==================== kgp_ctrl_fsm_flat
==> kgp_ctrl_fsm_flat/pdn.png <==
Bar = 20 µm. Pins as bars on the die edge.
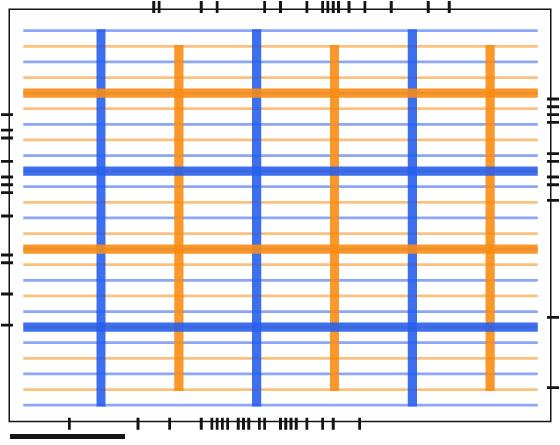

[src/rtl/kgp_ctrl_pkg.sv]
// Shared definitions for the KGP-RISC multicycle control sequencer:
// opcode/funct encodings, state and instruction-class enums, datapath
// select encodings and the instruction classifier.
package kgp_ctrl_pkg;

    // Opcode field IR[31:28]
    localparam logic [3:0] OP_ALU0  = 4'b0000;
    localparam logic [3:0] OP_ALU1  = 4'b0001;
    localparam logic [3:0] OP_ALU2  = 4'b0010;
    localparam logic [3:0] OP_ALU3  = 4'b0011;
    localparam logic [3:0] OP_JUMP  = 4'b0100;
    localparam logic [3:0] OP_BCOND = 4'b0101;
    localparam logic [3:0] OP_LW    = 4'b0110;
    localparam logic [3:0] OP_SW    = 4'b0111;
    localparam logic [3:0] OP_HALT  = 4'b1111;

    // Function field for the JUMP opcode
    localparam logic [3:0] FN_BR = 4'b0000;  // register target
    localparam logic [3:0] FN_BL = 4'b0001;  // branch and link
    localparam logic [3:0] FN_B  = 4'b0010;  // branch target

    // PC source select
    localparam logic [1:0] PC_SEL_PLUS4  = 2'd0;
    localparam logic [1:0] PC_SEL_BRANCH = 2'd1;
    localparam logic [1:0] PC_SEL_REG    = 2'd2;

    // Register-file write-back source select
    localparam logic [1:0] WB_SEL_ALU  = 2'd0;
    localparam logic [1:0] WB_SEL_MEM  = 2'd1;
    localparam logic [1:0] WB_SEL_LINK = 2'd2;

    typedef enum logic [2:0] {
        ST_FETCH,
        ST_DECODE,
        ST_EXEC,
        ST_MEM,
        ST_WB,
        ST_HALT,
        ST_TRAP
    } state_t;

    typedef enum logic [2:0] {
        CL_ALU,
        CL_JUMP,
        CL_BCOND,
        CL_LW,
        CL_SW,
        CL_HALT,
        CL_ILL
    } iclass_t;

    // State-aligned control strobes, held in a register while in a state
    typedef struct packed {
        logic       imem_req;
        logic       dmem_req;
        logic       dmem_we;
        logic       pc_we;
        logic [1:0] pc_sel;
        logic       reg_we;
        logic [1:0] wb_sel;
        logic       link_en;
        logic       alu_en;
    } ctrl_t;

    // Map opcode/funct onto an instruction class; unknown encodings are CL_ILL
    function automatic iclass_t classify(input logic [3:0] op, input logic [3:0] fn);
        iclass_t cls;
        case (op)
            OP_ALU0, OP_ALU1, OP_ALU2, OP_ALU3: cls = CL_ALU;
            OP_JUMP:  cls = (fn == FN_BR || fn == FN_BL || fn == FN_B) ? CL_JUMP : CL_ILL;
            OP_BCOND: cls = CL_BCOND;
            OP_LW:    cls = CL_LW;
            OP_SW:    cls = CL_SW;
            OP_HALT:  cls = CL_HALT;
            default:  cls = CL_ILL;
        endcase
        return cls;
    endfunction

endpackage

[src/rtl/kgp_ctrl_fsm_if.sv]
// Control/handshake bundle between the sequencer (master) and the
// datapath plus instruction/data memories (slave).
interface kgp_ctrl_fsm_if #(
    parameter int unsigned RET_CNT_W = 32
);
    logic [3:0]           opcode;
    logic [3:0]           funct;
    logic                 cond_true;
    logic                 imem_ack;
    logic                 dmem_ack;

    logic                 imem_req;
    logic                 dmem_req;
    logic                 dmem_we;
    logic                 ir_we;
    logic                 pc_we;
    logic [1:0]           pc_sel;
    logic                 reg_we;
    logic [1:0]           wb_sel;
    logic                 link_en;
    logic                 alu_en;
    logic                 halted;
    logic                 illegal;
    logic                 bus_err;
    logic [RET_CNT_W-1:0] retired;

    modport master (
        input  opcode, funct, cond_true, imem_ack, dmem_ack,
        output imem_req, dmem_req, dmem_we, ir_we, pc_we, pc_sel,
               reg_we, wb_sel, link_en, alu_en, halted, illegal, bus_err, retired
    );

    modport slave (
        output opcode, funct, cond_true, imem_ack, dmem_ack,
        input  imem_req, dmem_req, dmem_we, ir_we, pc_we, pc_sel,
               reg_we, wb_sel, link_en, alu_en, halted, illegal, bus_err, retired
    );
endinterface

[src/rtl/kgp_mem_wait_timer.sv]
// Memory wait counter shared by instruction fetch and data access.
// timeout is high while the current cycle is the LIMIT-th cycle of the
// wait, so an un-acked cycle with timeout set is the last one allowed.
module kgp_mem_wait_timer #(
    parameter int unsigned LIMIT = 16
) (
    input  logic clk,
    input  logic rst_n,
    input  logic clr,
    input  logic en,
    output logic timeout
);
    localparam int unsigned CW = $clog2(LIMIT + 1);

    logic [CW-1:0] count;

    // Count un-acked request cycles; cleared whenever a new wait begins
    always_ff @(posedge clk or negedge rst_n) begin
        if (!rst_n) begin
            count <= '0;
        end else if (clr) begin
            count <= '0;
        end else if (en) begin
            count <= count + CW'(1);
        end
    end

    assign timeout = (count == CW'(LIMIT - 1));

endmodule

[src/rtl/kgp_ctrl_fsm.sv]
// KGP-RISC multicycle control sequencer: FETCH, DECODE, EXEC, MEM, WB with
// terminal HALT/TRAP states. State-aligned strobes are registered from the
// next-state decode; only the handshake-qualified strobes (ir_we on imem_ack,
// store pc_we on dmem_ack, conditional-branch pc_sel) combine the registered
// state with the live input.
module kgp_ctrl_fsm
    import kgp_ctrl_pkg::*;
#(
    parameter int unsigned MEM_TIMEOUT = 16,
    parameter int unsigned RET_CNT_W   = 32
) (
    input  logic           clk,
    input  logic           rst_n,
    kgp_ctrl_fsm_if.master bus
);

    state_t               state;
    state_t               next_state;
    iclass_t              cls_q;
    iclass_t              cls_d;
    iclass_t              cls_n;
    logic [3:0]           fn_q;
    logic [3:0]           fn_n;
    ctrl_t                ctrl_q;
    ctrl_t                ctrl_d;
    logic                 halted_q;
    logic                 illegal_q;
    logic                 bus_err_q;
    logic                 halted_d;
    logic                 illegal_d;
    logic                 bus_err_d;
    logic [RET_CNT_W-1:0] retired_q;

    logic                 fetch_ack;
    logic                 mem_ack;
    logic                 waiting;
    logic                 wait_clr;
    logic                 wait_timeout;
    logic                 retire;

    // The fetch handshake only counts once the request is actually on the bus
    assign fetch_ack = (state == ST_FETCH) && ctrl_q.imem_req && bus.imem_ack;
    assign mem_ack   = (state == ST_MEM) && bus.dmem_ack;
    assign waiting   = ((state == ST_FETCH) && ctrl_q.imem_req && !bus.imem_ack) ||
                       ((state == ST_MEM) && !bus.dmem_ack);
    assign cls_d     = classify(bus.opcode, bus.funct);

    // Decode is live in DECODE and comes from the latched copy afterwards
    assign cls_n = (state == ST_DECODE) ? cls_d : cls_q;
    assign fn_n  = (state == ST_DECODE) ? bus.funct : fn_q;

    // Every instruction completes on the transition back into FETCH
    assign retire   = (state != ST_FETCH) && (next_state == ST_FETCH);
    assign wait_clr = (next_state != state) &&
                      ((next_state == ST_FETCH) || (next_state == ST_MEM));

    kgp_mem_wait_timer #(
        .LIMIT (MEM_TIMEOUT)
    ) u_wait_timer (
        .clk     (clk),
        .rst_n   (rst_n),
        .clr     (wait_clr),
        .en      (waiting),
        .timeout (wait_timeout)
    );

    // State, latched instruction class, sticky status and retired count
    always_ff @(posedge clk or negedge rst_n) begin
        if (!rst_n) begin
            state     <= ST_FETCH;
            cls_q     <= CL_ALU;
            fn_q      <= '0;
            halted_q  <= 1'b0;
            illegal_q <= 1'b0;
            bus_err_q <= 1'b0;
            retired_q <= '0;
        end else begin
            state     <= next_state;
            halted_q  <= halted_d;
            illegal_q <= illegal_d;
            bus_err_q <= bus_err_d;
            if (state == ST_DECODE) begin
                cls_q <= cls_d;
                fn_q  <= bus.funct;
            end
            if (retire) begin
                retired_q <= retired_q + RET_CNT_W'(1);
            end
        end
    end

    // Next-state selection and sticky-flag updates
    always_comb begin
        next_state = state;
        halted_d   = halted_q;
        illegal_d  = illegal_q;
        bus_err_d  = bus_err_q;
        case (state)
            ST_FETCH: begin
                if (fetch_ack) begin
                    next_state = ST_DECODE;
                end else if (waiting && wait_timeout) begin
                    next_state = ST_TRAP;
                    bus_err_d  = 1'b1;
                end
            end
            ST_DECODE: begin
                case (cls_d)
                    CL_HALT: begin
                        next_state = ST_HALT;
                        halted_d   = 1'b1;
                    end
                    CL_ILL: begin
                        next_state = ST_TRAP;
                        illegal_d  = 1'b1;
                    end
                    default: next_state = ST_EXEC;
                endcase
            end
            ST_EXEC: begin
                case (cls_q)
                    CL_ALU:       next_state = ST_WB;
                    CL_LW, CL_SW: next_state = ST_MEM;
                    default:      next_state = ST_FETCH;
                endcase
            end
            ST_MEM: begin
                if (bus.dmem_ack) begin
                    next_state = (cls_q == CL_SW) ? ST_FETCH : ST_WB;
                end else if (wait_timeout) begin
                    next_state = ST_TRAP;
                    bus_err_d  = 1'b1;
                end
            end
            ST_WB:   next_state = ST_FETCH;
            default: next_state = state;
        endcase
    end

    // Control strobes for the state being entered
    always_comb begin
        ctrl_d = '0;
        case (next_state)
            ST_FETCH: ctrl_d.imem_req = 1'b1;
            ST_EXEC: begin
                ctrl_d.alu_en = 1'b1;
                if (cls_n == CL_JUMP) begin
                    ctrl_d.pc_we  = 1'b1;
                    ctrl_d.pc_sel = (fn_n == FN_BR) ? PC_SEL_REG : PC_SEL_BRANCH;
                    if (fn_n == FN_BL) begin
                        // Link write shares the PC-update edge, so it sees the old PC+4
                        ctrl_d.reg_we  = 1'b1;
                        ctrl_d.wb_sel  = WB_SEL_LINK;
                        ctrl_d.link_en = 1'b1;
                    end
                end else if (cls_n == CL_BCOND) begin
                    ctrl_d.pc_we = 1'b1;
                end
            end
            ST_MEM: begin
                ctrl_d.dmem_req = 1'b1;
                ctrl_d.dmem_we  = (cls_n == CL_SW);
            end
            ST_WB: begin
                ctrl_d.reg_we = 1'b1;
                ctrl_d.wb_sel = (cls_n == CL_LW) ? WB_SEL_MEM : WB_SEL_ALU;
                ctrl_d.pc_we  = 1'b1;
                ctrl_d.pc_sel = PC_SEL_PLUS4;
            end
            default: ctrl_d = '0;
        endcase
    end

    // Registered control strobes
    always_ff @(posedge clk or negedge rst_n) begin
        if (!rst_n) begin
            ctrl_q <= '0;
        end else begin
            ctrl_q <= ctrl_d;
        end
    end

    assign bus.imem_req = ctrl_q.imem_req;
    assign bus.dmem_req = ctrl_q.dmem_req;
    assign bus.dmem_we  = ctrl_q.dmem_we;
    assign bus.reg_we   = ctrl_q.reg_we;
    assign bus.wb_sel   = ctrl_q.wb_sel;
    assign bus.link_en  = ctrl_q.link_en;
    assign bus.alu_en   = ctrl_q.alu_en;
    assign bus.halted   = halted_q;
    assign bus.illegal  = illegal_q;
    assign bus.bus_err  = bus_err_q;
    assign bus.retired  = retired_q;

    // IR loads on the fetch ack; a store retires on its dmem_ack in MEM
    assign bus.ir_we  = fetch_ack;
    assign bus.pc_we  = ctrl_q.pc_we || (mem_ack && (cls_q == CL_SW));
    assign bus.pc_sel = ((state == ST_EXEC) && (cls_q == CL_BCOND)) ?
                        (bus.cond_true ? PC_SEL_BRANCH : PC_SEL_PLUS4) : ctrl_q.pc_sel;

endmodule

[src/flat_wrapper.sv]
// flat-port wrapper written by rule: the top's interface ports become plain ports
module kgp_ctrl_fsm_flat import kgp_ctrl_pkg::*;
#(
    parameter int unsigned MEM_TIMEOUT = 16,
    parameter int unsigned RET_CNT_W   = 32
)
  (clk, rst_n, bus_opcode, bus_funct, bus_cond_true, bus_imem_ack, bus_dmem_ack, bus_imem_req, bus_dmem_req, bus_dmem_we, bus_ir_we, bus_pc_we, bus_pc_sel, bus_reg_we, bus_wb_sel, bus_link_en, bus_alu_en, bus_halted, bus_illegal, bus_bus_err, bus_retired);
  kgp_ctrl_fsm_if #(.RET_CNT_W(RET_CNT_W)) bus_i ();
  input  logic clk;
  input  logic rst_n;
  input wire logic [$bits(bus_i.opcode)-1:0] bus_opcode;
  input wire logic [$bits(bus_i.funct)-1:0] bus_funct;
  input wire logic [$bits(bus_i.cond_true)-1:0] bus_cond_true;
  input wire logic [$bits(bus_i.imem_ack)-1:0] bus_imem_ack;
  input wire logic [$bits(bus_i.dmem_ack)-1:0] bus_dmem_ack;
  output wire logic [$bits(bus_i.imem_req)-1:0] bus_imem_req;
  output wire logic [$bits(bus_i.dmem_req)-1:0] bus_dmem_req;
  output wire logic [$bits(bus_i.dmem_we)-1:0] bus_dmem_we;
  output wire logic [$bits(bus_i.ir_we)-1:0] bus_ir_we;
  output wire logic [$bits(bus_i.pc_we)-1:0] bus_pc_we;
  output wire logic [$bits(bus_i.pc_sel)-1:0] bus_pc_sel;
  output wire logic [$bits(bus_i.reg_we)-1:0] bus_reg_we;
  output wire logic [$bits(bus_i.wb_sel)-1:0] bus_wb_sel;
  output wire logic [$bits(bus_i.link_en)-1:0] bus_link_en;
  output wire logic [$bits(bus_i.alu_en)-1:0] bus_alu_en;
  output wire logic [$bits(bus_i.halted)-1:0] bus_halted;
  output wire logic [$bits(bus_i.illegal)-1:0] bus_illegal;
  output wire logic [$bits(bus_i.bus_err)-1:0] bus_bus_err;
  output wire logic [$bits(bus_i.retired)-1:0] bus_retired;
  assign bus_i.opcode = bus_opcode;
  assign bus_i.funct = bus_funct;
  assign bus_i.cond_true = bus_cond_true;
  assign bus_i.imem_ack = bus_imem_ack;
  assign bus_i.dmem_ack = bus_dmem_ack;
  assign bus_imem_req = bus_i.imem_req;
  assign bus_dmem_req = bus_i.dmem_req;
  assign bus_dmem_we = bus_i.dmem_we;
  assign bus_ir_we = bus_i.ir_we;
  assign bus_pc_we = bus_i.pc_we;
  assign bus_pc_sel = bus_i.pc_sel;
  assign bus_reg_we = bus_i.reg_we;
  assign bus_wb_sel = bus_i.wb_sel;
  assign bus_link_en = bus_i.link_en;
  assign bus_alu_en = bus_i.alu_en;
  assign bus_halted = bus_i.halted;
  assign bus_illegal = bus_i.illegal;
  assign bus_bus_err = bus_i.bus_err;
  assign bus_retired = bus_i.retired;
  kgp_ctrl_fsm #(.MEM_TIMEOUT(MEM_TIMEOUT), .RET_CNT_W(RET_CNT_W)) u_core (.clk(clk), .rst_n(rst_n), .bus(bus_i));
endmodule
[config.mk]
export PLATFORM = sky130hd
export DESIGN_NAME = kgp_ctrl_fsm_flat
export DESIGN_NICKNAME = d
export VERILOG_FILES = /design/src/rtl/kgp_ctrl_pkg.sv /design/src/rtl/kgp_ctrl_fsm_if.sv /design/src/rtl/kgp_mem_wait_timer.sv /design/src/rtl/kgp_ctrl_fsm.sv /design/src/flat_wrapper.sv
export SDC_FILE = /design/constraint.sdc
export NUM_CORES = 1
export LEC_CHECK = 0
export ABC_CLOCK_PERIOD_IN_PS = 2960
export CAP_MARGIN = 20
export CORE_ASPECT_RATIO = 0.75
export CORE_MARGIN = 2
export CORE_UTILIZATION = 52
export DETAILED_ROUTE_END_ITERATION = 8
export PLACE_DENSITY = 0.8
export SYNTH_ARGS = -nofsm -noshare
export SYNTH_HDL_FRONTEND = slang
export SYNTH_SLANG_ARGS = --single-unit
export TNS_END_PERCENT = 20
[constraint.sdc]
create_clock -name clk -period 2.96 [get_ports clk]
set_input_delay 0.444 -clock clk [delete_from_list [all_inputs] [get_ports clk]]
set_output_delay 0.444 -clock clk [all_outputs]
set_load 0.1 [all_outputs]
==================== cfg_slv
$ cat src/rtl/cfg_slv.sv
// UART configuration slave: receives 3-byte commands on RX_C and
// transmits 16-bit responses (high byte first) on TX_C, full duplex.
module cfg_slv #(
   parameter int unsigned BAUD_DIV = 16,
   parameter int unsigned TMO_BITS = 16
) (
   input  logic        clk,
   input  logic        rst,
   input  logic        RX_C,
   output logic        TX_C,
   output logic [23:0] cmd,
   output logic        cmd_rdy,
   input  logic [15:0] rsp,
   input  logic        rsp_vld,
   output logic        rsp_busy,
   output logic        frm_err
);

   localparam int unsigned BW      = $clog2(BAUD_DIV);
   localparam int unsigned HALF    = BAUD_DIV / 2;
   localparam int unsigned TMO_CYC = TMO_BITS * BAUD_DIV;
   localparam int unsigned TW      = $clog2(TMO_CYC + 1);

   typedef enum logic [1:0] {RX_IDLE, RX_START, RX_DATA, RX_STOP} rx_st_t;
   typedef enum logic [1:0] {TX_IDLE, TX_START, TX_DATA, TX_STOP} tx_st_t;

   // ---------------- receive path ----------------
   logic          rx_s1, rx_s2, rx_d;
   logic          rx_fall;
   rx_st_t        rx_st;
   logic [BW-1:0] rx_baud;
   logic [2:0]    rx_bit;
   logic [7:0]    rx_sh;
   logic [1:0]    byte_cnt;
   logic [7:0]    byte_hi, byte_mid;
   logic [TW-1:0] tmo_cnt;

   assign rx_fall = rx_d & ~rx_s2;

   always_ff @(posedge clk) begin
      if (rst) begin
         rx_s1    <= 1'b1;
         rx_s2    <= 1'b1;
         rx_d     <= 1'b1;
         rx_st    <= RX_IDLE;
         rx_baud  <= '0;
         rx_bit   <= '0;
         rx_sh    <= '0;
         byte_cnt <= '0;
         byte_hi  <= '0;
         byte_mid <= '0;
         tmo_cnt  <= '0;
         cmd      <= '0;
         cmd_rdy  <= 1'b0;
         frm_err  <= 1'b0;
      end else begin
         rx_s1   <= RX_C;
         rx_s2   <= rx_s1;
         rx_d    <= rx_s2;
         cmd_rdy <= 1'b0;
         frm_err <= 1'b0;
         case (rx_st)
            RX_IDLE: begin
               rx_baud <= '0;
               rx_bit  <= '0;
               if (rx_fall) rx_st <= RX_START;
               // a partially received command is dropped after a long idle line
               if (byte_cnt != 2'd0 && rx_s2) begin
                  if (tmo_cnt == TW'(TMO_CYC - 1)) begin
                     byte_cnt <= '0;
                     tmo_cnt  <= '0;
                  end else begin
                     tmo_cnt <= tmo_cnt + TW'(1);
                  end
               end else begin
                  tmo_cnt <= '0;
               end
            end
            RX_START: begin
               tmo_cnt <= '0;
               if (rx_baud == BW'(HALF - 1)) begin
                  rx_baud <= '0;
                  rx_st   <= rx_s2 ? RX_IDLE : RX_DATA;
               end else begin
                  rx_baud <= rx_baud + BW'(1);
               end
            end
            RX_DATA: begin
               tmo_cnt <= '0;
               if (rx_baud == BW'(BAUD_DIV - 1)) begin
                  rx_baud <= '0;
                  rx_sh   <= {rx_s2, rx_sh[7:1]};
                  rx_bit  <= rx_bit + 3'd1;
                  if (rx_bit == 3'd7) rx_st <= RX_STOP;
               end else begin
                  rx_baud <= rx_baud + BW'(1);
               end
            end
            RX_STOP: begin
               tmo_cnt <= '0;
               if (rx_baud == BW'(BAUD_DIV - 1)) begin
                  rx_baud <= '0;
                  rx_st   <= RX_IDLE;
                  if (rx_s2) begin
                     case (byte_cnt)
                        2'd0: begin
                           byte_hi  <= rx_sh;
                           byte_cnt <= 2'd1;
                        end
                        2'd1: begin
                           byte_mid <= rx_sh;
                           byte_cnt <= 2'd2;
                        end
                        default: begin
                           cmd      <= {byte_hi, byte_mid, rx_sh};
                           cmd_rdy  <= 1'b1;
                           byte_cnt <= 2'd0;
                        end
                     endcase
                  end else begin
                     frm_err  <= 1'b1;
                     byte_cnt <= '0;
                  end
               end else begin
                  rx_baud <= rx_baud + BW'(1);
               end
            end
            default: rx_st <= RX_IDLE;
         endcase
      end
   end

   // ---------------- transmit path ----------------
   tx_st_t        tx_st;
   logic [BW-1:0] tx_baud;
   logic [2:0]    tx_bit;
   logic [2:0]    tx_nxt;
   logic [15:0]   tx_word;
   logic          tx_hi;
   logic [7:0]    tx_byte;

   assign tx_byte = tx_hi ? tx_word[15:8] : tx_word[7:0];
   assign tx_nxt  = tx_bit + 3'd1;

   always_ff @(posedge clk) begin
      if (rst) begin
         tx_st    <= TX_IDLE;
         tx_baud  <= '0;
         tx_bit   <= '0;
         tx_word  <= '0;
         tx_hi    <= 1'b0;
         TX_C     <= 1'b1;
         rsp_busy <= 1'b0;
      end else begin
         case (tx_st)
            TX_IDLE: begin
               tx_baud <= '0;
               tx_bit  <= '0;
               if (rsp_vld) begin
                  tx_word  <= rsp;
                  tx_hi    <= 1'b1;
                  TX_C     <= 1'b0;
                  rsp_busy <= 1'b1;
                  tx_st    <= TX_START;
               end
            end
            TX_START: begin
               if (tx_baud == BW'(BAUD_DIV - 1)) begin
                  tx_baud <= '0;
                  tx_bit  <= '0;
                  TX_C    <= tx_byte[0];
                  tx_st   <= TX_DATA;
               end else begin
                  tx_baud <= tx_baud + BW'(1);
               end
            end
            TX_DATA: begin
               if (tx_baud == BW'(BAUD_DIV - 1)) begin
                  tx_baud <= '0;
                  if (tx_bit == 3'd7) begin
                     TX_C  <= 1'b1;
                     tx_st <= TX_STOP;
                  end else begin
                     TX_C   <= tx_byte[tx_nxt];
                     tx_bit <= tx_nxt;
                  end
               end else begin
                  tx_baud <= tx_baud + BW'(1);
               end
            end
            TX_STOP: begin
               // low byte follows the high byte's stop bit with no gap
               if (tx_baud == BW'(BAUD_DIV - 1)) begin
                  tx_baud <= '0;
                  if (tx_hi) begin
                     tx_hi <= 1'b0;
                     TX_C  <= 1'b0;
                     tx_st <= TX_START;
                  end else begin
                     rsp_busy <= 1'b0;
                     tx_st    <= TX_IDLE;
                  end
               end else begin
                  tx_baud <= tx_baud + BW'(1);
               end
            end
            default: tx_st <= TX_IDLE;
         endcase
      end
   end

endmodule

$ cat config.mk
export PLATFORM = sky130hd
export DESIGN_NAME = cfg_slv
export DESIGN_NICKNAME = d
export VERILOG_FILES = /design/src/rtl/cfg_slv.sv
export SDC_FILE = /design/constraint.sdc
export NUM_CORES = 1
export LEC_CHECK = 0
export CELL_PAD_IN_SITES_DETAIL_PLACEMENT = 2
export CELL_PAD_IN_SITES_GLOBAL_PLACEMENT = 2
export CORE_ASPECT_RATIO = 1.2
export CORE_MARGIN = 2
export CORE_UTILIZATION = 38
export CTS_CLUSTER_SIZE = 30
export DETAILED_ROUTE_END_ITERATION = 16
export DONT_BUFFER_PORTS = 1
export HOLD_SLACK_MARGIN = 0.03
export PLACE_DENSITY_LB_ADDON = 0.3
export SLEW_MARGIN = 20
export SYNTH_ARGS = -nofsm -noshare
export SYNTH_HDL_FRONTEND = slang
export SYNTH_SLANG_ARGS = --single-unit
$ cat constraint.sdc
create_clock -name clk -period 2.2 [get_ports clk]
set_input_delay 0.33 -clock clk [delete_from_list [all_inputs] [get_ports clk]]
set_output_delay 0.33 -clock clk [all_outputs]
set_load 0.05 [all_outputs]
==> cfg_slv/pdn.png <==
Bar = 20 µm. Pins as bars on the die edge.
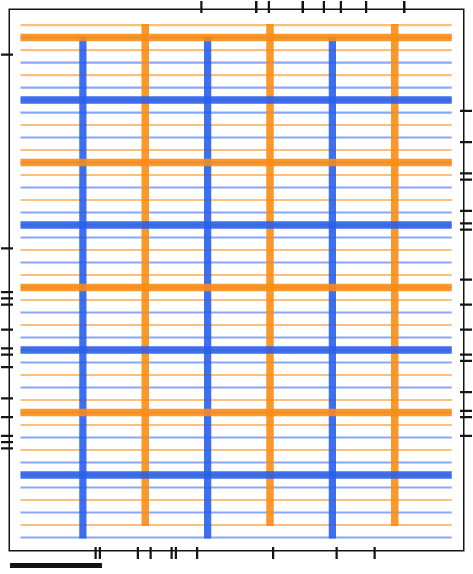
[VDD] orange
[VSS] blue
met5 straps: 8
met1 rails: 42
met4 straps: 6
chip height: 118 µm
Die X: 98.6 µm
Max VDD drop: 382 µV

==> impl_metrics.ini, cfg_slv <==
; generated from flow reports
[run_status]
status = finished, final reports clean

[clock_network]
ctsHoldBuffers = 0

[logic_synthesis]
area_leaders = dfxtp_1, nand2_1, a21oi_1, mux2i_1, nor2_1
yosysTopAreaCell = dfxtp_1
synth_cells = 460
synth_area_um2 = 4080

[finish]
top_register = cmd
largest_reg_flops = 24
lay_top_count = dfxtp_1
n_all_buffers = 9
num-multi-input-gates = 325

[floorplanning]
ios = 48

[critical_path]
rrSetupSlack_ns = 0.26

[power_and_ir_drop]
powerSeq_uw = 2050
seqPwrFrac = 0.488

[global_routing]
antenna_found_initial = 0
-- cfg_slv: cells by family (layout without fill, tap and decap cells) --
family | Yosys count | after routing | synth area share
buffers and inverters | 34 | 33 | 0.0411
AND-OR/OR-AND | 85 | 85 | 0.128
flip-flops | 101 | 101 | 0.496
AND/OR/NAND/NOR | 191 | 191 | 0.203
XOR/XNOR | 10 | 10 | 0.0215
adder cells (fa/ha/maj) | 13 | 13 | 0.0399
multiplexers | 26 | 26 | 0.0705
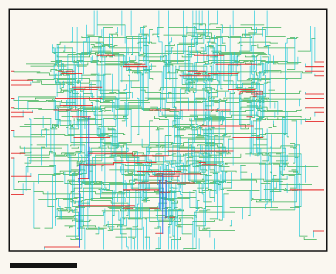
(kgp_ctrl_fsm_flat/metal_stack.png)
Bar = 20 µm.
[met2] cyan | wire length: 3520 µm
[met3] red | wire length: 473 µm
[met4] blue | wire length: 79.6 µm
[met1] green | wire length: 3570 µm

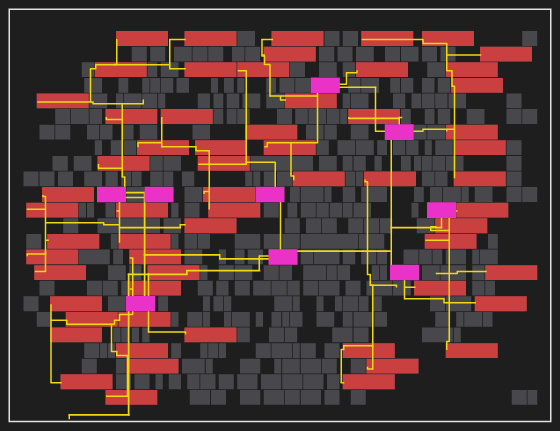
(kgp_ctrl_fsm_flat/clock_map.png)
[cells driving clock nets] magenta | count: 9
[flip-flops] red | count: 61
[clock wires] yellow | length: 756 µm
flops lie: widely spread
routed clock nets: 10
clock share of power: 0.481
P_clk: 826 µW
clock latency on the worst-skew pair: 0.34 ns
Clock Skews: 0.00996 ns

About kgp_ctrl_fsm_flat/pdn.png:
[VSS] blue
[VDD] orange
met4 straps: 6
rows: 24
met1 rails: 25
met5 straps: 4
signal pins: 60
Die X: 94.1 µm
Core Area: 5860 µm²
Max VDD drop: 428 µV

==> impl_metrics.ini, kgp_ctrl_fsm_flat <==
; generated from flow reports
[run_status]
status = finished, final reports clean

[logic_synthesis]
ys_area_um2 = 3170
edf_count = 0
synth_flops = 61
postSynthSeqShare = 0.482
synth-simple-area-share = 0.267
yosysTopAreaCell = dfrtp_1

[critical_path]
cp.arrival_ns = 2.87

[global_routing]
grt_use_met2 = 0.360
grt_max_degree = 62

[floorplanning]
fp-row-count = 24
nWellTaps = 78
die_area_um2 = 6740

[placement]
numPortBuffers = 59
place_area_um2 = 3780

[timing]
rsz0062_at_grt = no

[finish]
area_growth_pct = 26.5
stdcell_area_um2 = 4010
regArea_um2 = 1530
comb_share = 0.381

[clock_network]
cts_sinks = 61

[detailed_routing]
first_iter_violations = 209
[kgp_ctrl_fsm_flat: worst max-delay path: stages (launching register included)]
cell and delay [ns]:
dfrtp_1 0.61, or3b_2 0.61, nor2_1 0.20, a211oi_1 0.10, a22oi_2 0.28, buf_4 0.29, and3_1 0.23, nor4b_2 0.20
[kgp_ctrl_fsm_flat: metrics by stage]
stage	instances	hold slack [ns]	power, µW
final	469	0.246	1710
after global routing	469	0.315	1770
after CTS	469	0.286	1730
after detailed placement	453	0.459	906
after global placement	453	0.457	905
after floorplan	316	0.148	862

==================== pipe_hazard_ctrl
==> pipe_hazard_ctrl/cell_classes.png <==
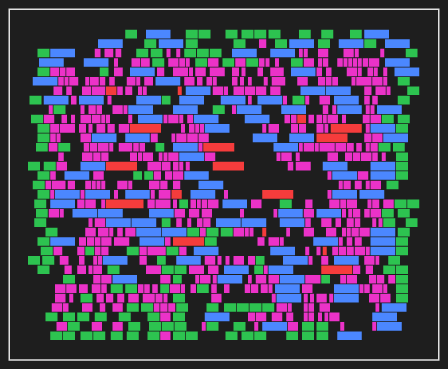

`src/rtl/pipe_ctrl_pkg.sv`:
```
// Shared opcodes, immediate-select codes and controller state encoding for the
// 3-stage RV32I pipeline sequencing logic.
package pipe_ctrl_pkg;

    localparam logic [6:0] OP_IMM    = 7'b0010011;
    localparam logic [6:0] OP_LOAD   = 7'b0000011;
    localparam logic [6:0] OP_JALR   = 7'b1100111;
    localparam logic [6:0] OP_SYSTEM = 7'b1110011;
    localparam logic [6:0] OP_STORE  = 7'b0100011;
    localparam logic [6:0] OP_BRANCH = 7'b1100011;
    localparam logic [6:0] OP_LUI    = 7'b0110111;
    localparam logic [6:0] OP_AUIPC  = 7'b0010111;
    localparam logic [6:0] OP_JAL    = 7'b1101111;
    localparam logic [6:0] OP_REG    = 7'b0110011;

    // Same codes as the 3-bit select of imm_gen.
    typedef enum logic [2:0] {
        ImmNone = 3'd0,
        ImmI    = 3'd1,
        ImmS    = 3'd2,
        ImmB    = 3'd3,
        ImmU    = 3'd4,
        ImmJ    = 3'd5
    } imm_sel_e;

    typedef enum logic [1:0] {
        StRun,
        StFlush,
        StMemWait,
        StErr
    } state_e;

endpackage

```
`src/rtl/inst_decode.sv`:
```
// ID-stage instruction decode: immediate type for imm_gen and source-register usage
// for the load-use hazard check.
module inst_decode
    import pipe_ctrl_pkg::*;
(
    input  logic [31:0] i_inst,
    input  logic        i_valid,
    output logic [2:0]  o_imm_sel,
    output logic        o_rs1_used,
    output logic        o_rs2_used,
    output logic [4:0]  o_rs1,
    output logic [4:0]  o_rs2
);

    imm_sel_e   w_type;
    logic [6:0] w_opcode;
    logic       w_unused;

    assign w_opcode = i_inst[6:0];
    assign w_unused = ^{i_inst[31:25], i_inst[14:7]};

    always_comb begin
        w_type = ImmNone;
        case (w_opcode)
            OP_IMM, OP_LOAD, OP_JALR, OP_SYSTEM: w_type = ImmI;
            OP_STORE:                            w_type = ImmS;
            OP_BRANCH:                           w_type = ImmB;
            OP_LUI, OP_AUIPC:                    w_type = ImmU;
            OP_JAL:                              w_type = ImmJ;
            default:                             w_type = ImmNone;
        endcase
    end

    assign o_imm_sel  = i_valid ? w_type : ImmNone;
    assign o_rs1_used = (w_type != ImmU) && (w_type != ImmJ);
    assign o_rs2_used = (w_opcode == OP_REG) || (w_type == ImmS) || (w_type == ImmB);
    assign o_rs1      = i_inst[19:15];
    assign o_rs2      = i_inst[24:20];

endmodule

```
`src/rtl/pipe_hazard_ctrl.sv`:
```
// Pipeline sequencing controller: load-use stalls, taken-branch flush across the
// one-cycle IMEM latency, data-memory hold with watchdog, and performance counters.
module pipe_hazard_ctrl
    import pipe_ctrl_pkg::*;
#(
    parameter int unsigned MEM_TIMEOUT = 15,
    parameter int unsigned CNT_W       = 32
) (
    input  logic             i_clk,
    input  logic             i_rst_n,
    input  logic [31:0]      i_id_inst,
    input  logic             i_id_valid,
    input  logic             i_ex_valid,
    input  logic             i_ex_is_load,
    input  logic [4:0]       i_ex_rd,
    input  logic             i_ex_br_taken,
    input  logic             i_mem_busy,
    output logic [2:0]       o_imm_sel,
    output logic             o_pc_stall,
    output logic             o_id_stall,
    output logic             o_ex_hold,
    output logic             o_ex_bubble,
    output logic             o_id_flush,
    output logic             o_pc_redirect,
    output logic             o_err,
    output logic [CNT_W-1:0] o_cycle_cnt,
    output logic [CNT_W-1:0] o_stall_cnt,
    output logic [CNT_W-1:0] o_flush_cnt
);

    localparam int unsigned   WD_W   = $clog2(MEM_TIMEOUT + 1);
    localparam logic [WD_W-1:0] WD_MAX = WD_W'(MEM_TIMEOUT);

    state_e           r_state, w_state_d;
    logic [WD_W-1:0]  r_wd, w_wd_d, w_wd_inc;
    logic [CNT_W-1:0] r_cycle, r_stall, r_flush;
    logic             w_rs1_used, w_rs2_used, w_load_use;
    logic [4:0]       w_rs1, w_rs2;

    inst_decode u_decode (
        .i_inst     (i_id_inst),
        .i_valid    (i_id_valid),
        .o_imm_sel  (o_imm_sel),
        .o_rs1_used (w_rs1_used),
        .o_rs2_used (w_rs2_used),
        .o_rs1      (w_rs1),
        .o_rs2      (w_rs2)
    );

    assign w_load_use = i_ex_valid && i_ex_is_load && (i_ex_rd != 5'd0) && i_id_valid &&
                        ((w_rs1_used && (w_rs1 == i_ex_rd)) || (w_rs2_used && (w_rs2 == i_ex_rd)));

    // The first busy cycle is counted in RUN/FLUSH, so the count restarts at one there.
    assign w_wd_inc = (r_state == StMemWait) ? r_wd + WD_W'(1) : WD_W'(1);

    always_ff @(posedge i_clk) begin
        if (!i_rst_n) begin
            r_state <= StRun;
            r_wd    <= '0;
            r_cycle <= '0;
            r_stall <= '0;
            r_flush <= '0;
        end else begin
            r_state <= w_state_d;
            r_wd    <= w_wd_d;
            r_cycle <= r_cycle + CNT_W'(1);
            r_stall <= r_stall + {{(CNT_W-1){1'b0}}, o_pc_stall};
            r_flush <= r_flush + {{(CNT_W-1){1'b0}}, o_pc_redirect};
        end
    end

    always_comb begin
        w_state_d = r_state;
        w_wd_d    = '0;
        case (r_state)
            StErr: w_state_d = StErr;
            default: begin
                if (i_mem_busy) begin
                    w_wd_d    = w_wd_inc;
                    w_state_d = (w_wd_inc >= WD_MAX) ? StErr : StMemWait;
                end else if ((r_state != StFlush) && i_ex_br_taken) begin
                    w_state_d = StFlush;
                end else begin
                    w_state_d = StRun;
                end
            end
        endcase
    end

    always_comb begin
        o_pc_stall    = 1'b0;
        o_id_stall    = 1'b0;
        o_ex_hold     = 1'b0;
        o_ex_bubble   = 1'b0;
        o_id_flush    = 1'b0;
        o_pc_redirect = 1'b0;
        if (i_rst_n) begin
            if ((r_state == StErr) || i_mem_busy) begin
                o_pc_stall = 1'b1;
                o_id_stall = 1'b1;
                o_ex_hold  = 1'b1;
            end else if (r_state == StFlush) begin
                // Kill the wrong-path fetch; a load-use on it is irrelevant.
                o_id_flush  = 1'b1;
                o_ex_bubble = 1'b1;
            end else if (i_ex_br_taken) begin
                o_pc_redirect = 1'b1;
                o_id_flush    = 1'b1;
                o_ex_bubble   = 1'b1;
            end else if (w_load_use) begin
                o_pc_stall  = 1'b1;
                o_id_stall  = 1'b1;
                o_ex_bubble = 1'b1;
            end
        end
    end

    assign o_err       = (r_state == StErr);
    assign o_cycle_cnt = r_cycle;
    assign o_stall_cnt = r_stall;
    assign o_flush_cnt = r_flush;

endmodule

```
`config.mk`:
```
export PLATFORM = sky130hd
export DESIGN_NAME = pipe_hazard_ctrl
export DESIGN_NICKNAME = d
export VERILOG_FILES = /design/src/rtl/pipe_ctrl_pkg.sv /design/src/rtl/inst_decode.sv /design/src/rtl/pipe_hazard_ctrl.sv
export SDC_FILE = /design/constraint.sdc
export NUM_CORES = 1
export LEC_CHECK = 0
export CAP_MARGIN = 20
export CORE_ASPECT_RATIO = 0.8
export CORE_MARGIN = 5
export CORE_UTILIZATION = 47
export CTS_BUF_LIST = sky130_fd_sc_hd__clkbuf_16
export CTS_CLUSTER_SIZE = 24
export DETAILED_ROUTE_END_ITERATION = 8
export PLACE_DENSITY_LB_ADDON = 0.2
export SLEW_MARGIN = 20
export SYNTH_ARGS = -nofsm -noshare
export SYNTH_HDL_FRONTEND = slang
export SYNTH_SLANG_ARGS = --single-unit
```
`constraint.sdc`:
```
create_clock -name i_clk -period 3.2 [get_ports i_clk]
set_clock_uncertainty 0.1 [all_clocks]
set_input_delay 0.32 -clock i_clk [delete_from_list [all_inputs] [get_ports i_clk]]
set_output_delay 0.32 -clock i_clk [all_outputs]
set_load 0.01 [all_outputs]
```
==================== risc_sequencer_flat
[config.mk]
export PLATFORM = sky130hd
export DESIGN_NAME = risc_sequencer_flat
export DESIGN_NICKNAME = d
export VERILOG_FILES = /design/src/rtl/risc_sequencer_pkg.sv /design/src/rtl/risc_sequencer_if.sv /design/src/rtl/risc_sequencer_strobe_decode.sv /design/src/rtl/risc_sequencer.sv /design/src/flat_wrapper.sv
export SDC_FILE = /design/constraint.sdc
export NUM_CORES = 1
export LEC_CHECK = 0
export CORE_MARGIN = 3
export CORE_UTILIZATION = 50
export DETAILED_ROUTE_END_ITERATION = 10
export PLACE_DENSITY_LB_ADDON = 0.25
export RECOVER_POWER = 25
export SKIP_CTS_REPAIR_TIMING = 1
export SYNTH_ARGS = -nofsm -noshare
export SYNTH_HDL_FRONTEND = slang
export SYNTH_SLANG_ARGS = --single-unit
[constraint.sdc]
create_clock -name clock -period 4.75 [get_ports clock]
set_input_delay 0.475 -clock clock [delete_from_list [all_inputs] [get_ports clock]]
set_output_delay 0.475 -clock clock [all_outputs]
set_load 0.02 [all_outputs]
[src/rtl/risc_sequencer_pkg.sv]
// Shared types for the RISC instruction-cycle sequencer:
// opcodes, state encoding and the strobe-vector bit map.
package risc_sequencer_pkg;

  localparam logic [2:0] OP_HLT  = 3'd0;
  localparam logic [2:0] OP_SKZ  = 3'd1;
  localparam logic [2:0] OP_ADD  = 3'd2;
  localparam logic [2:0] OP_ANDD = 3'd3;
  localparam logic [2:0] OP_XORR = 3'd4;
  localparam logic [2:0] OP_LDA  = 3'd5;
  localparam logic [2:0] OP_STO  = 3'd6;
  localparam logic [2:0] OP_JMP  = 3'd7;

  typedef enum logic [3:0] {
    ST_IDLE   = 4'd0,
    ST_S0     = 4'd1,
    ST_S1     = 4'd2,
    ST_S2     = 4'd3,
    ST_S3     = 4'd4,
    ST_S4     = 4'd5,
    ST_S5     = 4'd6,
    ST_S6     = 4'd7,
    ST_S7     = 4'd8,
    ST_HALTED = 4'd9
  } state_t;

  localparam int SB_INC_PC   = 0;
  localparam int SB_LOAD_PC  = 1;
  localparam int SB_RD       = 2;
  localparam int SB_WR       = 3;
  localparam int SB_LOAD_IR  = 4;
  localparam int SB_LOAD_ACC = 5;
  localparam int SB_DATACTL  = 6;
  localparam int SB_HALT     = 7;
  localparam int SB_W        = 8;

  typedef logic [SB_W-1:0] strobe_t;

  function automatic strobe_t sb_bit(input int idx);
    strobe_t v;
    v = '0;
    v[idx] = 1'b1;
    return v;
  endfunction

endpackage

[src/rtl/risc_sequencer_if.sv]
// Control bundle between the sequencer and the core datapath.
// master = sequencer, slave = datapath / test driver.
interface risc_sequencer_if #(
  parameter int OPW   = 3,
  parameter int CNT_W = 16
);
  logic             ena;
  logic [OPW-1:0]   opcode;
  logic             zero;
  logic             inc_pc;
  logic             load_pc;
  logic             rd;
  logic             wr;
  logic             load_ir;
  logic             load_acc;
  logic             datactl_ena;
  logic             halt;
  logic [3:0]       state;
  logic [CNT_W-1:0] retired;

  modport master (
    input  ena, opcode, zero,
    output inc_pc, load_pc, rd, wr,
    output load_ir, load_acc, datactl_ena,
    output halt, state, retired
  );

  modport slave (
    output ena, opcode, zero,
    input  inc_pc, load_pc, rd, wr,
    input  load_ir, load_acc, datactl_ena,
    input  halt, state, retired
  );
endinterface

[src/rtl/risc_sequencer_strobe_decode.sv]
// Pure decode of (state, op_q, skip_q) into the strobe vector.
// Inputs are all registered, so outputs carry no input paths.
module risc_sequencer_strobe_decode
  import risc_sequencer_pkg::*;
#(
  parameter int OPW = 3
) (
  input  state_t         state,
  input  logic [OPW-1:0] op_q,
  input  logic           skip_q,
  output strobe_t        sb
);

  logic is_alu;
  logic is_sto;
  logic is_jmp;
  logic is_skz;

  assign is_alu = (op_q == OPW'(OP_ADD))
               || (op_q == OPW'(OP_ANDD))
               || (op_q == OPW'(OP_XORR))
               || (op_q == OPW'(OP_LDA));
  assign is_sto = (op_q == OPW'(OP_STO));
  assign is_jmp = (op_q == OPW'(OP_JMP));
  assign is_skz = (op_q == OPW'(OP_SKZ));

  always_comb begin
    sb = '0;
    unique case (state)
      ST_S0, ST_S1: begin
        sb = sb_bit(SB_RD)
           | sb_bit(SB_LOAD_IR)
           | sb_bit(SB_INC_PC);
      end
      ST_S4: begin
        unique case (1'b1)
          is_alu: sb = sb_bit(SB_RD);
          is_sto: sb = sb_bit(SB_DATACTL);
          is_jmp: sb = sb_bit(SB_LOAD_PC);
          is_skz: sb[SB_INC_PC] = skip_q;
          default: ;
        endcase
      end
      ST_S5: begin
        unique case (1'b1)
          is_alu: sb = sb_bit(SB_RD)
                     | sb_bit(SB_LOAD_ACC);
          is_sto: sb = sb_bit(SB_WR)
                     | sb_bit(SB_DATACTL);
          is_skz: sb[SB_INC_PC] = skip_q;
          default: ;
        endcase
      end
      // Hold the bus one cycle after wr falls.
      ST_S6: begin
        if (is_sto) sb = sb_bit(SB_DATACTL);
      end
      ST_HALTED: sb = sb_bit(SB_HALT);
      default: ;
    endcase
  end

endmodule

[src/rtl/risc_sequencer.sv]
// Eight-state instruction-cycle controller for the 8-bit-bus
// RISC core: fetch hi/lo, decode, execute, writeback.
module risc_sequencer
  import risc_sequencer_pkg::*;
#(
  parameter int OPW      = 3,
  parameter int CNT_W    = 16,
  parameter bit AUTO_RUN = 1'b0
) (
  input logic             clock,
  input logic             rst,
  risc_sequencer_if.master bus
);

  state_t           state_q;
  state_t           state_d;
  logic [OPW-1:0]   op_q;
  logic             skip_q;
  logic [CNT_W-1:0] ret_q;
  logic             go;
  strobe_t          sb;

  assign go = bus.ena | AUTO_RUN;

  always_ff @(posedge clock or posedge rst) begin
    if (rst) begin
      state_q <= ST_IDLE;
      op_q    <= '0;
      skip_q  <= 1'b0;
      ret_q   <= '0;
    end else begin
      state_q <= state_d;
      if (state_q == ST_S2) op_q <= bus.opcode;
      if (state_q == ST_S3) skip_q <= bus.zero;
      if (state_q == ST_S7) ret_q <= ret_q + CNT_W'(1);
    end
  end

  always_comb begin
    state_d = state_q;
    unique case (state_q)
      ST_IDLE: if (go) state_d = ST_S0;
      ST_S0:   state_d = ST_S1;
      ST_S1:   state_d = ST_S2;
      ST_S2:   state_d = ST_S3;
      // op_q was captured on the S2 edge, so it is valid here.
      ST_S3: begin
        if (op_q == OPW'(OP_HLT)) state_d = ST_HALTED;
        else                      state_d = ST_S4;
      end
      ST_S4:   state_d = ST_S5;
      ST_S5:   state_d = ST_S6;
      ST_S6:   state_d = ST_S7;
      ST_S7:   state_d = go ? ST_S0 : ST_IDLE;
      ST_HALTED: state_d = ST_HALTED;
      default: state_d = ST_IDLE;
    endcase
  end

  risc_sequencer_strobe_decode #(
    .OPW (OPW)
  ) u_dec (
    .state  (state_q),
    .op_q   (op_q),
    .skip_q (skip_q),
    .sb     (sb)
  );

  assign bus.inc_pc      = sb[SB_INC_PC];
  assign bus.load_pc     = sb[SB_LOAD_PC];
  assign bus.rd          = sb[SB_RD];
  assign bus.wr          = sb[SB_WR];
  assign bus.load_ir     = sb[SB_LOAD_IR];
  assign bus.load_acc    = sb[SB_LOAD_ACC];
  assign bus.datactl_ena = sb[SB_DATACTL];
  assign bus.halt        = sb[SB_HALT];
  assign bus.state       = state_q;
  assign bus.retired     = ret_q;

endmodule

[src/flat_wrapper.sv]
// flat-port wrapper written by rule: the top's interface ports become plain ports
module risc_sequencer_flat import risc_sequencer_pkg::*;
#(
  parameter int OPW      = 3,
  parameter int CNT_W    = 16,
  parameter bit AUTO_RUN = 1'b0
)
  (clock, rst, bus_ena, bus_opcode, bus_zero, bus_inc_pc, bus_load_pc, bus_rd, bus_wr, bus_load_ir, bus_load_acc, bus_datactl_ena, bus_halt, bus_state, bus_retired);
  risc_sequencer_if #(.OPW(OPW), .CNT_W(CNT_W)) bus_i ();
  input logic clock;
  input logic rst;
  input wire logic [$bits(bus_i.ena)-1:0] bus_ena;
  input wire logic [$bits(bus_i.opcode)-1:0] bus_opcode;
  input wire logic [$bits(bus_i.zero)-1:0] bus_zero;
  output wire logic [$bits(bus_i.inc_pc)-1:0] bus_inc_pc;
  output wire logic [$bits(bus_i.load_pc)-1:0] bus_load_pc;
  output wire logic [$bits(bus_i.rd)-1:0] bus_rd;
  output wire logic [$bits(bus_i.wr)-1:0] bus_wr;
  output wire logic [$bits(bus_i.load_ir)-1:0] bus_load_ir;
  output wire logic [$bits(bus_i.load_acc)-1:0] bus_load_acc;
  output wire logic [$bits(bus_i.datactl_ena)-1:0] bus_datactl_ena;
  output wire logic [$bits(bus_i.halt)-1:0] bus_halt;
  output wire logic [$bits(bus_i.state)-1:0] bus_state;
  output wire logic [$bits(bus_i.retired)-1:0] bus_retired;
  assign bus_i.ena = bus_ena;
  assign bus_i.opcode = bus_opcode;
  assign bus_i.zero = bus_zero;
  assign bus_inc_pc = bus_i.inc_pc;
  assign bus_load_pc = bus_i.load_pc;
  assign bus_rd = bus_i.rd;
  assign bus_wr = bus_i.wr;
  assign bus_load_ir = bus_i.load_ir;
  assign bus_load_acc = bus_i.load_acc;
  assign bus_datactl_ena = bus_i.datactl_ena;
  assign bus_halt = bus_i.halt;
  assign bus_state = bus_i.state;
  assign bus_retired = bus_i.retired;
  risc_sequencer #(.OPW(OPW), .CNT_W(CNT_W), .AUTO_RUN(AUTO_RUN)) u_core (.clock(clock), .rst(rst), .bus(bus_i));
endmodule
==================== mem_port_arbiter
===== config.mk =====
export PLATFORM = sky130hd
export DESIGN_NAME = mem_port_arbiter
export DESIGN_NICKNAME = d
export VERILOG_FILES = /design/src/rtl/mem_port_arbiter.sv
export SDC_FILE = /design/constraint.sdc
export NUM_CORES = 1
export LEC_CHECK = 0
export ABC_AREA = 1
export CORE_ASPECT_RATIO = 1.1
export CORE_MARGIN = 2
export CORE_UTILIZATION = 41
export CTS_BUF_LIST = sky130_fd_sc_hd__clkbuf_16
export DETAILED_ROUTE_END_ITERATION = 7
export PLACE_DENSITY_LB_ADDON = 0.15
export SYNTH_ARGS = -nofsm -noshare
export SYNTH_HDL_FRONTEND = slang
export SYNTH_SLANG_ARGS = --single-unit

===== constraint.sdc =====
create_clock -name clk_i -period 2.4 [get_ports clk_i]
set_clock_uncertainty 0.2 [all_clocks]
set_input_delay 0.36 -clock clk_i [delete_from_list [all_inputs] [get_ports clk_i]]
set_output_delay 0.36 -clock clk_i [all_outputs]
set_load 0.01 [all_outputs]

===== src/rtl/mem_port_arbiter.sv =====
// mem_port_arbiter: shares one single-ported unified memory between the IF
// (fetch) and MEM (load/store) stages. Data accesses win over fetches, except
// that after MAX_DM_RUN back-to-back data grants with a fetch waiting, one
// fetch is forced through. A busy timeout aborts a hung access and raises a
// sticky error_o.
// Optional build macro MEM_ARB_PERF_EN adds stall_cnt_o / squash_cnt_o.
module mem_port_arbiter #(
  parameter int ADDR_W     = 32,
  parameter int DATA_W     = 32,
  parameter int MAX_DM_RUN = 4,
  parameter int TIMEOUT    = 16
) (
  input  logic              clk_i,
  input  logic              rst_i,
  input  logic              start_i,
  input  logic              flush_i,
  input  logic              if_req_i,
  input  logic [ADDR_W-1:0] if_addr_i,
  output logic              if_ready_o,
  output logic [DATA_W-1:0] if_rdata_o,
  input  logic              dm_req_i,
  input  logic              dm_we_i,
  input  logic [ADDR_W-1:0] dm_addr_i,
  input  logic [DATA_W-1:0] dm_wdata_i,
  output logic              dm_ready_o,
  output logic [DATA_W-1:0] dm_rdata_o,
  output logic              mem_req_o,
  output logic              mem_we_o,
  output logic [ADDR_W-1:0] mem_addr_o,
  output logic [DATA_W-1:0] mem_wdata_o,
  input  logic              mem_ack_i,
  input  logic [DATA_W-1:0] mem_rdata_i,
  output logic              stall_o,
  output logic              error_o
`ifdef MEM_ARB_PERF_EN
  ,
  output logic [31:0]       stall_cnt_o,
  output logic [31:0]       squash_cnt_o
`endif
);

  localparam int RUN_W = $clog2(MAX_DM_RUN + 1);
  localparam int TO_W  = $clog2(TIMEOUT + 1);

  typedef enum logic [1:0] {IDLE, BUSY_IF, BUSY_DM} state_t;

  state_t           state, state_d;
  logic [RUN_W-1:0] run_cnt;
  logic [TO_W-1:0]  to_cnt;
  logic             kill;
  logic             forced, grant_dm, grant_if, acked, expired;
  logic             if_done, dm_done, kill_now;

  // Next-state: grant from IDLE, complete on ack or on timeout expiry
  always_comb begin
    state_d  = state;
    grant_dm = 1'b0;
    grant_if = 1'b0;
    acked    = 1'b0;
    expired  = 1'b0;
    forced   = if_req_i && (run_cnt == RUN_W'(MAX_DM_RUN));
    case (state)
      IDLE: begin
        if (start_i) begin
          if (dm_req_i && !forced) begin
            grant_dm = 1'b1;
            state_d  = BUSY_DM;
          end else if (if_req_i) begin
            grant_if = 1'b1;
            state_d  = BUSY_IF;
          end
        end
      end
      BUSY_IF, BUSY_DM: begin
        if (mem_ack_i) begin
          acked   = 1'b1;
          state_d = IDLE;
        end else if (to_cnt == TO_W'(TIMEOUT - 1)) begin
          expired = 1'b1;
          state_d = IDLE;
        end
      end
      default: state_d = IDLE;
    endcase
  end

  // A flush in the completing cycle itself also squashes the fetch
  assign kill_now = kill | flush_i;
  assign if_done  = (acked | expired) && (state == BUSY_IF);
  assign dm_done  = (acked | expired) && (state == BUSY_DM);
  assign stall_o  = (if_req_i & ~if_ready_o) | (dm_req_i & ~dm_ready_o);

  // State register
  always_ff @(posedge clk_i or negedge rst_i) begin
    if (!rst_i) state <= IDLE;
    else        state <= state_d;
  end

  // Memory port: latch the winner's request at grant, hold until completion
  always_ff @(posedge clk_i or negedge rst_i) begin
    if (!rst_i) begin
      mem_req_o   <= 1'b0;
      mem_we_o    <= 1'b0;
      mem_addr_o  <= '0;
      mem_wdata_o <= '0;
    end else if (grant_dm) begin
      mem_req_o   <= 1'b1;
      mem_we_o    <= dm_we_i;
      mem_addr_o  <= dm_addr_i;
      mem_wdata_o <= dm_wdata_i;
    end else if (grant_if) begin
      mem_req_o   <= 1'b1;
      mem_we_o    <= 1'b0;
      mem_addr_o  <= if_addr_i;
    end else if (acked || expired) begin
      mem_req_o   <= 1'b0;
    end
  end

  // Fetch response: pulse unless squashed; data only updates on a real ack
  always_ff @(posedge clk_i or negedge rst_i) begin
    if (!rst_i) begin
      if_ready_o <= 1'b0;
      if_rdata_o <= '0;
    end else begin
      if_ready_o <= if_done && !kill_now;
      if (if_done && !kill_now && acked) if_rdata_o <= mem_rdata_i;
    end
  end

  // Data response: always pulses; only a completed load updates rdata
  always_ff @(posedge clk_i or negedge rst_i) begin
    if (!rst_i) begin
      dm_ready_o <= 1'b0;
      dm_rdata_o <= '0;
    end else begin
      dm_ready_o <= dm_done;
      if (dm_done && acked && !mem_we_o) dm_rdata_o <= mem_rdata_i;
    end
  end

  // Starvation guard: count data grants taken while a fetch was waiting
  always_ff @(posedge clk_i or negedge rst_i) begin
    if (!rst_i)        run_cnt <= '0;
    else if (grant_if) run_cnt <= '0;
    else if (grant_dm) run_cnt <= if_req_i ? run_cnt + RUN_W'(1) : '0;
  end

  // Busy-cycle counter for the ack timeout
  always_ff @(posedge clk_i or negedge rst_i) begin
    if (!rst_i)                                to_cnt <= '0;
    else if (state != IDLE && state_d != IDLE) to_cnt <= to_cnt + TO_W'(1);
    else                                       to_cnt <= '0;
  end

  // Kill flag lives only while the fetch it squashes is in flight
  always_ff @(posedge clk_i or negedge rst_i) begin
    if (!rst_i) kill <= 1'b0;
    else        kill <= (state_d == BUSY_IF) && kill_now;
  end

  // Sticky timeout error
  always_ff @(posedge clk_i or negedge rst_i) begin
    if (!rst_i)       error_o <= 1'b0;
    else if (expired) error_o <= 1'b1;
  end

`ifdef MEM_ARB_PERF_EN
  // Saturating performance counters, active only while start_i is high
  always_ff @(posedge clk_i or negedge rst_i) begin
    if (!rst_i) begin
      stall_cnt_o  <= '0;
      squash_cnt_o <= '0;
    end else if (start_i) begin
      if (stall_o && stall_cnt_o != '1)
        stall_cnt_o <= stall_cnt_o + 32'd1;
      if (if_done && kill_now && squash_cnt_o != '1)
        squash_cnt_o <= squash_cnt_o + 32'd1;
    end
  end
`endif

endmodule


==================== if_stage
### config.mk
export PLATFORM = sky130hd
export DESIGN_NAME = if_stage
export DESIGN_NICKNAME = d
export VERILOG_FILES = /design/src/rtl/cpu_pkg.sv /design/src/rtl/if_perf_cnt.sv /design/src/rtl/if_stage.sv
export SDC_FILE = /design/constraint.sdc
export NUM_CORES = 1
export LEC_CHECK = 0
export ABC_AREA = 1
export CORE_AREA = 2 2 118 120
export CTS_CLUSTER_DIAMETER = 80
export DETAILED_ROUTE_END_ITERATION = 16
export DIE_AREA = 0 0 120 122
export GPL_ROUTABILITY_DRIVEN = 0
export PLACE_DENSITY = 0.9
export SLEW_MARGIN = 20
export SYNTH_ARGS = -nofsm -noshare
export SYNTH_HDL_FRONTEND = slang
export SYNTH_HIERARCHICAL = 1
export SYNTH_SLANG_ARGS = --single-unit
export TNS_END_PERCENT = 50
### constraint.sdc
create_clock -name clk -period 4.5 [get_ports clk]
set_input_delay 0.9 -clock clk [delete_from_list [all_inputs] [get_ports clk]]
set_output_delay 0.9 -clock clk [all_outputs]
set_load 0.03 [all_outputs]
### src/rtl/cpu_pkg.sv
// ============================================================================
// Module   : cpu_pkg
// Brief    : Shared CPU types: fetch state, IF/ID register layout, NOP word.
// Revision : 1.0 - initial release
// ============================================================================
`default_nettype none

package cpu_pkg;

    localparam logic [31:0] NOP_INST_DEFAULT = 32'h0000_0013;

    typedef enum logic [0:0] {
        BOOT = 1'b0,
        RUN  = 1'b1
    } fetch_state_e;

    // IF/ID pipeline register, also consumed by the decode stage
    typedef struct packed {
        logic        valid;
        logic [31:0] pc;
        logic [31:0] inst;
    } if_id_t;

endpackage

`default_nettype wire

### src/rtl/if_perf_cnt.sv
// ============================================================================
// Module   : if_perf_cnt
// Brief    : Fetch-stage performance counters (fetches, stalls, flushes).
// Revision : 1.0 - initial release
// ============================================================================
`default_nettype none

module if_perf_cnt (
    input  logic        clk,
    input  logic        rst,
    input  logic        fetch_ev_i,
    input  logic        stall_ev_i,
    input  logic        flush_ev_i,
    output logic [31:0] fetch_cnt_o,
    output logic [31:0] stall_cnt_o,
    output logic [31:0] flush_cnt_o
);

    logic [31:0] fetch_cnt_q;
    logic [31:0] stall_cnt_q;
    logic [31:0] flush_cnt_q;

    always_ff @(posedge clk or posedge rst) begin
        if (rst) begin
            fetch_cnt_q <= 32'h0;
            stall_cnt_q <= 32'h0;
            flush_cnt_q <= 32'h0;
        end else begin
            if (fetch_ev_i) fetch_cnt_q <= fetch_cnt_q + 32'd1;
            if (stall_ev_i) stall_cnt_q <= stall_cnt_q + 32'd1;
            if (flush_ev_i) flush_cnt_q <= flush_cnt_q + 32'd1;
        end
    end

    assign fetch_cnt_o = fetch_cnt_q;
    assign stall_cnt_o = stall_cnt_q;
    assign flush_cnt_o = flush_cnt_q;

endmodule

`default_nettype wire

### src/rtl/if_stage.sv
// ============================================================================
// Module   : if_stage
// Brief    : Instruction fetch: PC register, imem drive and IF/ID register.
//            Optional counters enabled by defining FETCH_PERF_CNT_EN.
// Revision : 1.0 - initial release
// ============================================================================
`default_nettype none

module if_stage
    import cpu_pkg::*;
#(
    parameter logic [31:0] RESET_PC = 32'h0000_0000,
    parameter logic [31:0] NOP_INST = NOP_INST_DEFAULT
) (
    input  logic        clk,
    input  logic        rst,
    input  logic        pc_stall,
    input  logic        id_flush,
    input  logic        redirect_en,
    input  logic [31:0] redirect_pc,
    output logic        imem_en,
    output logic [31:0] imem_addr,
    input  logic [31:0] imem_rdata,
    output logic        if_id_valid,
    output logic [31:0] if_id_pc,
    output logic [31:0] if_id_inst,
    output logic [31:0] perf_fetch_cnt,
    output logic [31:0] perf_stall_cnt,
    output logic [31:0] perf_flush_cnt
);

    fetch_state_e state_q, state_d;
    logic [31:0]  pc_q, pc_d;
    if_id_t       if_id_q, if_id_d;
    logic [31:0]  redir_pc_aligned;

    assign redir_pc_aligned = redirect_pc & ~32'h3;

    always_ff @(posedge clk or posedge rst) begin
        if (rst) state_q <= BOOT;
        else     state_q <= state_d;
    end

    always_comb begin
        state_d = state_q;
        case (state_q)
            BOOT:    state_d = RUN;
            default: state_d = RUN;
        endcase
    end

    // A redirect or flush makes pc_q's instruction wrong-path, so IF/ID
    // takes a bubble tagged with pc_q instead of the memory data.
    always_comb begin
        pc_d          = pc_q + 32'd4;
        imem_en       = 1'b1;
        if_id_d       = if_id_q;
        case (state_q)
            RUN: begin
                if (redirect_en) begin
                    pc_d = redir_pc_aligned;
                end else if (pc_stall) begin
                    pc_d    = pc_q;
                    imem_en = 1'b0;
                end
                if (id_flush || redirect_en) begin
                    if_id_d.valid = 1'b0;
                    if_id_d.pc    = pc_q;
                    if_id_d.inst  = NOP_INST;
                end else if (!pc_stall) begin
                    if_id_d.valid = 1'b1;
                    if_id_d.pc    = pc_q;
                    if_id_d.inst  = imem_rdata;
                end
            end
            default: begin
                pc_d          = RESET_PC;
                if_id_d.valid = 1'b0;
                if_id_d.pc    = pc_q;
                if_id_d.inst  = NOP_INST;
            end
        endcase
    end

    always_ff @(posedge clk or posedge rst) begin
        if (rst) begin
            pc_q          <= RESET_PC;
            if_id_q.valid <= 1'b0;
            if_id_q.pc    <= RESET_PC;
            if_id_q.inst  <= NOP_INST;
        end else begin
            pc_q    <= pc_d;
            if_id_q <= if_id_d;
        end
    end

    assign imem_addr   = pc_d;
    assign if_id_valid = if_id_q.valid;
    assign if_id_pc    = if_id_q.pc;
    assign if_id_inst  = if_id_q.inst;

`ifdef FETCH_PERF_CNT_EN
    logic run_w;
    logic fetch_ev_w;
    logic stall_ev_w;
    logic flush_ev_w;

    assign run_w      = (state_q == RUN);
    assign flush_ev_w = run_w & (id_flush | redirect_en);
    assign stall_ev_w = run_w & pc_stall & ~redirect_en & ~id_flush;
    assign fetch_ev_w = run_w & ~pc_stall & ~redirect_en & ~id_flush;

    if_perf_cnt u_perf_cnt (
        .clk         (clk),
        .rst         (rst),
        .fetch_ev_i  (fetch_ev_w),
        .stall_ev_i  (stall_ev_w),
        .flush_ev_i  (flush_ev_w),
        .fetch_cnt_o (perf_fetch_cnt),
        .stall_cnt_o (perf_stall_cnt),
        .flush_cnt_o (perf_flush_cnt)
    );
`else
    assign perf_fetch_cnt = 32'h0;
    assign perf_stall_cnt = 32'h0;
    assign perf_flush_cnt = 32'h0;
`endif

endmodule

`default_nettype wire

==> mem_port_arbiter/clock_map.png <==
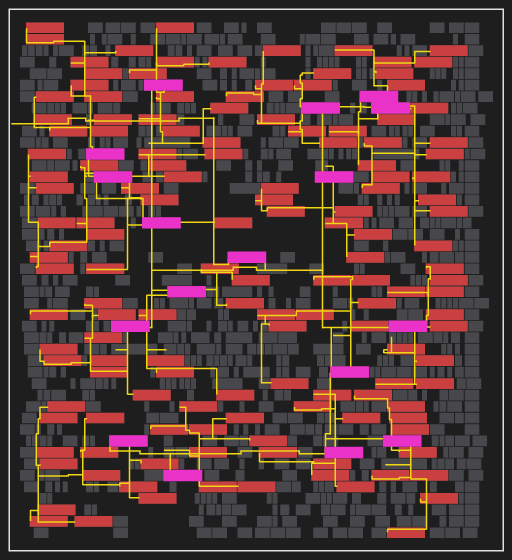
[flip-flops] red | count: 144
[clock wires] yellow | length: 1700 µm
[cells driving clock nets] magenta | count: 17
flops lie: widely spread
clock share of power: 0.249
P_clk: 2740 µW
clock latency on the worst-skew pair: 0.42 ns

==> impl_metrics.ini, mem_port_arbiter <==
; generated from flow reports
[floorplanning]
dieHeight_um = 128
fp-row-count = 45
nWellTaps = 188
die_w_um = 117

[power_and_ir_drop]
p_sw_uw = 3510
p_leak_uw = 0.00438

[critical_path]
critical_path.max_fanout = 2
cp.arrival_ns = 1.67
cp-start-kind = input port

[finish]
comb_share = 0.186
largestClassByArea = sequential cells
lay_top_count = clkdlybuf4s50_1

[clock_network]
cts_tree = done
htreeDepth = 4

[run_status]
status = finished, final reports clean

[placement]
dp_hpwl_mm = 12.1

[timing]
period_needed_ns = 2.23

[global_routing]
use_met3 = 0.0931
grt-busiest-layer = met2

[detailed_routing]
via_per_inst = 4.71

[logic_synthesis]
synth.top_cell.area_share = 0.629
mem_port_arbiter: final timing paths:
| kind | to | cells after the start | slack [ns] | from |
|---|---|---|---|---|
| max in group asynchronous | mem_addr_o[11] | 3 | 1.06 | rst_i |
| worst max register to register | dm_rdata_o[17] | 8 | 0.24 | state[0] |
| worst min register to register | mem_wdata_o[10] | 2 | 0.27 | mem_wdata_o[10] |
| worst min-delay path | mem_wdata_o[10] | 2 | 0.27 | mem_wdata_o[10] |
| worst max-delay path | stall_o | 4 | 0.17 | if_req_i |
| min in group asynchronous | if_rdata_o[20] | 2 | 0.28 | rst_i |
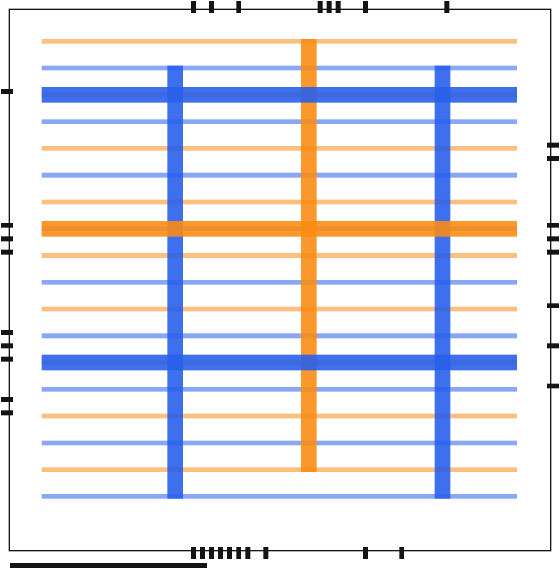
(risc_sequencer_flat/pdn.png)
Bar = 20 µm. Pins as bars on the die edge.
[VSS] blue
[VDD] orange
signal pins: 35
met4 straps: 3
met1 rails: 18
met5 straps: 3

==> impl_metrics.ini, risc_sequencer_flat <==
; generated from flow reports
[critical_path]
cp-end-kind = primary output
r2r_start = u_core.bus.state[0]

[floorplanning]
die_area_um2 = 3010
fp.coreArea_um2 = 2230

[detailed_routing]
firstDrtPassIters = 4
ant_nets = 0

[logic_synthesis]
synth_nets = 117
flop_cell = dfrtp_1

[flow_run]
maxCapViolations = 0
warnings = 26

[finish]
drive_gt1_frac = 0.0839

[clock_network]
root_buffer = clkbuf_4

[run_status]
status = finished, final reports clean

[placement]
place_area_um2 = 1530

[global_routing]
antenna_found_initial = 0
-- risc_sequencer_flat: flip-flops by register name, indices dropped and copies added (netlist names) --
name / count
u_core.op_q: 3
u_core.bus.state: 4
u_core.bus.retired: 16
u_core.skip_q: 1
-- risc_sequencer_flat: logic make-up after synthesis --
kind of cell               Yosys count  synth area share
xor gates and xnor gates            16             0.117
muxes                                6            0.0556
adders and majority gates            1            0.0105
DFF                                 24             0.503
buffers and inverters                6            0.0356
AOI/OAI and AO/OA                    7            0.0346
and+or+nand+nor                     49             0.243
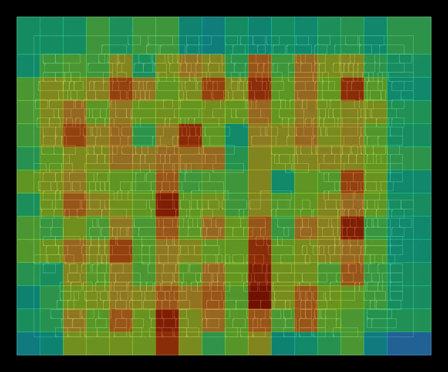
(pipe_hazard_ctrl/final_congestion.png)
met2 usage: 0.316
GR Layer Usage met1: 0.266
M3 GR Usage: 0.0466

## Picture notes: pipe_hazard_ctrl/cell_classes.png
[other buffers and delay cells] green | cells: 148
[flops] blue | cells: 102
[all other logic] magenta | cells: 439
[clock drivers and dummy loads] red | cells: 16

==> impl_metrics.ini, pipe_hazard_ctrl <==
; generated from flow reports
[run_status]
status = finished, final reports clean

[global_routing]
antenna_found_initial = 0

[critical_path]
cp-end-kind = primary output
timing.critical_path.from = i_ex_rd[1]
crit_family = buffers and inverters
cpPeakStageDelay_ns = 0.56
rr_worst_depth = 9
endpoint = o_id_stall
cp_num_cells = 8
slowest_stage = or4_1

[timing]
rsz0062_at_grt = no
fmax_mhz = 326

[finish]
layout.nets = 750
fill_cells = 883

[detailed_routing]
wl_met1_mm = 5.70
routed.top_layer = met4
ant_nets = 0

[placement]
numPortBuffers = 134
place_area_um2 = 6370

[floorplanning]
ios = 150
die_w_um = 124

[clock_network]
cts_tree = done

[logic_synthesis]
synth_flops = 102
pipe_hazard_ctrl: where the power goes:
group          switching, µW  internal (µW)
clock network            467            602
logic                   65.2           76.4
registers               8.57           1280
total                    541           1960
pipe_hazard_ctrl: cell usage in the layout (no fill, tap or decap), types with 16 or more instances in the layout:
cell             instances
xor2_1                  39
xnor2_1                 52
dfxtp_1                102
clkdlybuf4s50_1        134
nand4_1                 24
nand2_1                 31
nor3_1                  16
inv_1                   16
nor2_1                  96
nand3_1                 42
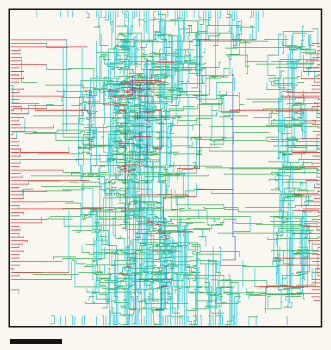
(if_stage/metal_stack.png)
Bar = 20 µm.
[met1] green | wire length: 5830 µm
[met4] blue | wire length: 369 µm
[met3] red | wire length: 1280 µm
[met2] cyan | wire length: 6740 µm
total track usage: 0.195
Vias: 4610

==> impl_metrics.ini, if_stage <==
; generated from flow reports
[power_and_ir_drop]
p_clk_uw = 829
p_leak_uw = 0.00338

[critical_path]
critical_path.max_fanout = 7
r2r-end = pc_q[18]

[timing]
fin_crit_sh = 0.917
hold_violations = 0
finalClockSkew_ns = 0.00808

[worst_hold_path]
hold_path.class = reg2reg
hold_end = if_id_valid

[finish]
inv_count = 62
num-clock-buffers = 13
drive_gt1_frac = 0.0825

[logic_synthesis]
common_cells = nand2_1, buf_4, dfrtp_1, nor2_1, inv_1
flop_cell = dfrtp_1
area_leaders = dfrtp_1, buf_4, nand2_1, a22o_1, nor2_1

[global_routing]
grt_max_degree = 99

[floorplanning]
nWellTaps = 180

[run_status]
status = finished, final reports clean

[detailed_routing]
firstDrtPassIters = 5
if_stage: cell families after synthesis:
| logic type | synth area share |
|---|---|
| xor+xnor | 0.00163 |
| flops | 0.458 |
| buf+inv | 0.203 |
| other cells | 0.00140 |
| simple gates | 0.209 |
| fa+ha+maj | 0.00233 |
| compound gates | 0.124 |
if_stage: state kept, by name (all words and copies together), names as in the netlist:
register / flops
if_id_pc: 32
if_id_valid: 1
if_id_inst: 32
pc_q: 32
state_q: 1


==> layout pictures side by side <==
Congestion heat map.
image #1
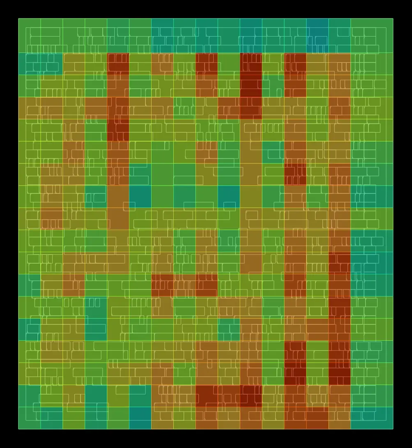
image #2
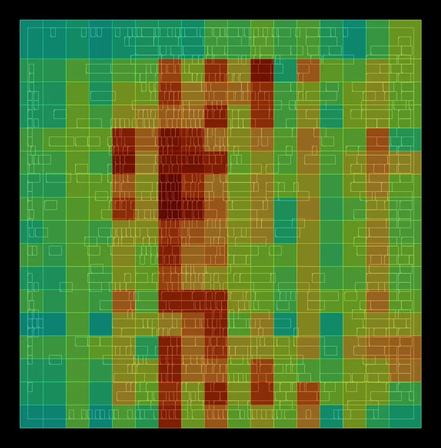
image #3
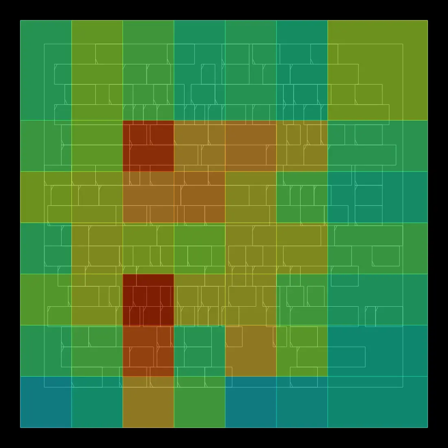
image #4
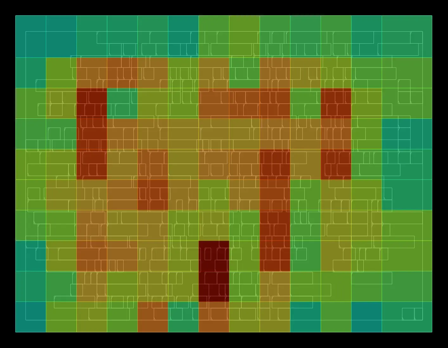
image #5
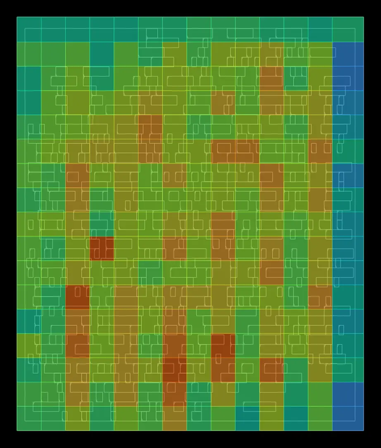
kgp_ctrl_fsm_flat: image #4
mem_port_arbiter: image #1
cfg_slv: image #5
risc_sequencer_flat: image #3
if_stage: image #2
- lowest utilization: image #5


==> notes/layouts.md <==
Pictures saved along the way, in no particular order.

Cells coloured by class.
panel A
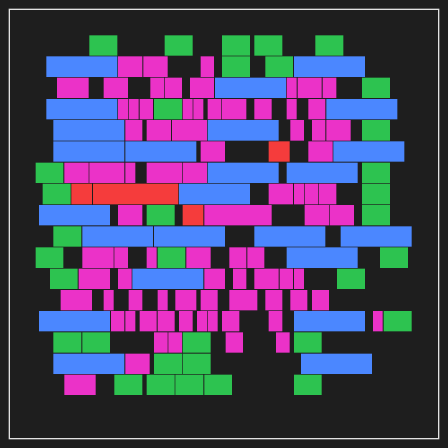
panel B
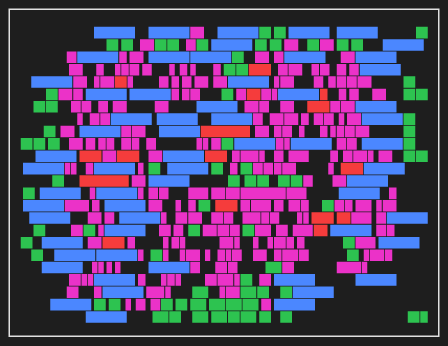
panel C
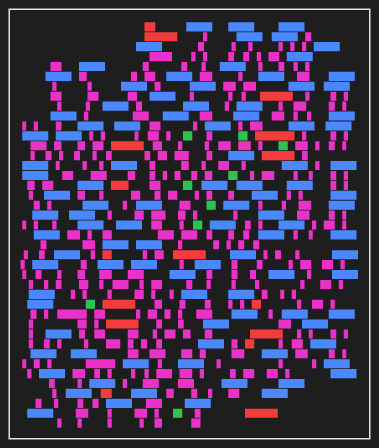
panel D
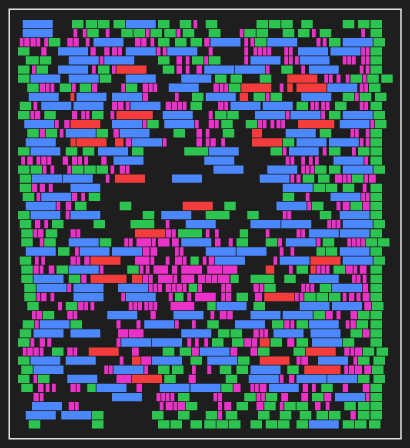
panel E
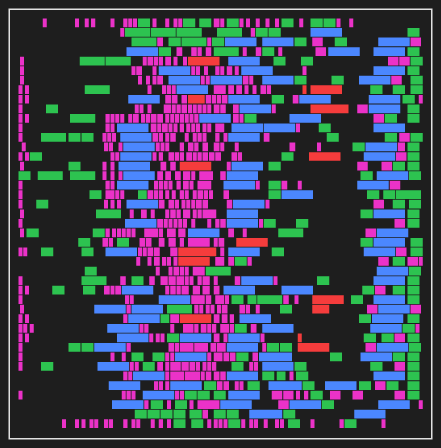
Panel C comes from cfg_slv.
Panel B comes from kgp_ctrl_fsm_flat.
Panel E comes from if_stage.
Panel A comes from risc_sequencer_flat.
Panel D comes from mem_port_arbiter.
The one with the lowest utilization is panel C.
The one with the fewest sequential cells is panel A.

Power figures rest on the tool's default switching activity, not on a simulated workload.
